######## design 1 ########
**Design 1: placement by cell class**

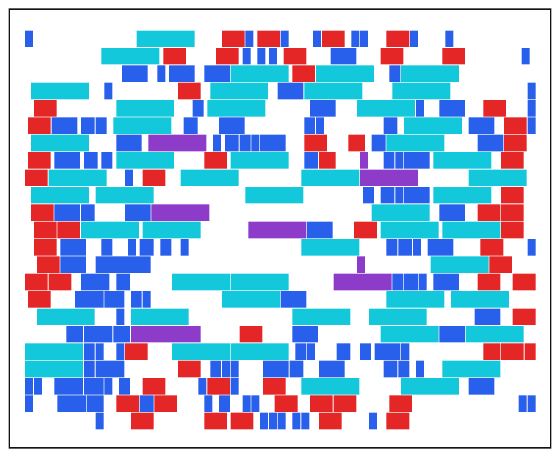

`config.mk`:
```
export PLATFORM = sky130hd
export DESIGN_NAME = vector_loader_flat
export DESIGN_NICKNAME = d
export VERILOG_FILES = /design/src/rtl/vector_loader_pkg.sv /design/src/rtl/vector_loader_if.sv /design/src/rtl/vector_loader.sv /design/src/flat_wrapper.sv
export SDC_FILE = /design/constraint.sdc
export NUM_CORES = 1
export LEC_CHECK = 0
export CAP_MARGIN = 5
export CORE_ASPECT_RATIO = 0.8
export CORE_MARGIN = 2
export CORE_UTILIZATION = 46
export CTS_BUF_LIST = sky130_fd_sc_hd__clkbuf_16
export CTS_CLUSTER_SIZE = 40
export DETAILED_ROUTE_END_ITERATION = 7
export HOLD_SLACK_MARGIN = 0.02
export PLACE_DENSITY = 0.91
export REMOVE_ABC_BUFFERS = 1
export SLEW_MARGIN = 20
export SYNTH_ARGS = -nofsm -noshare
export SYNTH_HDL_FRONTEND = slang
export SYNTH_SLANG_ARGS = --single-unit
```
`constraint.sdc`:
```
create_clock -name clk -period 5.5 [get_ports clk]
set_clock_uncertainty 0.05 [all_clocks]
set_input_delay 1.1 -clock clk [delete_from_list [all_inputs] [get_ports clk]]
set_output_delay 1.1 -clock clk [all_outputs]
set_load 0.03 [all_outputs]
```
`src/rtl/vector_loader_pkg.sv`:
```
// Shared fetch-redirect definitions: source selectors,
// vector_loader state encoding and vector table stride.
package vector_loader_pkg;

  typedef enum logic [1:0] {
    RSTSRC   = 2'b00,
    EXPT1SRC = 2'b01,
    EXPT2SRC = 2'b10,
    INTSRC   = 2'b11
  } fetch_src_e;

  typedef enum logic [1:0] {
    IDLE  = 2'b00,
    RD_HI = 2'b01,
    RD_LO = 2'b10,
    DONE  = 2'b11
  } vl_state_e;

  localparam int VEC_STRIDE = 2;

endpackage

```
`src/rtl/vector_loader_if.sv`:
```
// Half-word instruction-memory read port used by
// vector_loader (master) and the memory (slave).
interface vector_loader_if #(
  parameter int ADDR_W = 32
);

  logic              memRead;
  logic [ADDR_W-1:0] memAddr;
  logic [15:0]       memData;
  logic              memReady;

  modport master (
    output memRead,
    output memAddr,
    input  memData,
    input  memReady
  );

  modport slave (
    input  memRead,
    input  memAddr,
    output memData,
    output memReady
  );

endinterface

```
`src/rtl/vector_loader.sv`:
```
// Reads a 32-bit big-endian handler vector as two half-words and
// strobes it into the PC. VEC_ALIGN_CHECK_EN masks/flags bits [1:0].
module vector_loader
  import vector_loader_pkg::*;
#(
  parameter int              ADDR_W   = 32,
  parameter logic [ADDR_W-1:0] VEC_BASE = '0
) (
  input  logic              clk,
  input  logic              rst,
  input  logic              fetch,
  input  logic [1:0]        fetchSrc,
  vector_loader_if.master   mem,
  output logic              pcLoad,
  output logic [ADDR_W-1:0] pcValue,
  output logic              busy,
  output logic              vecErr
);

  vl_state_e         state_q;
  vl_state_e         state_d;
  fetch_src_e        src_q;
  logic [15:0]       hi_q;
  logic [ADDR_W-1:0] entry;
  logic [31:0]       raw_vec;
  logic [31:0]       pc_next;
  logic              err_next;
  logic              lo_done;

  assign entry = VEC_BASE
               + ADDR_W'(src_q) * ADDR_W'(VEC_STRIDE);

  assign raw_vec = {hi_q, mem.memData};
  assign lo_done = (state_q == RD_LO) && mem.memReady && !fetch;

`ifdef VEC_ALIGN_CHECK_EN
  logic err_q;

  assign pc_next  = {raw_vec[31:2], 2'b00};
  assign err_next = |raw_vec[1:0];
  assign vecErr   = pcLoad & err_q;

  always_ff @(posedge clk or negedge rst) begin
    if (!rst) begin
      err_q <= 1'b0;
    end else if (lo_done) begin
      err_q <= err_next;
    end
  end
`else
  assign pc_next  = raw_vec;
  assign err_next = 1'b0;
  assign vecErr   = err_next;
`endif

  always_comb begin
    state_d     = state_q;
    mem.memRead = 1'b0;
    mem.memAddr = '0;
    pcLoad      = 1'b0;
    busy        = (state_q != IDLE);
    unique case (state_q)
      IDLE: begin
        if (fetch) state_d = RD_HI;
      end
      RD_HI: begin
        mem.memRead = 1'b1;
        mem.memAddr = entry;
        if (mem.memReady) state_d = RD_LO;
      end
      RD_LO: begin
        mem.memRead = 1'b1;
        mem.memAddr = entry + ADDR_W'(1);
        if (mem.memReady) state_d = DONE;
      end
      DONE: begin
        pcLoad  = 1'b1;
        state_d = IDLE;
      end
      default: state_d = IDLE;
    endcase
    // A new request always wins, even over the load strobe.
    if (fetch) begin
      state_d = RD_HI;
      pcLoad  = 1'b0;
    end
  end

  always_ff @(posedge clk or negedge rst) begin
    if (!rst) begin
      state_q <= IDLE;
      src_q   <= RSTSRC;
      hi_q    <= '0;
      pcValue <= '0;
    end else begin
      state_q <= state_d;
      if (fetch) begin
        src_q <= fetch_src_e'(fetchSrc);
        hi_q  <= '0;
      end else if (state_q == RD_HI && mem.memReady) begin
        hi_q <= mem.memData;
      end else if (lo_done) begin
        pcValue <= ADDR_W'(pc_next);
      end
    end
  end

endmodule

```
`src/flat_wrapper.sv`:
```
// flat-port wrapper written by rule: the top's interface ports become plain ports
module vector_loader_flat import vector_loader_pkg::*;
#(
  parameter int              ADDR_W   = 32,
  parameter logic [ADDR_W-1:0] VEC_BASE = '0
)
  (clk, rst, fetch, fetchSrc, pcLoad, pcValue, busy, vecErr, mem_memRead, mem_memAddr, mem_memData, mem_memReady);
  vector_loader_if #(.ADDR_W(ADDR_W)) mem_i ();
  input  logic clk;
  input  logic rst;
  input  logic fetch;
  input  logic [1:0] fetchSrc;
  output logic pcLoad;
  output logic [ADDR_W-1:0] pcValue;
  output logic busy;
  output logic vecErr;
  output wire logic [$bits(mem_i.memRead)-1:0] mem_memRead;
  output wire logic [$bits(mem_i.memAddr)-1:0] mem_memAddr;
  input wire logic [$bits(mem_i.memData)-1:0] mem_memData;
  input wire logic [$bits(mem_i.memReady)-1:0] mem_memReady;
  assign mem_memRead = mem_i.memRead;
  assign mem_memAddr = mem_i.memAddr;
  assign mem_i.memData = mem_memData;
  assign mem_i.memReady = mem_memReady;
  vector_loader #(.ADDR_W(ADDR_W), .VEC_BASE(VEC_BASE)) u_core (.clk(clk), .rst(rst), .fetch(fetch), .fetchSrc(fetchSrc), .mem(mem_i), .pcLoad(pcLoad), .pcValue(pcValue), .busy(busy), .vecErr(vecErr));
endmodule
```
######## design 2 ########
## config.mk

```make
export PLATFORM = sky130hd
export DESIGN_NAME = shifter_tx
export DESIGN_NICKNAME = d
export VERILOG_FILES = /design/src/rtl/shifter_tx.sv
export SDC_FILE = /design/constraint.sdc
export NUM_CORES = 1
export LEC_CHECK = 0
export CORE_AREA = 2 2 39 41
export CTS_CLUSTER_DIAMETER = 120
export CTS_CLUSTER_SIZE = 12
export DETAILED_ROUTE_END_ITERATION = 8
export DIE_AREA = 0 0 41 43
export GPL_ROUTABILITY_DRIVEN = 0
export GPL_TIMING_DRIVEN = 0
export PLACE_DENSITY = 0.66
export SYNTH_ARGS = -nofsm -noshare
export SYNTH_HDL_FRONTEND = slang
export SYNTH_SLANG_ARGS = --single-unit
```

## constraint.sdc

```tcl
create_clock -name clk1 -period 1.5 [get_ports clk1]
set_input_delay 0.225 -clock clk1 [delete_from_list [all_inputs] [get_ports clk1]]
set_output_delay 0.225 -clock clk1 [all_outputs]
set_load 0.01 [all_outputs]
```

## src/rtl/shifter_tx.sv

```systemverilog
// Parallel-in, serial-out transmitter for the serial shifter link.
// Loads a WIDTH-bit word through LOAD/READY and sends it one bit per clk1 on OUT.
module shifter_tx #(
   parameter int   WIDTH    = 4,
   parameter logic IDLE_OUT = 1'b0
) (
   input  logic             clk1,
   input  logic             Reset,
   input  logic [WIDTH-1:0] D,
   input  logic             MODE,
   input  logic             LOAD,
   output logic             READY,
   output logic             OUT,
   output logic             OUT_VALID,
   output logic             DONE
);

   localparam int CNT_W = (WIDTH > 2) ? $clog2(WIDTH) : 1;
   localparam logic [CNT_W-1:0] LAST_CNT = CNT_W'(WIDTH - 1);
   localparam logic [CNT_W-1:0] ONE_CNT  = CNT_W'(1);

   typedef enum logic [0:0] {
      S_IDLE  = 1'b0,
      S_SHIFT = 1'b1
   } state_t;

   state_t           state_q, state_d;
   logic [WIDTH-1:0] shreg_q, shreg_d;
   logic [CNT_W-1:0] count_q, count_d;
   logic             mode_q, mode_d;
   logic             out_q, out_d;
   logic             out_valid_q, out_valid_d;
   logic             done_q, done_d;
   logic             last_s;
   logic             ready_s;
   logic             accept_s;

   // Next-state logic: load, shift, end-of-frame and back-to-back reload.
   always_comb begin
      state_d     = state_q;
      shreg_d     = shreg_q;
      count_d     = count_q;
      mode_d      = mode_q;
      out_d       = out_q;
      out_valid_d = out_valid_q;
      done_d      = 1'b0;

      last_s   = (state_q == S_SHIFT) && (count_q == LAST_CNT);
      ready_s  = (state_q == S_IDLE) || last_s;
      accept_s = LOAD && ready_s;

      if (accept_s) begin
         // The first bit goes straight to OUT; the register keeps the whole word.
         state_d     = S_SHIFT;
         shreg_d     = D;
         mode_d      = MODE;
         count_d     = '0;
         out_d       = MODE ? D[WIDTH-1] : D[0];
         out_valid_d = 1'b1;
         done_d      = last_s;
      end else begin
         case (state_q)
            S_IDLE: begin
               out_d       = IDLE_OUT;
               out_valid_d = 1'b0;
            end
            S_SHIFT: begin
               if (last_s) begin
                  state_d     = S_IDLE;
                  count_d     = '0;
                  out_d       = IDLE_OUT;
                  out_valid_d = 1'b0;
                  done_d      = 1'b1;
               end else if (mode_q) begin
                  shreg_d = shreg_q << 1;
                  out_d   = shreg_q[WIDTH-2];
                  count_d = count_q + ONE_CNT;
               end else begin
                  shreg_d = shreg_q >> 1;
                  out_d   = shreg_q[1];
                  count_d = count_q + ONE_CNT;
               end
            end
            default: begin
               state_d     = S_IDLE;
               count_d     = '0;
               out_d       = IDLE_OUT;
               out_valid_d = 1'b0;
            end
         endcase
      end
   end

   // State and output registers; reset drops any in-flight frame silently.
   always_ff @(posedge clk1 or negedge Reset) begin
      if (!Reset) begin
         state_q     <= S_IDLE;
         shreg_q     <= '0;
         count_q     <= '0;
         mode_q      <= 1'b0;
         out_q       <= IDLE_OUT;
         out_valid_q <= 1'b0;
         done_q      <= 1'b0;
      end else begin
         state_q     <= state_d;
         shreg_q     <= shreg_d;
         count_q     <= count_d;
         mode_q      <= mode_d;
         out_q       <= out_d;
         out_valid_q <= out_valid_d;
         done_q      <= done_d;
      end
   end

   assign READY     = ready_s;
   assign OUT       = out_q;
   assign OUT_VALID = out_valid_q;
   assign DONE      = done_q;

endmodule
```

######## design 3 ########
### src/rtl/cla_pipe_if.sv
// cla_pipe_if: operand/result handshake bundle for cla_pipe.
//   master (producer/consumer side): drives A, B, CIN, IN_VALID, OUT_READY;
//                                    observes IN_READY, S, Cout, OUT_VALID (and OVF).
//   slave  (adder side):             the mirror image.
// Optional macro CLA_PIPE_OVF_EN adds the OVF result signal.
interface cla_pipe_if #(
  parameter int unsigned WIDTH = 32
) ();
  logic [WIDTH-1:0] A;
  logic [WIDTH-1:0] B;
  logic             CIN;
  logic             IN_VALID;
  logic             IN_READY;
  logic [WIDTH-1:0] S;
  logic             Cout;
  logic             OUT_VALID;
  logic             OUT_READY;
`ifdef CLA_PIPE_OVF_EN
  logic             OVF;

  modport master (
    output A, B, CIN, IN_VALID, OUT_READY,
    input  IN_READY, S, Cout, OUT_VALID, OVF
  );
  modport slave (
    input  A, B, CIN, IN_VALID, OUT_READY,
    output IN_READY, S, Cout, OUT_VALID, OVF
  );
`else
  modport master (
    output A, B, CIN, IN_VALID, OUT_READY,
    input  IN_READY, S, Cout, OUT_VALID
  );
  modport slave (
    input  A, B, CIN, IN_VALID, OUT_READY,
    output IN_READY, S, Cout, OUT_VALID
  );
`endif
endinterface

### src/rtl/cla_pipe.sv
// cla_pipe: pipelined carry-lookahead adder, one GRP-bit lookahead group per stage.
//   CLK    : rising-edge clock
//   RST_N  : asynchronous active-low reset, clears every stage immediately
//   cla_io : slave side of cla_pipe_if
//            A/B/CIN/IN_VALID/IN_READY  operand handshake
//            S/Cout/OUT_VALID/OUT_READY result handshake (S/Cout are the last stage)
// Latency is NGRP = WIDTH/GRP cycles; the pipe collapses bubbles and accepts a new
// operand set while full as long as the result is being popped in the same cycle.
// Optional macro CLA_PIPE_OVF_EN adds OVF, the registered signed overflow flag.
module cla_pipe #(
  parameter int unsigned WIDTH = 32,
  parameter int unsigned GRP   = 8
) (
  input logic         CLK,
  input logic         RST_N,
  cla_pipe_if.slave   cla_io
);

  localparam int unsigned NGRP  = WIDTH / GRP;
  localparam int unsigned NCELL = GRP / 4;

  // Adds one group: returns {carry_out, sum}. Carries into each 4-bit cell are flat
  // sum-of-products over the lower cells' generate/propagate, so no cell waits on
  // the carry of its neighbour.
  function automatic logic [GRP:0] grp_add(input logic [GRP-1:0] ga,
                                           input logic [GRP-1:0] gb,
                                           input logic           ci);
    logic [GRP-1:0]   p, g, c;
    logic [NCELL-1:0] cg, cp;
    logic [NCELL:0]   cc;
    logic             term;
    p = ga ^ gb;
    g = ga & gb;
    for (int j = 0; j < NCELL; j++) begin
      cg[j] = g[4*j+3] | (p[4*j+3] & g[4*j+2]) | (p[4*j+3] & p[4*j+2] & g[4*j+1]) |
              (p[4*j+3] & p[4*j+2] & p[4*j+1] & g[4*j]);
      cp[j] = &p[4*j +: 4];
    end
    cc    = '0;
    cc[0] = ci;
    for (int j = 1; j <= NCELL; j++) begin
      term = ci;
      for (int m = 0; m < j; m++) term = term & cp[m];
      cc[j] = term;
      for (int i = 0; i < j; i++) begin
        term = cg[i];
        for (int m = i + 1; m < j; m++) term = term & cp[m];
        cc[j] = cc[j] | term;
      end
    end
    for (int j = 0; j < NCELL; j++) begin
      c[4*j]   = cc[j];
      c[4*j+1] = g[4*j] | (p[4*j] & cc[j]);
      c[4*j+2] = g[4*j+1] | (p[4*j+1] & g[4*j]) | (p[4*j+1] & p[4*j] & cc[j]);
      c[4*j+3] = g[4*j+2] | (p[4*j+2] & g[4*j+1]) | (p[4*j+2] & p[4*j+1] & g[4*j]) |
                 (p[4*j+2] & p[4*j+1] & p[4*j] & cc[j]);
    end
    return {cc[NCELL], p ^ c};
  endfunction

  // Stage state: valid, operands carried forward, resolved sum bits, group carry.
  logic [NGRP-1:0]  v_q, v_d;
  logic [NGRP-1:0]  c_q, c_d;
  logic [WIDTH-1:0] a_q [NGRP];
  logic [WIDTH-1:0] a_d [NGRP];
  logic [WIDTH-1:0] b_q [NGRP];
  logic [WIDTH-1:0] b_d [NGRP];
  logic [WIDTH-1:0] s_q [NGRP];
  logic [WIDTH-1:0] s_d [NGRP];

  // What each stage would load: stage 0 sees the input port, stage k sees stage k-1.
  logic [NGRP-1:0]  in_v, in_c, ld;
  logic [WIDTH-1:0] in_a [NGRP];
  logic [WIDTH-1:0] in_b [NGRP];
  logic [WIDTH-1:0] in_s [NGRP];
  logic [WIDTH-1:0] nsum [NGRP];
  logic [GRP:0]     grp_r [NGRP];

  always_comb begin
    in_v[0] = cla_io.IN_VALID;
    in_c[0] = cla_io.CIN;
    in_a[0] = cla_io.A;
    in_b[0] = cla_io.B;
    in_s[0] = '0;
    for (int k = 1; k < NGRP; k++) begin
      in_v[k] = v_q[k-1];
      in_c[k] = c_q[k-1];
      in_a[k] = a_q[k-1];
      in_b[k] = b_q[k-1];
      in_s[k] = s_q[k-1];
    end
  end

  // A stage may load if it or any stage downstream of it is empty, or the output pops.
  always_comb begin
    for (int k = 0; k < NGRP; k++) begin
      ld[k] = cla_io.OUT_READY;
      for (int j = k; j < NGRP; j++) ld[k] = ld[k] | ~v_q[j];
    end
  end

  always_comb begin
    for (int k = 0; k < NGRP; k++) begin
      grp_r[k]                 = grp_add(in_a[k][k*GRP +: GRP], in_b[k][k*GRP +: GRP], in_c[k]);
      nsum[k]                  = in_s[k];
      nsum[k][k*GRP +: GRP]    = grp_r[k][GRP-1:0];
    end
  end

  always_comb begin
    v_d = v_q;
    c_d = c_q;
    for (int k = 0; k < NGRP; k++) begin
      a_d[k] = a_q[k];
      b_d[k] = b_q[k];
      s_d[k] = s_q[k];
    end
    for (int k = 0; k < NGRP; k++) begin
      if (ld[k]) begin
        v_d[k] = in_v[k];
        // Bubbles only clear the valid bit; data is left alone.
        if (in_v[k]) begin
          a_d[k] = in_a[k];
          b_d[k] = in_b[k];
          s_d[k] = nsum[k];
          c_d[k] = grp_r[k][GRP];
        end
      end
    end
  end

  always_ff @(posedge CLK or negedge RST_N) begin
    if (!RST_N) begin
      v_q <= '0;
      c_q <= '0;
      for (int k = 0; k < NGRP; k++) begin
        a_q[k] <= '0;
        b_q[k] <= '0;
        s_q[k] <= '0;
      end
    end else begin
      v_q <= v_d;
      c_q <= c_d;
      for (int k = 0; k < NGRP; k++) begin
        a_q[k] <= a_d[k];
        b_q[k] <= b_d[k];
        s_q[k] <= s_d[k];
      end
    end
  end

  assign cla_io.IN_READY  = ld[0];
  assign cla_io.OUT_VALID = v_q[NGRP-1];
  assign cla_io.S         = s_q[NGRP-1];
  assign cla_io.Cout      = c_q[NGRP-1];

`ifdef CLA_PIPE_OVF_EN
  // Carry into the MSB is a^b^s at that bit; XOR with carry out gives signed overflow.
  logic ovf_q, ovf_d;

  always_comb begin
    ovf_d = ovf_q;
    if (ld[NGRP-1] && in_v[NGRP-1]) begin
      ovf_d = in_a[NGRP-1][WIDTH-1] ^ in_b[NGRP-1][WIDTH-1] ^ nsum[NGRP-1][WIDTH-1] ^
              grp_r[NGRP-1][GRP];
    end
  end

  always_ff @(posedge CLK or negedge RST_N) begin
    if (!RST_N) ovf_q <= 1'b0;
    else        ovf_q <= ovf_d;
  end

  assign cla_io.OVF = ovf_q;
`endif

endmodule

### src/flat_wrapper.sv
// flat-port wrapper written by rule: the top's interface ports become plain ports
module cla_pipe_flat 
#(
  parameter int unsigned WIDTH = 32,
  parameter int unsigned GRP   = 8
)
  (CLK, RST_N, cla_io_A, cla_io_B, cla_io_CIN, cla_io_IN_VALID, cla_io_OUT_READY, cla_io_IN_READY, cla_io_S, cla_io_Cout, cla_io_OUT_VALID);
  cla_pipe_if #(.WIDTH(WIDTH)) cla_io_i ();
  input logic CLK;
  input logic RST_N;
  input wire logic [$bits(cla_io_i.A)-1:0] cla_io_A;
  input wire logic [$bits(cla_io_i.B)-1:0] cla_io_B;
  input wire logic [$bits(cla_io_i.CIN)-1:0] cla_io_CIN;
  input wire logic [$bits(cla_io_i.IN_VALID)-1:0] cla_io_IN_VALID;
  input wire logic [$bits(cla_io_i.OUT_READY)-1:0] cla_io_OUT_READY;
  output wire logic [$bits(cla_io_i.IN_READY)-1:0] cla_io_IN_READY;
  output wire logic [$bits(cla_io_i.S)-1:0] cla_io_S;
  output wire logic [$bits(cla_io_i.Cout)-1:0] cla_io_Cout;
  output wire logic [$bits(cla_io_i.OUT_VALID)-1:0] cla_io_OUT_VALID;
  assign cla_io_i.A = cla_io_A;
  assign cla_io_i.B = cla_io_B;
  assign cla_io_i.CIN = cla_io_CIN;
  assign cla_io_i.IN_VALID = cla_io_IN_VALID;
  assign cla_io_i.OUT_READY = cla_io_OUT_READY;
  assign cla_io_IN_READY = cla_io_i.IN_READY;
  assign cla_io_S = cla_io_i.S;
  assign cla_io_Cout = cla_io_i.Cout;
  assign cla_io_OUT_VALID = cla_io_i.OUT_VALID;
  cla_pipe #(.WIDTH(WIDTH), .GRP(GRP)) u_core (.CLK(CLK), .RST_N(RST_N), .cla_io(cla_io_i));
endmodule
### config.mk
export PLATFORM = sky130hd
export DESIGN_NAME = cla_pipe_flat
export DESIGN_NICKNAME = d
export VERILOG_FILES = /design/src/rtl/cla_pipe_if.sv /design/src/rtl/cla_pipe.sv /design/src/flat_wrapper.sv
export SDC_FILE = /design/constraint.sdc
export NUM_CORES = 1
export LEC_CHECK = 0
export CAP_MARGIN = 20
export CORE_AREA = 2 2 184 96
export CTS_CLUSTER_SIZE = 30
export DETAILED_ROUTE_END_ITERATION = 10
export DIE_AREA = 0 0 186 98
export PLACE_DENSITY = 0.8
export SYNTH_ARGS = -nofsm -noshare
export SYNTH_HDL_FRONTEND = slang
export SYNTH_SLANG_ARGS = --single-unit
### constraint.sdc
create_clock -name CLK -period 2 [get_ports CLK]
set_input_delay 0.2 -clock CLK [delete_from_list [all_inputs] [get_ports CLK]]
set_output_delay 0.2 -clock CLK [all_outputs]
set_load 0.05 [all_outputs]
**Design 1: clock wiring as the flow saved it**

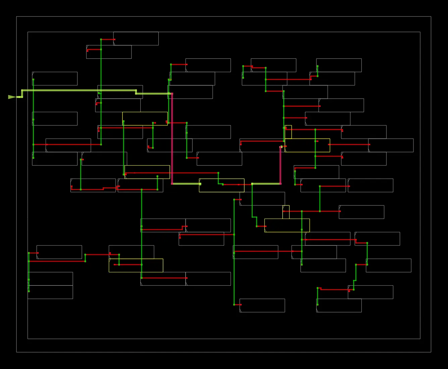
Latency at later pin: 280 ps
clk sinks: 52
CTS Buf Count: 5
num sequential: 52
clkbuf count: 5

## Picture notes: 'placement by cell class' of design 1
legend:
  clock drivers and dummy loads:
    color: purple
    cells: 8
    share_of_their_area: 5.4%
  combinational and other logic:
    color: blue
    cells: 138
    share_of_their_area: 31%
  sequential cells:
    color: cyan
    cells: 52
    share_of_their_area: 43%
  remaining buffers and delay cells:
    color: red
    cells: 62
    share_of_their_area: 20%

==> results.json, design 1 <==
{
  "status": "complete, no violations",
  "comb_share": 0.293,
  "max-vdd-ir-drop_v": 0.000265,
  "drtIter0Drc": 66,
  "grt_start_max_net_pins": 53,
  "dp_slack_ps": 1440,
  "hpwl_um": 2970,
  "r2r_slack_ps": 2910,
  "report.final.hold_viol_count": 0,
  "path_depth": 3,
  "hp-start": "u_core.hi_q[12]",
  "inverters": 6,
  "p_clk_mw": 0.336,
  "largest_area_cell": "dfrtp_1",
  "p_seq_frac": 0.366,
  "power-top-group": "combinational cells",
  "cts_hold_buf": 0,
  "top_area_cell_class": "registers",
  "max_stage_delay_ps": 850,
  "wl_per_cell_um": 12.8,
  "max_slew_margin": 0.336,
  "end_kind": "output port",
  "ant_nets": 0,
  "layout.area.seq_mm2": 0.00130,
  "reg.largest.list": "u_core.pcValue x32, u_core.hi_q x16",
  "leakagePower_nw": 1.43,
  "chip_area_mm2": 0.00579,
  "route.met3.wl_um": 219,
  "comb_cell_power_mw": 0.610,
  "synthMuxAreaShare": 0.151,
  "setup_viol": 0,
  "cpMaxStageDelayCell": "clkdlybuf4s50_1",
  "p_int_mw": 0.966,
  "warnings": 30,
  "placed_area_mm2": 0.00291,
  "p_switching_mw": 0.526,
  "total_power_mw": 1.49,
  "max_freq_ghz": 0.248,
  "post_cts_resized": 0,
  "path_clk_slew_ps": 60,
  "layout_min_cycle_time_ps": 4040,
  "num_rows": 23,
  "worstMarginPinSlew_ps": 992,
  "drive_above_1_share": 0.162,
  "insertedDiodeCount": 0,
  "clkPwrFrac": 0.225,
  "top_layer": "met4",
  "cpMostUsedCell": "clkdlybuf4s50_1",
  "ys_seq_frac": 0.545,
  "postCtsSetupBuffers": 0,
  "critPathLaunchType": "primary input",
  "clockBufferDepth": 2,
  "largest_register_ffs": 32,
  "required_ps": 4350,
  "top_logic_kind": "multiplexers",
  "use_met2": 0.243,
  "logic_gate_count": 132,
  "synth_adder_area_share": 0.0314,
  "cp-startpoint": "fetch",
  "p_sw_frac": 0.353,
  "routabilityCongestion": 0.783,
  "synth-edff-count": 0,
  "synth_area_mm2": 0.00239,
  "grt_overflow_total": 0,
  "cts_tree": "yes",
  "final_core_utilization": 0.613,
  "path_delay_family": "buffers and inverters",
  "tns_ps": 0,
  "drv_cap": 0
}
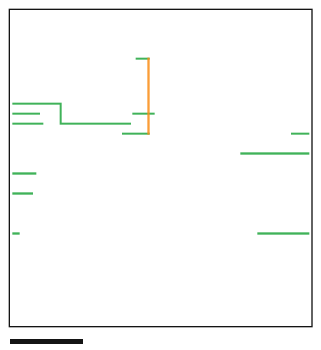
**Above:** design 2 (wiring by layer).
Scale bar: 10 um. Only two layers are drawn.
legend:
  metal 3:
    color: green
    wire_length: 58.0 um
  metal 4:
    color: orange
    wire_length: 10.2 um
vias: 391
per-cell routed wire length: 13.1 um

==> results.json, design 2 <==
{
  "syn2layout_area_growth_pct": 32.9,
  "p_comb_frac": 0.468,
  "drive_above_1_share": 0.210,
  "synth_adder_area_share": 0.0239,
  "tns_ps": 0,
  "logic_gate_count": 30,
  "p_switching_mw": 0.521,
  "rr_startpoint": "count_q[0]",
  "slew_viol_final": 0,
  "synthTopCellsByCount": "dfrtp_1 (11), a21oi_1 (6), mux2i_1 (5)",
  "worst-endpoint-arrival_ps": 1590,
  "p_int_mw": 0.924,
  "synth_area_um2": 524,
  "largest_register_ffs": 4,
  "ys_sh_aoi": 0.134,
  "die_w_um": 41,
  "reg2reg_depth": 5,
  "synthMuxAreaShare": 0.124,
  "power-top-group": "combinational cells",
  "grt_start_max_net_pins": 12,
  "firstDrtPassIters": 4,
  "crit_fanout": 11,
  "yosys_warnings": 0,
  "p_clk_mw": 0.200,
  "chip_area_mm2": 0.00176,
  "p_seq_frac": 0.393,
  "path_cells": "ha_4 -> nand2b_4 -> buf_4 -> nand2_4 -> mux2_4",
  "async_flop_share": 1.00,
  "dp_slack_ps": -139,
  "simple_gate_area_frac": 0.136,
  "status": "complete, no violations",
  "ys_top_cells_by_area": "dfrtp_1 (53%), mux2i_1 (9.5%), a21oi_1 (5.7%)",
  "initCoreUtil": 0.379,
  "period_used_share": 0.958,
  "routed_via_density": 5.01,
  "wl_met1_um": 467,
  "max-vdd-ir-drop_v": 0.000785,
  "antenna_found_initial": 0,
  "warnings": 26,
  "max_freq_ghz": 0.696,
  "nonClkBufAreaFrac": 0.196,
  "drtIter0Drc": 12
}
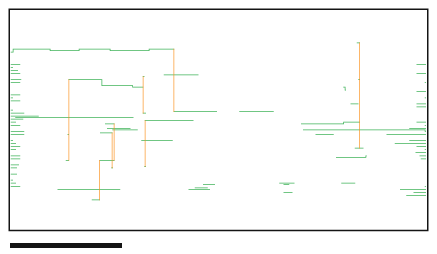
**Above:** design 3 (wiring by layer).
Scale bar: 50 um. Only two layers are drawn.
legend:
  metal 4:
    color: orange
    wire_length: 197 um
  metal 3:
    color: green
    wire_length: 683 um
per-cell routed wire length: 16.1 um
vias: 5515
final WL: 17200 um
gr usage total: 0.201

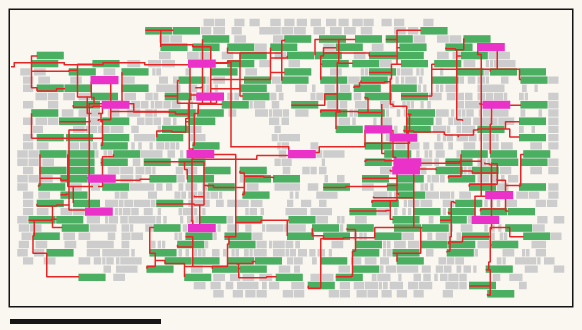
**Above:** design 3 (clock network drawn from the DEF).
Scale bar: 50 um.
legend:
  flip-flops:
    color: green
    count: 184
  clock drivers:
    color: magenta
    count: 17
  clock wires:
    color: red
    length: 2270 um
flops lie: widely spread
routed clock nets: 18
P_clk: 3.28 mW
clock share of power: 0.219

==> results.json, design 3 <==
{
  "logic_gate_count": 442,
  "clock-sinks": 184,
  "nonClkBufAreaFrac": 0.149,
  "fillers": 1317,
  "drv_cap": 0,
  "drive_above_1_share": 0.273,
  "xor_share": 0.0129,
  "fin_ws_ps": -21.5,
  "seq_share": 0.433,
  "fin_nets": 930,
  "cts_tree": "yes",
  "globalRouteMet3Util": 0.0421,
  "synthTopCellsByCount": "dfrtp_1 (184), nand2_1 (128), mux2_2 (113)",
  "port_buffers": 103,
  "reg2reg_depth": 6,
  "critPathLaunchType": "flop",
  "leakagePower_nw": 4.82,
  "path_cells": "ha_4 -> a211oi_4 -> o21bai_2 -> a21o_1 -> fa_2 -> mux2_4",
  "r2r_slack_ps": -20,
  "synth_area_mm2": 0.00817,
  "worstMarginPinSlew_ps": 674,
  "synthMuxAreaShare": 0.157,
  "clockNetworkAreaShare": 0.0530,
  "p_sw_frac": 0.372,
  "violations": "setup timing",
  "avgSynthCellArea_um2": 12.2,
  "wl_met1_um": 8850,
  "tap_cells": 234,
  "status": "finished with violations",
  "use_met1": 0.304,
  "grt_overflow_total": 0,
  "comb_share": 0.332,
  "crit_type": "reg2reg",
  "path_delay_family": "adder cells",
  "postCtsSetupBuffers": 10,
  "buffers": 159,
  "syn_inst": 668,
  "async_flop_share": 1.00,
  "total_power_mw": 15.0,
  "layout.area.seq_mm2": 0.00460,
  "p_switching_mw": 5.57,
  "inverters": 17,
  "lay_top_cells": "dfrtp_1 (184), nand2_1 (127), mux2_2 (111), clkdlybuf4s50_1 (101), buf_4 (46)",
  "rr_startpoint": "u_core.a_q[56]",
  "netlist.area_leader.share": 0.563,
  "placed_area_mm2": 0.00985,
  "p_int_mw": 9.42,
  "htree_levels": 4,
  "num_rows": 34,
  "max_freq_ghz": 0.495,
  "ant_nets": 0,
  "setup_viol": 1,
  "hold_ws_ps": 349,
  "ff_type": "dfrtp_1",
  "yosys_warnings": 0,
  "worst-endpoint-arrival_ps": 2340,
  "grt_first_pass_wirelength_um": 28500,
  "synth_cell_type_count": 45,
  "yosys_area_mm2": 0.00817,
  "synthesis.nets": 777,
  "routabilityCongestion": 0.781,
  "simple_gate_area_frac": 0.0980,
  "dp_slack_ps": -435,
  "yosysMostFrequentCell": "dfrtp_1",
  "dr_wl_met2_um": 7520,
  "clock_latency_ps": 430
}

==> screenshots <==
Power grid.
shot_01.png
Scale bar: 10 um. Pins as bars on the die edge. Tap cells in gray.
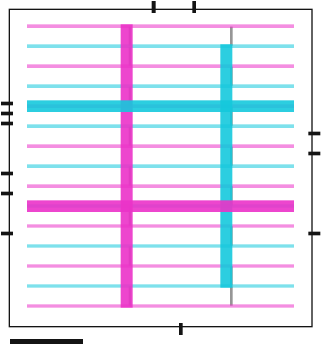
shot_02.png
Scale bar: 20 um. Pins as bars on the die edge. Tap cells in gray.
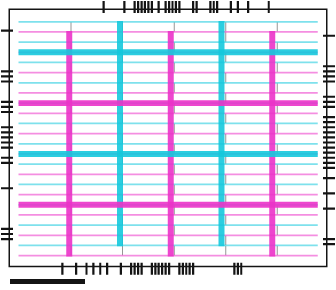
shot_03.png
Scale bar: 50 um. Pins as bars on the die edge. Tap cells in gray.
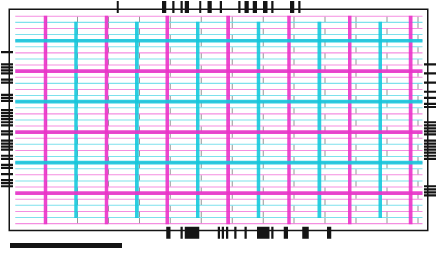
design 2: shot_01.png
design 3: shot_03.png
design 1: shot_02.png
- largest die: shot_03.png
- smallest die: shot_01.png

Key to shot_03.png:
legend:
  VSS:
    color: magenta
  VDD:
    color: cyan
met1 rails: 35
signal pins: 104


######## design 4 ########
**Design 4: clock network drawn from the DEF**

Scale bar: 20 um.
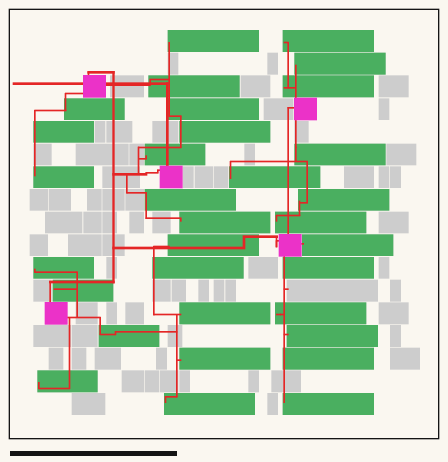

$ cat src/rtl/demux_5_1_2_buf_if.sv
// demux_5_1_2_buf_if
// Bundles the input handshake and both output handshakes of the buffered 1:2 demux.
//   master : source/consumer side (drives in_*, out*_ready; observes in_ready, out*_data/valid)
//   slave  : demux side (the inverse)
// Optional macro DEMUX_STATS_EN adds the cnt0/cnt1 per-port push counters.
interface demux_5_1_2_buf_if #(
  parameter int WIDTH = 5
);
  logic [WIDTH-1:0] in_data;
  logic             in_sel;
  logic             in_valid;
  logic             in_ready;
  logic [WIDTH-1:0] out0_data;
  logic             out0_valid;
  logic             out0_ready;
  logic [WIDTH-1:0] out1_data;
  logic             out1_valid;
  logic             out1_ready;
`ifdef DEMUX_STATS_EN
  logic [7:0]       cnt0;
  logic [7:0]       cnt1;
`endif

  modport master (
    output in_data, in_sel, in_valid, out0_ready, out1_ready,
    input  in_ready, out0_data, out0_valid, out1_data, out1_valid
`ifdef DEMUX_STATS_EN
    , input cnt0, cnt1
`endif
  );

  modport slave (
    input  in_data, in_sel, in_valid, out0_ready, out1_ready,
    output in_ready, out0_data, out0_valid, out1_data, out1_valid
`ifdef DEMUX_STATS_EN
    , output cnt0, cnt1
`endif
  );
endinterface

$ cat src/rtl/demux_5_1_2_buf.sv
// demux_5_1_2_buf
// Buffered 1-to-2 demultiplexer. Each accepted input item is steered by in_sel into
// one of two DEPTH-entry FIFOs; each FIFO drains on its own valid/ready handshake.
// Ports:
//   clk  - rising-edge clock
//   rst  - synchronous active-high reset (empties both FIFOs, clears counters)
//   bus  - demux_5_1_2_buf_if.slave: in_data/in_sel/in_valid/in_ready,
//          out0_data/out0_valid/out0_ready, out1_data/out1_valid/out1_ready,
//          and cnt0/cnt1 when DEMUX_STATS_EN is defined
// Optional feature macro: DEMUX_STATS_EN (saturating 8-bit per-port push counters).
module demux_5_1_2_buf #(
  parameter int WIDTH = 5,
  parameter int DEPTH = 2
) (
  input logic             clk,
  input logic             rst,
  demux_5_1_2_buf_if.slave bus
);
  localparam int AW = $clog2(DEPTH);
  localparam int CW = $clog2(DEPTH + 1);

  typedef enum logic [1:0] {
    EMPTY = 2'd0,
    PART  = 2'd1,
    FULL  = 2'd2
  } port_state_t;

  port_state_t      state     [2];
  port_state_t      state_nxt [2];
  logic [CW-1:0]    count     [2];
  logic [CW-1:0]    count_nxt [2];
  logic [AW-1:0]    wr_ptr    [2];
  logic [AW-1:0]    rd_ptr    [2];
  logic [WIDTH-1:0] mem       [2][DEPTH];
  logic [WIDTH-1:0] head      [2];
  logic [1:0]       push;
  logic [1:0]       pop;
  logic [1:0]       out_valid;
  logic [1:0]       out_ready;
  logic             in_ready;

  assign out_ready = {bus.out1_ready, bus.out0_ready};

  // in_ready looks only at the registered state of the selected port, so a FULL
  // port refuses a push even in the cycle it is being popped.
  always_comb begin
    in_ready  = (state[bus.in_sel] != FULL);
    push      = '0;
    pop       = '0;
    out_valid = '0;
    for (int p = 0; p < 2; p++) begin
      out_valid[p] = (state[p] != EMPTY);
      head[p]      = out_valid[p] ? mem[p][rd_ptr[p]] : '0;
      push[p]      = bus.in_valid && in_ready && (bus.in_sel == 1'(p));
      pop[p]       = out_valid[p] && out_ready[p];
      count_nxt[p] = count[p] + CW'(push[p]) - CW'(pop[p]);
      if (count_nxt[p] == '0)
        state_nxt[p] = EMPTY;
      else if (count_nxt[p] == CW'(DEPTH))
        state_nxt[p] = FULL;
      else
        state_nxt[p] = PART;
    end
  end

  always_ff @(posedge clk) begin
    for (int p = 0; p < 2; p++) begin
      if (rst) begin
        state[p] <= EMPTY;
        count[p] <= '0;
      end else begin
        state[p] <= state_nxt[p];
        count[p] <= count_nxt[p];
      end
    end
  end

  // Pointers wrap silently because DEPTH is a power of two.
  always_ff @(posedge clk) begin
    for (int p = 0; p < 2; p++) begin
      if (rst) begin
        wr_ptr[p] <= '0;
        rd_ptr[p] <= '0;
      end else begin
        if (push[p]) wr_ptr[p] <= wr_ptr[p] + AW'(1);
        if (pop[p])  rd_ptr[p] <= rd_ptr[p] + AW'(1);
      end
    end
  end

  // Storage needs no reset: out*_data is forced to zero while a port is EMPTY.
  always_ff @(posedge clk) begin
    for (int p = 0; p < 2; p++) begin
      if (push[p]) mem[p][wr_ptr[p]] <= bus.in_data;
    end
  end

  assign bus.in_ready   = in_ready;
  assign bus.out0_valid = out_valid[0];
  assign bus.out1_valid = out_valid[1];
  assign bus.out0_data  = head[0];
  assign bus.out1_data  = head[1];

`ifdef DEMUX_STATS_EN
  logic [7:0] cnt [2];

  // Counters saturate at 8'hFF rather than wrapping.
  always_ff @(posedge clk) begin
    for (int p = 0; p < 2; p++) begin
      if (rst)
        cnt[p] <= '0;
      else if (push[p] && (cnt[p] != 8'hFF))
        cnt[p] <= cnt[p] + 8'd1;
    end
  end

  assign bus.cnt0 = cnt[0];
  assign bus.cnt1 = cnt[1];
`endif
endmodule

$ cat src/flat_wrapper.sv
// flat-port wrapper written by rule: the top's interface ports become plain ports
module demux_5_1_2_buf_flat 
#(
  parameter int WIDTH = 5,
  parameter int DEPTH = 2
)
  (clk, rst, bus_in_data, bus_in_sel, bus_in_valid, bus_out0_ready, bus_out1_ready, bus_in_ready, bus_out0_data, bus_out0_valid, bus_out1_data, bus_out1_valid);
  demux_5_1_2_buf_if #(.WIDTH(WIDTH)) bus_i ();
  input logic clk;
  input logic rst;
  input wire logic [$bits(bus_i.in_data)-1:0] bus_in_data;
  input wire logic [$bits(bus_i.in_sel)-1:0] bus_in_sel;
  input wire logic [$bits(bus_i.in_valid)-1:0] bus_in_valid;
  input wire logic [$bits(bus_i.out0_ready)-1:0] bus_out0_ready;
  input wire logic [$bits(bus_i.out1_ready)-1:0] bus_out1_ready;
  output wire logic [$bits(bus_i.in_ready)-1:0] bus_in_ready;
  output wire logic [$bits(bus_i.out0_data)-1:0] bus_out0_data;
  output wire logic [$bits(bus_i.out0_valid)-1:0] bus_out0_valid;
  output wire logic [$bits(bus_i.out1_data)-1:0] bus_out1_data;
  output wire logic [$bits(bus_i.out1_valid)-1:0] bus_out1_valid;
  assign bus_i.in_data = bus_in_data;
  assign bus_i.in_sel = bus_in_sel;
  assign bus_i.in_valid = bus_in_valid;
  assign bus_i.out0_ready = bus_out0_ready;
  assign bus_i.out1_ready = bus_out1_ready;
  assign bus_in_ready = bus_i.in_ready;
  assign bus_out0_data = bus_i.out0_data;
  assign bus_out0_valid = bus_i.out0_valid;
  assign bus_out1_data = bus_i.out1_data;
  assign bus_out1_valid = bus_i.out1_valid;
  demux_5_1_2_buf #(.WIDTH(WIDTH), .DEPTH(DEPTH)) u_core (.clk(clk), .rst(rst), .bus(bus_i));
endmodule
$ cat config.mk
export PLATFORM = sky130hd
export DESIGN_NAME = demux_5_1_2_buf_flat
export DESIGN_NICKNAME = d
export VERILOG_FILES = /design/src/rtl/demux_5_1_2_buf_if.sv /design/src/rtl/demux_5_1_2_buf.sv /design/src/flat_wrapper.sv
export SDC_FILE = /design/constraint.sdc
export NUM_CORES = 1
export LEC_CHECK = 0
export CAP_MARGIN = 0
export CORE_MARGIN = 2
export CORE_UTILIZATION = 60
export CTS_BUF_LIST = sky130_fd_sc_hd__clkbuf_4 sky130_fd_sc_hd__clkbuf_8
export CTS_CLUSTER_SIZE = 20
export DETAILED_ROUTE_END_ITERATION = 10
export DONT_BUFFER_PORTS = 1
export PLACE_DENSITY = 0.8
export SYNTH_ARGS = -nofsm -noshare
export SYNTH_HDL_FRONTEND = slang
export SYNTH_SLANG_ARGS = --single-unit
$ cat constraint.sdc
create_clock -name clk -period 2.8 [get_ports clk]
set_input_delay 0.42 -clock clk [delete_from_list [all_inputs] [get_ports clk]]
set_output_delay 0.42 -clock clk [all_outputs]
set_load 0.005 [all_outputs]
######## design 5 ########
<file path="src/rtl/threshold_controller.sv">
// Button-driven threshold selector: debounced key2/key3 step a pending value with
// auto-repeat, and the pending value is handed to the edge datapath only at frame_start.
//
// state    | meaning
// S_IDLE   | no key active, waiting for a single debounced press
// S_STEP   | one-cycle step of pending_threshold in the latched direction
// S_HOLD   | key still held, counting toward auto-repeat
// S_REPEAT | auto-repeat, one step every REPEAT_PERIOD cycles
// S_LOCK   | both keys seen, ignore everything until both are released
module threshold_controller #(
  parameter int DEBOUNCE_CYCLES = 500000,
  parameter int REPEAT_DELAY    = 25000000,
  parameter int REPEAT_PERIOD   = 5000000,
  parameter int STEP            = 10,
  parameter int THRES_INIT      = 100,
  parameter int THRES_MIN       = 0,
  parameter int THRES_MAX       = 250
) (
  input  logic       clock,
  input  logic       reset_n,
  input  logic       button2,
  input  logic       button3,
  input  logic       frame_start,
  output logic [7:0] pending_threshold,
  output logic [7:0] threshold,
  output logic       update_pending,
  output logic       threshold_applied
);

  localparam int DB_W = $clog2(DEBOUNCE_CYCLES + 1);
  localparam int HD_W = $clog2(REPEAT_DELAY + 1);
  localparam int RP_W = $clog2(REPEAT_PERIOD + 1);

  localparam logic [DB_W-1:0] DB_LAST   = DB_W'(DEBOUNCE_CYCLES - 1);
  localparam logic [HD_W-1:0] HD_LAST   = HD_W'(REPEAT_DELAY - 1);
  localparam logic [RP_W-1:0] RP_LAST   = RP_W'(REPEAT_PERIOD - 1);
  localparam logic [8:0]      STEP9     = 9'(STEP);
  localparam logic [8:0]      MAX9      = 9'(THRES_MAX);
  localparam logic [8:0]      DEC_FLOOR = 9'(THRES_MIN + STEP);
  localparam logic [7:0]      STEP8     = 8'(STEP);
  localparam logic [7:0]      MIN8      = 8'(THRES_MIN);
  localparam logic [7:0]      MAX8      = 8'(THRES_MAX);
  localparam logic [7:0]      INIT8     = 8'(THRES_INIT);

  typedef enum logic [2:0] {S_IDLE, S_STEP, S_HOLD, S_REPEAT, S_LOCK} state_t;

  state_t            r_state, w_state_nxt;
  logic [1:0]        w_btn, r_sync1, r_sync2, r_deb;
  logic [DB_W-1:0]   r_db_cnt [2];
  logic              w_p2, w_p3, w_lat, w_oth;
  logic              r_dir_up, w_dir_nxt;
  logic [HD_W-1:0]   r_hold_cnt, w_hold_nxt;
  logic [RP_W-1:0]   r_rep_cnt, w_rep_nxt;
  logic              w_step, w_load;
  logic [8:0]        w_inc;
  logic [7:0]        w_pend_stepped;
  logic [7:0]        r_pend, r_thr;
  logic              r_applied;

  // index 0 is key2 (increment), index 1 is key3 (decrement)
  assign w_btn = {button3, button2};

  always_ff @(posedge clock or negedge reset_n) begin
    if (!reset_n) begin
      r_sync1     <= 2'b11;
      r_sync2     <= 2'b11;
      r_deb       <= 2'b11;
      r_db_cnt[0] <= '0;
      r_db_cnt[1] <= '0;
    end else begin
      r_sync1 <= w_btn;
      r_sync2 <= r_sync1;
      for (int i = 0; i < 2; i++) begin
        if (r_sync2[i] == r_deb[i]) begin
          r_db_cnt[i] <= '0;
        end else if (r_db_cnt[i] == DB_LAST) begin
          r_deb[i]    <= r_sync2[i];
          r_db_cnt[i] <= '0;
        end else begin
          r_db_cnt[i] <= r_db_cnt[i] + DB_W'(1);
        end
      end
    end
  end

  assign w_p2  = ~r_deb[0];
  assign w_p3  = ~r_deb[1];
  assign w_lat = r_dir_up ? w_p2 : w_p3;
  assign w_oth = r_dir_up ? w_p3 : w_p2;

  always_comb begin
    w_state_nxt = r_state;
    w_dir_nxt   = r_dir_up;
    w_hold_nxt  = r_hold_cnt;
    w_rep_nxt   = r_rep_cnt;
    w_step      = 1'b0;
    case (r_state)
      S_IDLE: begin
        if (w_p2 && w_p3) begin
          w_state_nxt = S_LOCK;
        end else if (w_p2 || w_p3) begin
          w_state_nxt = S_STEP;
          w_dir_nxt   = w_p2;
        end
      end
      S_STEP: begin
        // the step is already committed; a second key only blocks further steps
        w_step      = 1'b1;
        w_hold_nxt  = '0;
        w_state_nxt = w_oth ? S_LOCK : S_HOLD;
      end
      S_HOLD: begin
        if (w_oth) begin
          w_state_nxt = S_LOCK;
        end else if (!w_lat) begin
          w_state_nxt = S_IDLE;
        end else if (r_hold_cnt == HD_LAST) begin
          w_state_nxt = S_REPEAT;
          w_rep_nxt   = '0;
        end else begin
          w_hold_nxt = r_hold_cnt + HD_W'(1);
        end
      end
      S_REPEAT: begin
        if (w_oth) begin
          w_state_nxt = S_LOCK;
        end else if (!w_lat) begin
          w_state_nxt = S_IDLE;
        end else if (r_rep_cnt == RP_LAST) begin
          w_step    = 1'b1;
          w_rep_nxt = '0;
        end else begin
          w_rep_nxt = r_rep_cnt + RP_W'(1);
        end
      end
      S_LOCK: begin
        if (!w_p2 && !w_p3) w_state_nxt = S_IDLE;
      end
      default: w_state_nxt = S_IDLE;
    endcase
  end

  // bounds are compared at 9 bits so a step can never wrap the 8-bit value
  assign w_inc = {1'b0, r_pend} + STEP9;

  always_comb begin
    w_pend_stepped = r_pend;
    if (r_dir_up) begin
      w_pend_stepped = (w_inc > MAX9) ? MAX8 : w_inc[7:0];
    end else begin
      w_pend_stepped = ({1'b0, r_pend} < DEC_FLOOR) ? MIN8 : (r_pend - STEP8);
    end
  end

  assign update_pending = (r_pend != r_thr);
  assign w_load         = frame_start & update_pending;

  always_ff @(posedge clock or negedge reset_n) begin
    if (!reset_n) begin
      r_state    <= S_IDLE;
      r_dir_up   <= 1'b0;
      r_hold_cnt <= '0;
      r_rep_cnt  <= '0;
      r_pend     <= INIT8;
      r_thr      <= INIT8;
      r_applied  <= 1'b0;
    end else begin
      r_state    <= w_state_nxt;
      r_dir_up   <= w_dir_nxt;
      r_hold_cnt <= w_hold_nxt;
      r_rep_cnt  <= w_rep_nxt;
      r_applied  <= w_load;
      if (w_load) r_thr <= r_pend;
      if (w_step) r_pend <= w_pend_stepped;
    end
  end

  assign pending_threshold = r_pend;
  assign threshold         = r_thr;
  assign threshold_applied = r_applied;

endmodule

</file>
<file path="config.mk">
export PLATFORM = sky130hd
export DESIGN_NAME = threshold_controller
export DESIGN_NICKNAME = d
export VERILOG_FILES = /design/src/rtl/threshold_controller.sv
export SDC_FILE = /design/constraint.sdc
export NUM_CORES = 1
export LEC_CHECK = 0
export CORE_AREA = 10 10 129 131
export DETAILED_ROUTE_END_ITERATION = 8
export DIE_AREA = 0 0 139 141
export HOLD_SLACK_MARGIN = 0.03
export REMOVE_ABC_BUFFERS = 1
export SLEW_MARGIN = 20
export SYNTH_ARGS = -nofsm -noshare
export SYNTH_HDL_FRONTEND = slang
export SYNTH_SLANG_ARGS = --single-unit
</file>
<file path="constraint.sdc">
create_clock -name clock -period 3.9 [get_ports clock]
set_clock_uncertainty 0.05 [all_clocks]
set_input_delay 0.78 -clock clock [delete_from_list [all_inputs] [get_ports clock]]
set_output_delay 0.78 -clock clock [all_outputs]
set_load 0.02 [all_outputs]
</file>
######## design 6 ########
==> config.mk <==
export PLATFORM = sky130hd
export DESIGN_NAME = fn_eval_sched_flat
export DESIGN_NICKNAME = d
export VERILOG_FILES = /design/src/rtl/fn_eval_sched_if.sv /design/src/rtl/fn_eval_sched.sv /design/src/flat_wrapper.sv
export SDC_FILE = /design/constraint.sdc
export NUM_CORES = 1
export LEC_CHECK = 0
export ABC_AREA = 1
export CORE_ASPECT_RATIO = 2
export CORE_MARGIN = 3
export CORE_UTILIZATION = 40
export DETAILED_ROUTE_END_ITERATION = 16
export GPL_TIMING_DRIVEN = 0
export PLACE_DENSITY = 0.8
export SETUP_SLACK_MARGIN = 0.2
export SLEW_MARGIN = 0
export SYNTH_ARGS = -nofsm -noshare
export SYNTH_HDL_FRONTEND = slang
export SYNTH_SLANG_ARGS = --single-unit
export TNS_END_PERCENT = 20
==> constraint.sdc <==
create_clock -name clk -period 5.48 [get_ports clk]
set_clock_uncertainty 0.05 [all_clocks]
set_input_delay 0.822 -clock clk [delete_from_list [all_inputs] [get_ports clk]]
set_output_delay 0.822 -clock clk [all_outputs]
set_load 0.005 [all_outputs]
==> src/rtl/fn_eval_sched_if.sv <==
// Request/response bundle between the requesters and the shared function-evaluation scheduler.
// The scheduler uses the slave modport; the requesters and consumer use master.
interface fn_eval_sched_if #(
  parameter int NREQ = 4
);
  logic [NREQ-1:0]   req_valid;
  logic [NREQ-1:0]   req_ready;
  logic [3*NREQ-1:0] req_op;
  logic [8*NREQ-1:0] req_a;
  logic [8*NREQ-1:0] req_b;
  logic              out_valid;
  logic              out_ready;
  logic [7:0]        out_data;
  logic [2:0]        out_tag;
  logic              out_err;

  modport master (
    output req_valid, req_op, req_a, req_b, out_ready,
    input  req_ready, out_valid, out_data, out_tag, out_err
  );

  modport slave (
    input  req_valid, req_op, req_a, req_b, out_ready,
    output req_ready, out_valid, out_data, out_tag, out_err
  );
endinterface

==> src/rtl/fn_eval_sched.sv <==
// Round-robin arbiter feeding a 2-stage (issue, result) function-evaluation pipeline
// with tagged results and full-stall backpressure.
module fn_eval_sched #(
  parameter int NREQ = 4
) (
  input  logic              clk,
  input  logic              reset,
  fn_eval_sched_if.slave    bus,
  output logic              busy
);

  typedef struct packed {
    logic [2:0] op;
    logic [7:0] a;
    logic [7:0] b;
    logic [2:0] tag;
  } s1_t;

  typedef struct packed {
    logic [7:0] data;
    logic [2:0] tag;
    logic       err;
  } s2_t;

  logic [NREQ-1:0][2:0] op_v;
  logic [NREQ-1:0][7:0] a_v;
  logic [NREQ-1:0][7:0] b_v;

  for (genvar i = 0; i < NREQ; i++) begin : g_unpack
    assign op_v[i] = bus.req_op[3*i +: 3];
    assign a_v[i]  = bus.req_a[8*i +: 8];
    assign b_v[i]  = bus.req_b[8*i +: 8];
  end

  logic       s1_v_q, s1_v_d;
  s1_t        s1_q, s1_d;
  logic       s2_v_q, s2_v_d;
  s2_t        s2_q, s2_d;
  logic [2:0] rr_q, rr_d;

  logic       s2_load, s1_free, grant, gnt_found;
  logic [2:0] gnt_idx;
  s1_t        sel;

  assign s2_load = s1_v_q && (!s2_v_q || bus.out_ready);
  assign s1_free = !s1_v_q || s2_load;

  // Two descending passes: the lowest index >= rr wins; otherwise the lowest index below rr.
  always_comb begin
    gnt_found = 1'b0;
    gnt_idx   = '0;
    sel       = '0;
    for (int i = NREQ-1; i >= 0; i--) begin
      if (bus.req_valid[i] && (3'(i) < rr_q)) begin
        gnt_found = 1'b1;
        gnt_idx   = 3'(i);
        sel       = '{op: op_v[i], a: a_v[i], b: b_v[i], tag: 3'(i)};
      end
    end
    for (int i = NREQ-1; i >= 0; i--) begin
      if (bus.req_valid[i] && (3'(i) >= rr_q)) begin
        gnt_found = 1'b1;
        gnt_idx   = 3'(i);
        sel       = '{op: op_v[i], a: a_v[i], b: b_v[i], tag: 3'(i)};
      end
    end
  end

  assign grant = gnt_found && s1_free && !reset;

  for (genvar i = 0; i < NREQ; i++) begin : g_ready
    assign bus.req_ready[i] = grant && (gnt_idx == 3'(i));
  end

  function automatic s2_t eval(input s1_t s);
    s2_t r;
    r      = '0;
    r.tag  = s.tag;
    case (s.op)
      3'd0: r.data = {7'b0, s.a[0] ^ s.b[0]};
      3'd1: r.data = {7'b0, s.a[0] & s.b[0]};
      3'd2: r.data = {4'b0, s.a[3:0] & s.b[3:0]};
      3'd3: r.data = {4'b0, {3'b0, s.a[0]} & s.b[3:0]};
      3'd4: r.data = {7'b0, $signed(s.a[3:0]) < $signed(s.b[3:0])};
      default: r.err = 1'b1;
    endcase
    return r;
  endfunction

  always_comb begin
    s1_v_d = s1_v_q;
    s1_d   = s1_q;
    s2_v_d = s2_v_q;
    s2_d   = s2_q;
    rr_d   = rr_q;

    // S2 keeps its last contents after draining so the outputs never glitch.
    if (s2_load) begin
      s2_v_d = 1'b1;
      s2_d   = eval(s1_q);
    end else if (s2_v_q && bus.out_ready) begin
      s2_v_d = 1'b0;
    end

    if (grant) begin
      s1_v_d = 1'b1;
      s1_d   = sel;
      rr_d   = (gnt_idx == 3'(NREQ-1)) ? 3'd0 : gnt_idx + 3'd1;
    end else if (s2_load) begin
      s1_v_d = 1'b0;
    end
  end

  always_ff @(posedge clk) begin
    if (reset) begin
      s1_v_q <= 1'b0;
      s1_q   <= '0;
      s2_v_q <= 1'b0;
      s2_q   <= '0;
      rr_q   <= '0;
    end else begin
      s1_v_q <= s1_v_d;
      s1_q   <= s1_d;
      s2_v_q <= s2_v_d;
      s2_q   <= s2_d;
      rr_q   <= rr_d;
    end
  end

  assign bus.out_valid = s2_v_q;
  assign bus.out_data  = s2_q.data;
  assign bus.out_tag   = s2_q.tag;
  assign bus.out_err   = s2_q.err;
  assign busy          = s1_v_q || s2_v_q;

endmodule

==> src/flat_wrapper.sv <==
// flat-port wrapper written by rule: the top's interface ports become plain ports
module fn_eval_sched_flat 
#(
  parameter int NREQ = 4
)
  (clk, reset, busy, bus_req_valid, bus_req_op, bus_req_a, bus_req_b, bus_out_ready, bus_req_ready, bus_out_valid, bus_out_data, bus_out_tag, bus_out_err);
  fn_eval_sched_if #(.NREQ(NREQ)) bus_i ();
  input  logic clk;
  input  logic reset;
  output logic busy;
  input wire logic [$bits(bus_i.req_valid)-1:0] bus_req_valid;
  input wire logic [$bits(bus_i.req_op)-1:0] bus_req_op;
  input wire logic [$bits(bus_i.req_a)-1:0] bus_req_a;
  input wire logic [$bits(bus_i.req_b)-1:0] bus_req_b;
  input wire logic [$bits(bus_i.out_ready)-1:0] bus_out_ready;
  output wire logic [$bits(bus_i.req_ready)-1:0] bus_req_ready;
  output wire logic [$bits(bus_i.out_valid)-1:0] bus_out_valid;
  output wire logic [$bits(bus_i.out_data)-1:0] bus_out_data;
  output wire logic [$bits(bus_i.out_tag)-1:0] bus_out_tag;
  output wire logic [$bits(bus_i.out_err)-1:0] bus_out_err;
  assign bus_i.req_valid = bus_req_valid;
  assign bus_i.req_op = bus_req_op;
  assign bus_i.req_a = bus_req_a;
  assign bus_i.req_b = bus_req_b;
  assign bus_i.out_ready = bus_out_ready;
  assign bus_req_ready = bus_i.req_ready;
  assign bus_out_valid = bus_i.out_valid;
  assign bus_out_data = bus_i.out_data;
  assign bus_out_tag = bus_i.out_tag;
  assign bus_out_err = bus_i.out_err;
  fn_eval_sched #(.NREQ(NREQ)) u_core (.clk(clk), .reset(reset), .bus(bus_i), .busy(busy));
endmodule
######## design 7 ########
`src/rtl/if_fetch_stage.sv`:
```
// Instruction-fetch stage: issues one imem request per PC value, drives PC advance/hold,
// and feeds the IF/ID register while absorbing imem latency, ID stalls and branch flushes.
module if_fetch_stage #(
    parameter logic [31:0] NOP_INSTR = 32'h0000_0000
) (
    input  logic        clk,
    input  logic        reset,
    input  logic [31:0] pc_in,
    output logic [2:0]  pc_write_o,
    input  logic        stall_i,
    input  logic        flush_i,
    output logic        redir_done_o,
    output logic        imem_req_o,
    output logic [31:0] imem_addr_o,
    input  logic        imem_ack_i,
    input  logic [31:0] imem_rdata_i,
    output logic [31:0] ifid_pc_o,
    output logic [31:0] ifid_pc4_o,
    output logic [31:0] ifid_instr_o,
    output logic        ifid_valid_o
);

    typedef enum logic [2:0] {
        BOOT  = 3'd0,
        FETCH = 3'd1,
        ADV   = 3'd2,
        HOLD  = 3'd3,
        DROP  = 3'd4,
        REDIR = 3'd5
    } state_t;

    state_t      state_r;
    state_t      state_nxt_s;

    logic [31:0] addr_q_r;
    logic        hold_v_r;
    logic [31:0] hold_pc_r;
    logic [31:0] hold_instr_r;

    logic [31:0] ifid_pc_r;
    logic [31:0] ifid_pc4_r;
    logic [31:0] ifid_instr_r;
    logic        ifid_valid_r;

    logic [2:0]  pc_write_r;
    logic        redir_done_r;
    logic        req_r;

    logic [2:0]  pc_write_nxt_s;
    logic        redir_done_nxt_s;
    logic        req_nxt_s;

    logic        load_s;
    logic        to_hold_s;
    logic        release_s;
    logic        new_word_s;
    logic [31:0] word_s;
    logic [31:0] word_pc_s;

    // State register plus the control outputs, registered from the next state
    always_ff @(posedge clk or negedge reset) begin
        if (!reset) begin
            state_r      <= BOOT;
            pc_write_r   <= 3'b000;
            redir_done_r <= 1'b0;
            req_r        <= 1'b0;
        end else begin
            state_r      <= state_nxt_s;
            pc_write_r   <= pc_write_nxt_s;
            redir_done_r <= redir_done_nxt_s;
            req_r        <= req_nxt_s;
        end
    end

    // Next-state logic and per-cycle datapath decisions (load, buffer, release)
    always_comb begin
        state_nxt_s = state_r;
        load_s      = 1'b0;
        to_hold_s   = 1'b0;
        release_s   = 1'b0;
        case (state_r)
            BOOT: begin
                state_nxt_s = FETCH;
            end
            FETCH: begin
                if (imem_ack_i) begin
                    if (flush_i) begin
                        state_nxt_s = REDIR;
                    end else begin
                        state_nxt_s = ADV;
                        if (!stall_i) begin
                            load_s = 1'b1;
                        end else begin
                            to_hold_s = 1'b1;
                        end
                    end
                end else if (flush_i) begin
                    state_nxt_s = DROP;
                end else begin
                    state_nxt_s = FETCH;
                end
            end
            ADV: begin
                if (flush_i) begin
                    state_nxt_s = REDIR;
                end else if (hold_v_r && !stall_i) begin
                    release_s   = 1'b1;
                    state_nxt_s = FETCH;
                end else if (hold_v_r) begin
                    state_nxt_s = HOLD;
                end else begin
                    state_nxt_s = FETCH;
                end
            end
            HOLD: begin
                if (flush_i) begin
                    state_nxt_s = REDIR;
                end else if (!stall_i) begin
                    release_s   = 1'b1;
                    state_nxt_s = FETCH;
                end else begin
                    state_nxt_s = HOLD;
                end
            end
            DROP: begin
                // a flush is already pending here, so only the ack matters
                if (imem_ack_i) begin
                    state_nxt_s = REDIR;
                end else begin
                    state_nxt_s = DROP;
                end
            end
            REDIR: begin
                if (flush_i) begin
                    state_nxt_s = REDIR;
                end else begin
                    state_nxt_s = FETCH;
                end
            end
            default: begin
                state_nxt_s = BOOT;
            end
        endcase
    end

    // Control outputs decoded from the upcoming state
    always_comb begin
        pc_write_nxt_s   = 3'b000;
        redir_done_nxt_s = 1'b0;
        req_nxt_s        = 1'b0;
        case (state_nxt_s)
            FETCH:   req_nxt_s = 1'b1;
            DROP:    req_nxt_s = 1'b1;
            ADV:     pc_write_nxt_s = 3'b111;
            REDIR: begin
                pc_write_nxt_s   = 3'b111;
                redir_done_nxt_s = 1'b1;
            end
            default: begin
                pc_write_nxt_s   = 3'b000;
                redir_done_nxt_s = 1'b0;
                req_nxt_s        = 1'b0;
            end
        endcase
    end

    assign new_word_s = load_s | release_s;
    assign word_s     = release_s ? hold_instr_r : imem_rdata_i;
    assign word_pc_s  = release_s ? hold_pc_r : pc_in;

    // Request address latch and the one-deep hold buffer
    always_ff @(posedge clk or negedge reset) begin
        if (!reset) begin
            addr_q_r     <= 32'h0000_0000;
            hold_v_r     <= 1'b0;
            hold_pc_r    <= 32'h0000_0000;
            hold_instr_r <= NOP_INSTR;
        end else begin
            if (state_r == FETCH) begin
                addr_q_r <= pc_in;
            end
            if (flush_i) begin
                hold_v_r <= 1'b0;
            end else if (to_hold_s) begin
                hold_v_r     <= 1'b1;
                hold_pc_r    <= pc_in;
                hold_instr_r <= imem_rdata_i;
            end else if (release_s) begin
                hold_v_r <= 1'b0;
            end
        end
    end

    // IF/ID register: flush beats stall beats new word; otherwise a bubble
    always_ff @(posedge clk or negedge reset) begin
        if (!reset) begin
            ifid_valid_r <= 1'b0;
            ifid_instr_r <= NOP_INSTR;
            ifid_pc_r    <= 32'h0000_0000;
            ifid_pc4_r   <= 32'h0000_0004;
        end else if (flush_i) begin
            ifid_valid_r <= 1'b0;
            ifid_instr_r <= NOP_INSTR;
        end else if (stall_i) begin
            ifid_valid_r <= ifid_valid_r;
        end else if (new_word_s) begin
            ifid_valid_r <= 1'b1;
            ifid_instr_r <= word_s;
            ifid_pc_r    <= word_pc_s;
            ifid_pc4_r   <= word_pc_s + 32'd4;
        end else begin
            ifid_valid_r <= 1'b0;
            ifid_instr_r <= NOP_INSTR;
        end
    end

    assign pc_write_o   = pc_write_r;
    assign redir_done_o = redir_done_r;
    assign imem_req_o   = req_r;
    assign imem_addr_o  = (state_r == FETCH) ? pc_in : addr_q_r;
    assign ifid_pc_o    = ifid_pc_r;
    assign ifid_pc4_o   = ifid_pc4_r;
    assign ifid_instr_o = ifid_instr_r;
    assign ifid_valid_o = ifid_valid_r;

endmodule

```
`config.mk`:
```
export PLATFORM = sky130hd
export DESIGN_NAME = if_fetch_stage
export DESIGN_NICKNAME = d
export VERILOG_FILES = /design/src/rtl/if_fetch_stage.sv
export SDC_FILE = /design/constraint.sdc
export NUM_CORES = 1
export LEC_CHECK = 0
export ABC_AREA = 0
export CAP_MARGIN = 20
export CELL_PAD_IN_SITES_DETAIL_PLACEMENT = 1
export CELL_PAD_IN_SITES_GLOBAL_PLACEMENT = 1
export CORE_MARGIN = 2
export CORE_UTILIZATION = 43
export CTS_CLUSTER_SIZE = 12
export DETAILED_ROUTE_END_ITERATION = 10
export GPL_ROUTABILITY_DRIVEN = 1
export HOLD_SLACK_MARGIN = 0.02
export PLACE_DENSITY_LB_ADDON = 0.1
export SYNTH_ARGS = -nofsm -noshare
export SYNTH_HDL_FRONTEND = slang
export SYNTH_SLANG_ARGS = --single-unit
export TNS_END_PERCENT = 20
```
`constraint.sdc`:
```
create_clock -name clk -period 7.65 [get_ports clk]
set_clock_uncertainty 0.05 [all_clocks]
set_input_delay 0.765 -clock clk [delete_from_list [all_inputs] [get_ports clk]]
set_output_delay 0.765 -clock clk [all_outputs]
set_load 0.005 [all_outputs]
```
**Design 7: clock wiring as the flow saved it**

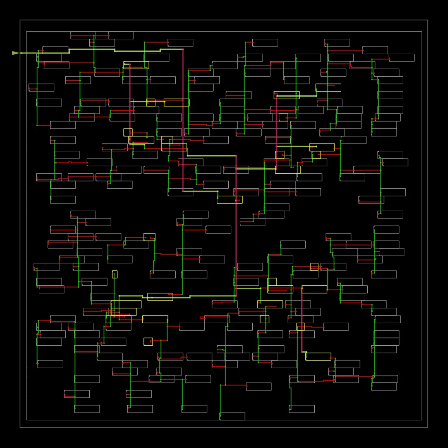
CTS Buf Count: 17
P_clk: 0.877 mW
Latency at later pin: 430 ps
clk sinks: 198
num sequential: 198

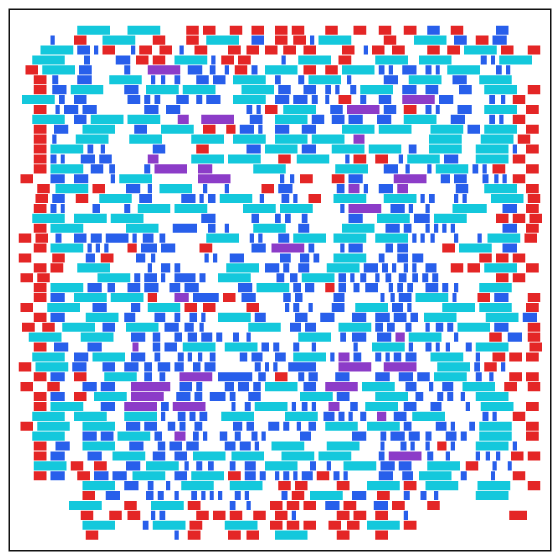
**Above:** design 7 (placement by cell class).
legend:
  sequential cells:
    color: cyan
    cells: 198
    share_of_their_area: 43%
  combinational and other logic:
    color: blue
    cells: 538
    share_of_their_area: 33%
  clock drivers and dummy loads:
    color: purple
    cells: 31
    share_of_their_area: 5.0%
  remaining buffers and delay cells:
    color: red
    cells: 207
    share_of_their_area: 18%
Design Area, Final: 0.0117 mm^2
Core Region: 0.0204 mm^2

==> results.json, design 7 <==
{
  "min_path_type": "in2async",
  "routabilityCongestion": 0.823,
  "die_h_um": 148,
  "worst-endpoint-arrival_ps": 3050,
  "ys_sh_aoi": 0.0796,
  "synth-edff-count": 0,
  "clockNetworkAreaShare": 0.0484,
  "placed_area_mm2": 0.0112,
  "use_met1": 0.305,
  "final_core_utilization": 0.576,
  "insertedDiodeCount": 0,
  "fillers": 2106,
  "place_inst": 1213,
  "chip_area_mm2": 0.0220,
  "end_kind": "output port",
  "p_sw_frac": 0.311,
  "path_cells": "nor3b_4 -> buf_4 -> mux2_2 -> clkdlybuf4s50_1",
  "async_flop_share": 1.00,
  "max-vdd-ir-drop_v": 0.000183,
  "p_seq_frac": 0.430,
  "rr_startpoint": "state_r[1]",
  "report.final.hold_viol_count": 0,
  "p_int_mw": 2.87,
  "buffers": 207,
  "vias": 6704,
  "dr_wl_met2_um": 12400,
  "worstMarginPinSlew_ps": 1010,
  "fin_ws_ps": 3790,
  "comb_share": 0.324,
  "max_stage_delay_ps": 780,
  "synthTopCellsByCount": "dfrtp_1 (197), nand2_1 (129), mux2_2 (101)",
  "lay_top_cells": "clkdlybuf4s50_1 (201), dfrtp_1 (197), nand2_1 (128), mux2_2 (101), mux2i_1 (55)",
  "hpwl_um": 17300,
  "tap_cells": 270,
  "postCtsSetupBuffers": 0,
  "synth_adder_area_share": 0.00279,
  "synthMuxAreaShare": 0.188,
  "cpMaxStageDelayCell": "nor3b_4",
  "rsz0062_at_grt": "no",
  "critPathBufInv": 2,
  "top_layer": "met4",
  "die_w_um": 148,
  "ys_top_cells_by_area": "dfrtp_1 (55%), mux2_2 (13%), mux2i_1 (6.1%)",
  "simple_gate_area_frac": 0.118,
  "comb_cell_power_mw": 1.50,
  "cts_tree": "yes",
  "hold_ws_ps": 415,
  "status": "complete, no violations",
  "ff_type": "dfrtp_1",
  "crit_fanout": 21,
  "netlist.area_leader.share": 0.550,
  "power-top-group": "sequential cells",
  "tns_ps": 0,
  "nonClkBufAreaFrac": 0.176,
  "antenna_found_initial": 0,
  "initCoreUtil": 0.440
}
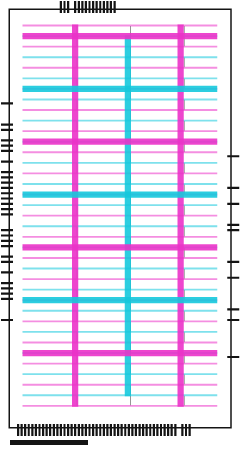
**Above:** design 6 (power grid).
Scale bar: 20 um. Pins as bars on the die edge. Tap cells in gray.
legend:
  VSS:
    color: magenta
  VDD:
    color: cyan
met1 rails: 37
signal pins: 101
rows: 36
met5 straps: 7

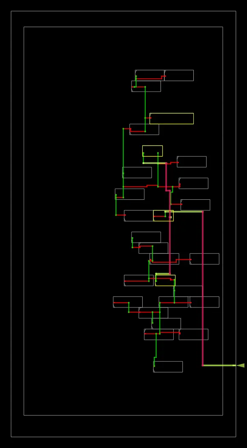
**Above:** design 6 (clock wiring as the flow saved it).
clk sinks: 24
clkbuf count: 3
num sequential: 24
P_clk: 0.155 mW

==> results.json, design 6 <==
{
  "status": "complete, no violations",
  "synth_area_mm2": 0.00205,
  "path_cells": "clkdlybuf4s50_1 -> buf_2 -> o21ai_0 -> nand2_1 -> a21oi_1 -> inv_1 -> ha_1 -> inv_1 -> nor2_1 -> clkdlybuf4s50_1",
  "xor_share": 0,
  "tap_cells": 57,
  "period_used_share": 0.714,
  "clockNetworkAreaShare": 0.0252,
  "p_seq_frac": 0.358,
  "grt_overflow_total": 0,
  "lay_top_cells": "nand2_1 (111), clkdlybuf4s50_1 (62), inv_1 (44), nand3_1 (43)",
  "buffers": 81,
  "fin_cells": 468,
  "max_stage_delay_ps": 520,
  "drive_above_1_share": 0.117,
  "place_inst": 464,
  "synthMuxAreaShare": 0,
  "r2r_slack_ps": 3410,
  "inverters": 45,
  "routabilityCongestion": 0.939,
  "drv_cap": 0,
  "drtIter0Drc": 57,
  "p_sw_frac": 0.319,
  "p_int_mw": 0.381,
  "logic_gate_count": 257,
  "vias": 2280,
  "p_switching_mw": 0.179,
  "max_freq_ghz": 0.255,
  "worstMarginPinSlew_ps": 645,
  "route.met3.wl_um": 242,
  "grt_pass1_vias": 2246
}
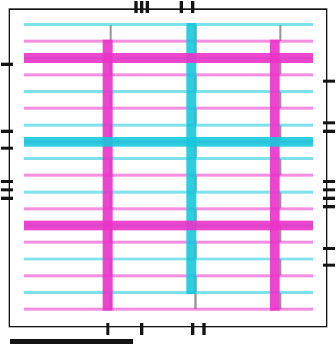
**Above:** design 4 (power grid).
Scale bar: 20 um. Pins as bars on the die edge. Tap cells in gray.
legend:
  VSS:
    color: magenta
  VDD:
    color: cyan
met1 rails: 18
met5 straps: 3
met4 straps: 3
signal pins: 24
Die X: 51.3 um
Peak VDD IR: 0.000736 V
die height: 51.3 um
Core Region: 0.00217 mm^2

Notes on 'clock network drawn from the DEF' of design 4 above:
legend:
  flip-flops:
    color: green
    count: 32
  clock drivers:
    color: magenta
    count: 5
  clock wires:
    color: red
    length: 314 um
routed clock nets: 6
flops lie: widely spread
clock share of power: 0.245
P_clk: 0.341 mW

==> results.json, design 4 <==
{
  "status": "complete, no violations",
  "path_clk_slew_ps": 100,
  "antenna_found_initial": 0,
  "period_used_share": 0.577,
  "dp_slack_ps": 1310,
  "worstReg2RegEnd": "u_core.state[0][1]",
  "crit_fanout": 6,
  "end_kind": "output port",
  "drtIter0Drc": 10,
  "syn_inst": 103,
  "grt-busiest-layer": "met2",
  "cpMaxStageDelayCell": "nor2_1",
  "synth_adder_area_share": 0.0186,
  "routed_via_density": 5.43,
  "lay_top_cells": "edfxtp_1 (24), nor2_1 (15), mux2i_1 (10), dfxtp_1 (8), inv_1 (7)",
  "p_comb_frac": 0.280,
  "cts_tree": "yes",
  "yosysMostFrequentCell": "edfxtp_1",
  "cpMostUsedCell": "nor2_1",
  "mi_logic_area_um2": 422,
  "drive_above_1_share": 0.120,
  "grt_pass1_vias": 685
}
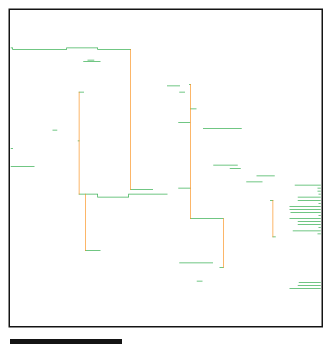
**Above:** design 5 (wiring by layer).
Scale bar: 50 um. Only two layers are drawn.
legend:
  metal 3:
    color: green
    wire_length: 399 um
  metal 4:
    color: orange
    wire_length: 231 um
gr usage total: 0.132
per-cell routed wire length: 14.6 um
final WL: 12500 um
vias: 4782

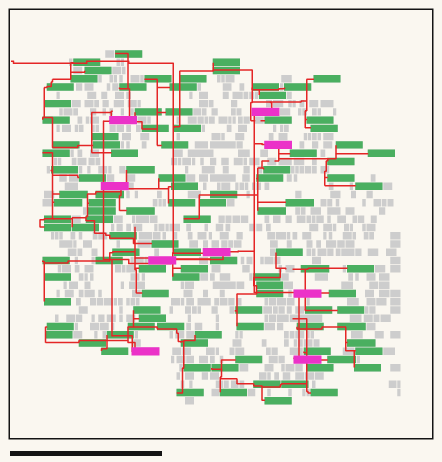
**Above:** design 5 (clock network drawn from the DEF).
Scale bar: 50 um.
legend:
  clock wires:
    color: red
    length: 1390 um
  clock drivers:
    color: magenta
    count: 9
  flip-flops:
    color: green
    count: 111
flops lie: widely spread
routed clock nets: 10

==> results.json, design 5 <==
{
  "cpMaxStageDelayCell": "o31ai_4",
  "clockBufferDepth": 2,
  "xor_share": 0.108,
  "synth_cell_type_count": 72,
  "min_path_type": "reg2reg",
  "ys_seq_frac": 0.447,
  "crit_fanout": 23,
  "comb_share": 0.470,
  "insertedDiodeCount": 0,
  "p_switching_mw": 0.480,
  "slew_viol_final": 0,
  "antenna_found_initial": 0,
  "reg.largest.list": "r_db_cnt x38, r_hold_cnt x25, r_rep_cnt x23",
  "fin_ws_ps": 841,
  "p_seq_frac": 0.540,
  "use_met2": 0.216,
  "max-vdd-ir-drop_v": 0.000212,
  "fin_cells": 858,
  "status": "complete, no violations",
  "simple_gate_area_frac": 0.261,
  "postCtsSetupBuffers": 0,
  "fillers": 1350,
  "powerDensity_mw_per_mm2": 315,
  "drv_cap": 0,
  "top_area_cell_class": "logic gates",
  "async_flop_share": 1.00,
  "drtIter0Drc": 235,
  "syn_inst": 663,
  "place_inst": 842,
  "min_to": "r_sync2[0]",
  "p_comb_frac": 0.022,
  "nonClkBufAreaFrac": 0.0354,
  "logic_gate_count": 504,
  "clkPwrFrac": 0.438,
  "min_delay_path_depth": 0,
  "grt_overflow_total": 0,
  "hp-start": "r_sync1[0]",
  "cts_hold_buf": 0,
  "route.met3.wl_um": 398,
  "drive_above_1_share": 0.0920,
  "clockNetworkAreaShare": 0.0442,
  "wl_met1_um": 6100,
  "ys_sh_aoi": 0.109,
  "report.final.hold_viol_count": 0,
  "final_core_utilization": 0.483,
  "ys_top_cells_by_area": "dfrtp_1 (40%), xnor2_1 (6.9%), nor2_1 (5.8%)",
  "ff_type": "dfrtp_1",
  "path_clk_slew_ps": 80,
  "n_clock_buffer": 10,
  "routed_via_density": 5.57,
  "clock_latency_ps": 360,
  "critPathLaunchType": "flop",
  "max_slew_margin": 0.410,
  "num_rows": 44,
  "clock-sinks": 111,
  "globalRouteMet3Util": 0.0249,
  "end_kind": "flop",
  "die_w_um": 139,
  "worstSetupEndpoint": "r_hold_cnt[14]",
  "crit_type": "reg2reg",
  "yosys_warnings": 0,
  "required_ps": 4090,
  "top_layer": "met4",
  "synth_adder_area_share": 0.0200,
  "setup_viol": 0,
  "hpwl_um": 8580,
  "netlist.area_leader.share": 0.397,
  "largest_register_ffs": 38,
  "path_delay_family": "simple AND/OR/NAND/NOR gates",
  "synth-edff-count": 0
}


==> layout pictures side by side <==
Wiring by layer.
image #1
Scale bar: 20 um. Only two layers are drawn.
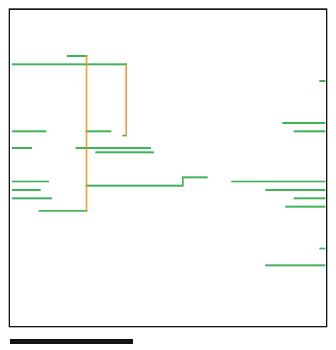
image #2
Scale bar: 20 um. Only two layers are drawn.
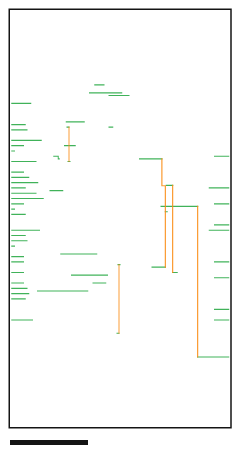
image #3
Scale bar: 50 um. Only two layers are drawn.
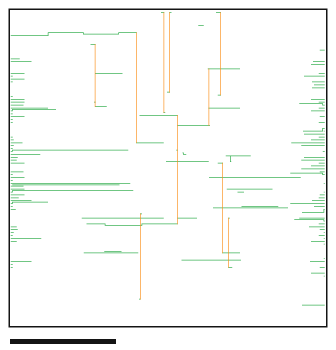
image #4
Scale bar: 20 um. Only two layers are drawn.
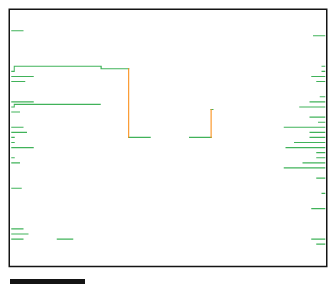
image #2: design 6
image #4: design 1
image #1: design 4
image #3: design 7


==> gallery <==
Clock network drawn from the DEF.
picture 1
Scale bar: 20 um.
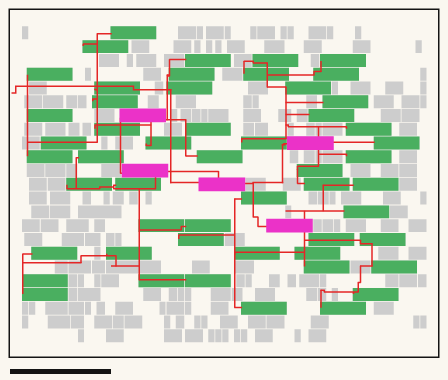
picture 2
Scale bar: 10 um.
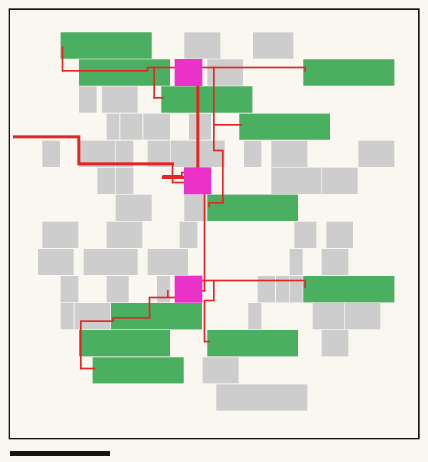
picture 3
Scale bar: 20 um.
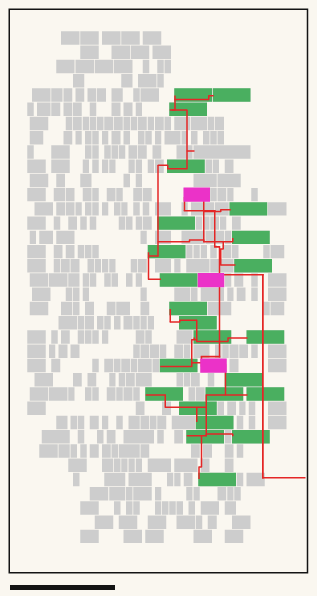
picture 4
Scale bar: 50 um.
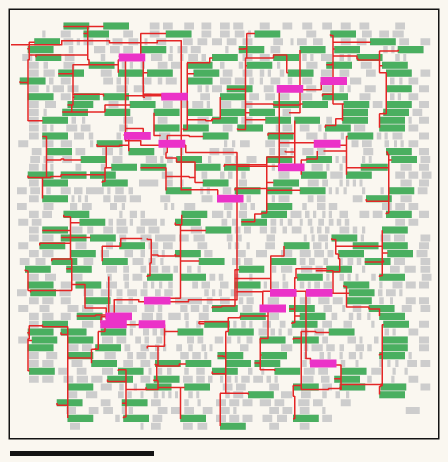
| from | picture |
|---|---|
| design 2 | picture 2 |
| design 7 | picture 4 |
| design 1 | picture 1 |
| design 6 | picture 3 |

Power and IR drop assume default switching activity.
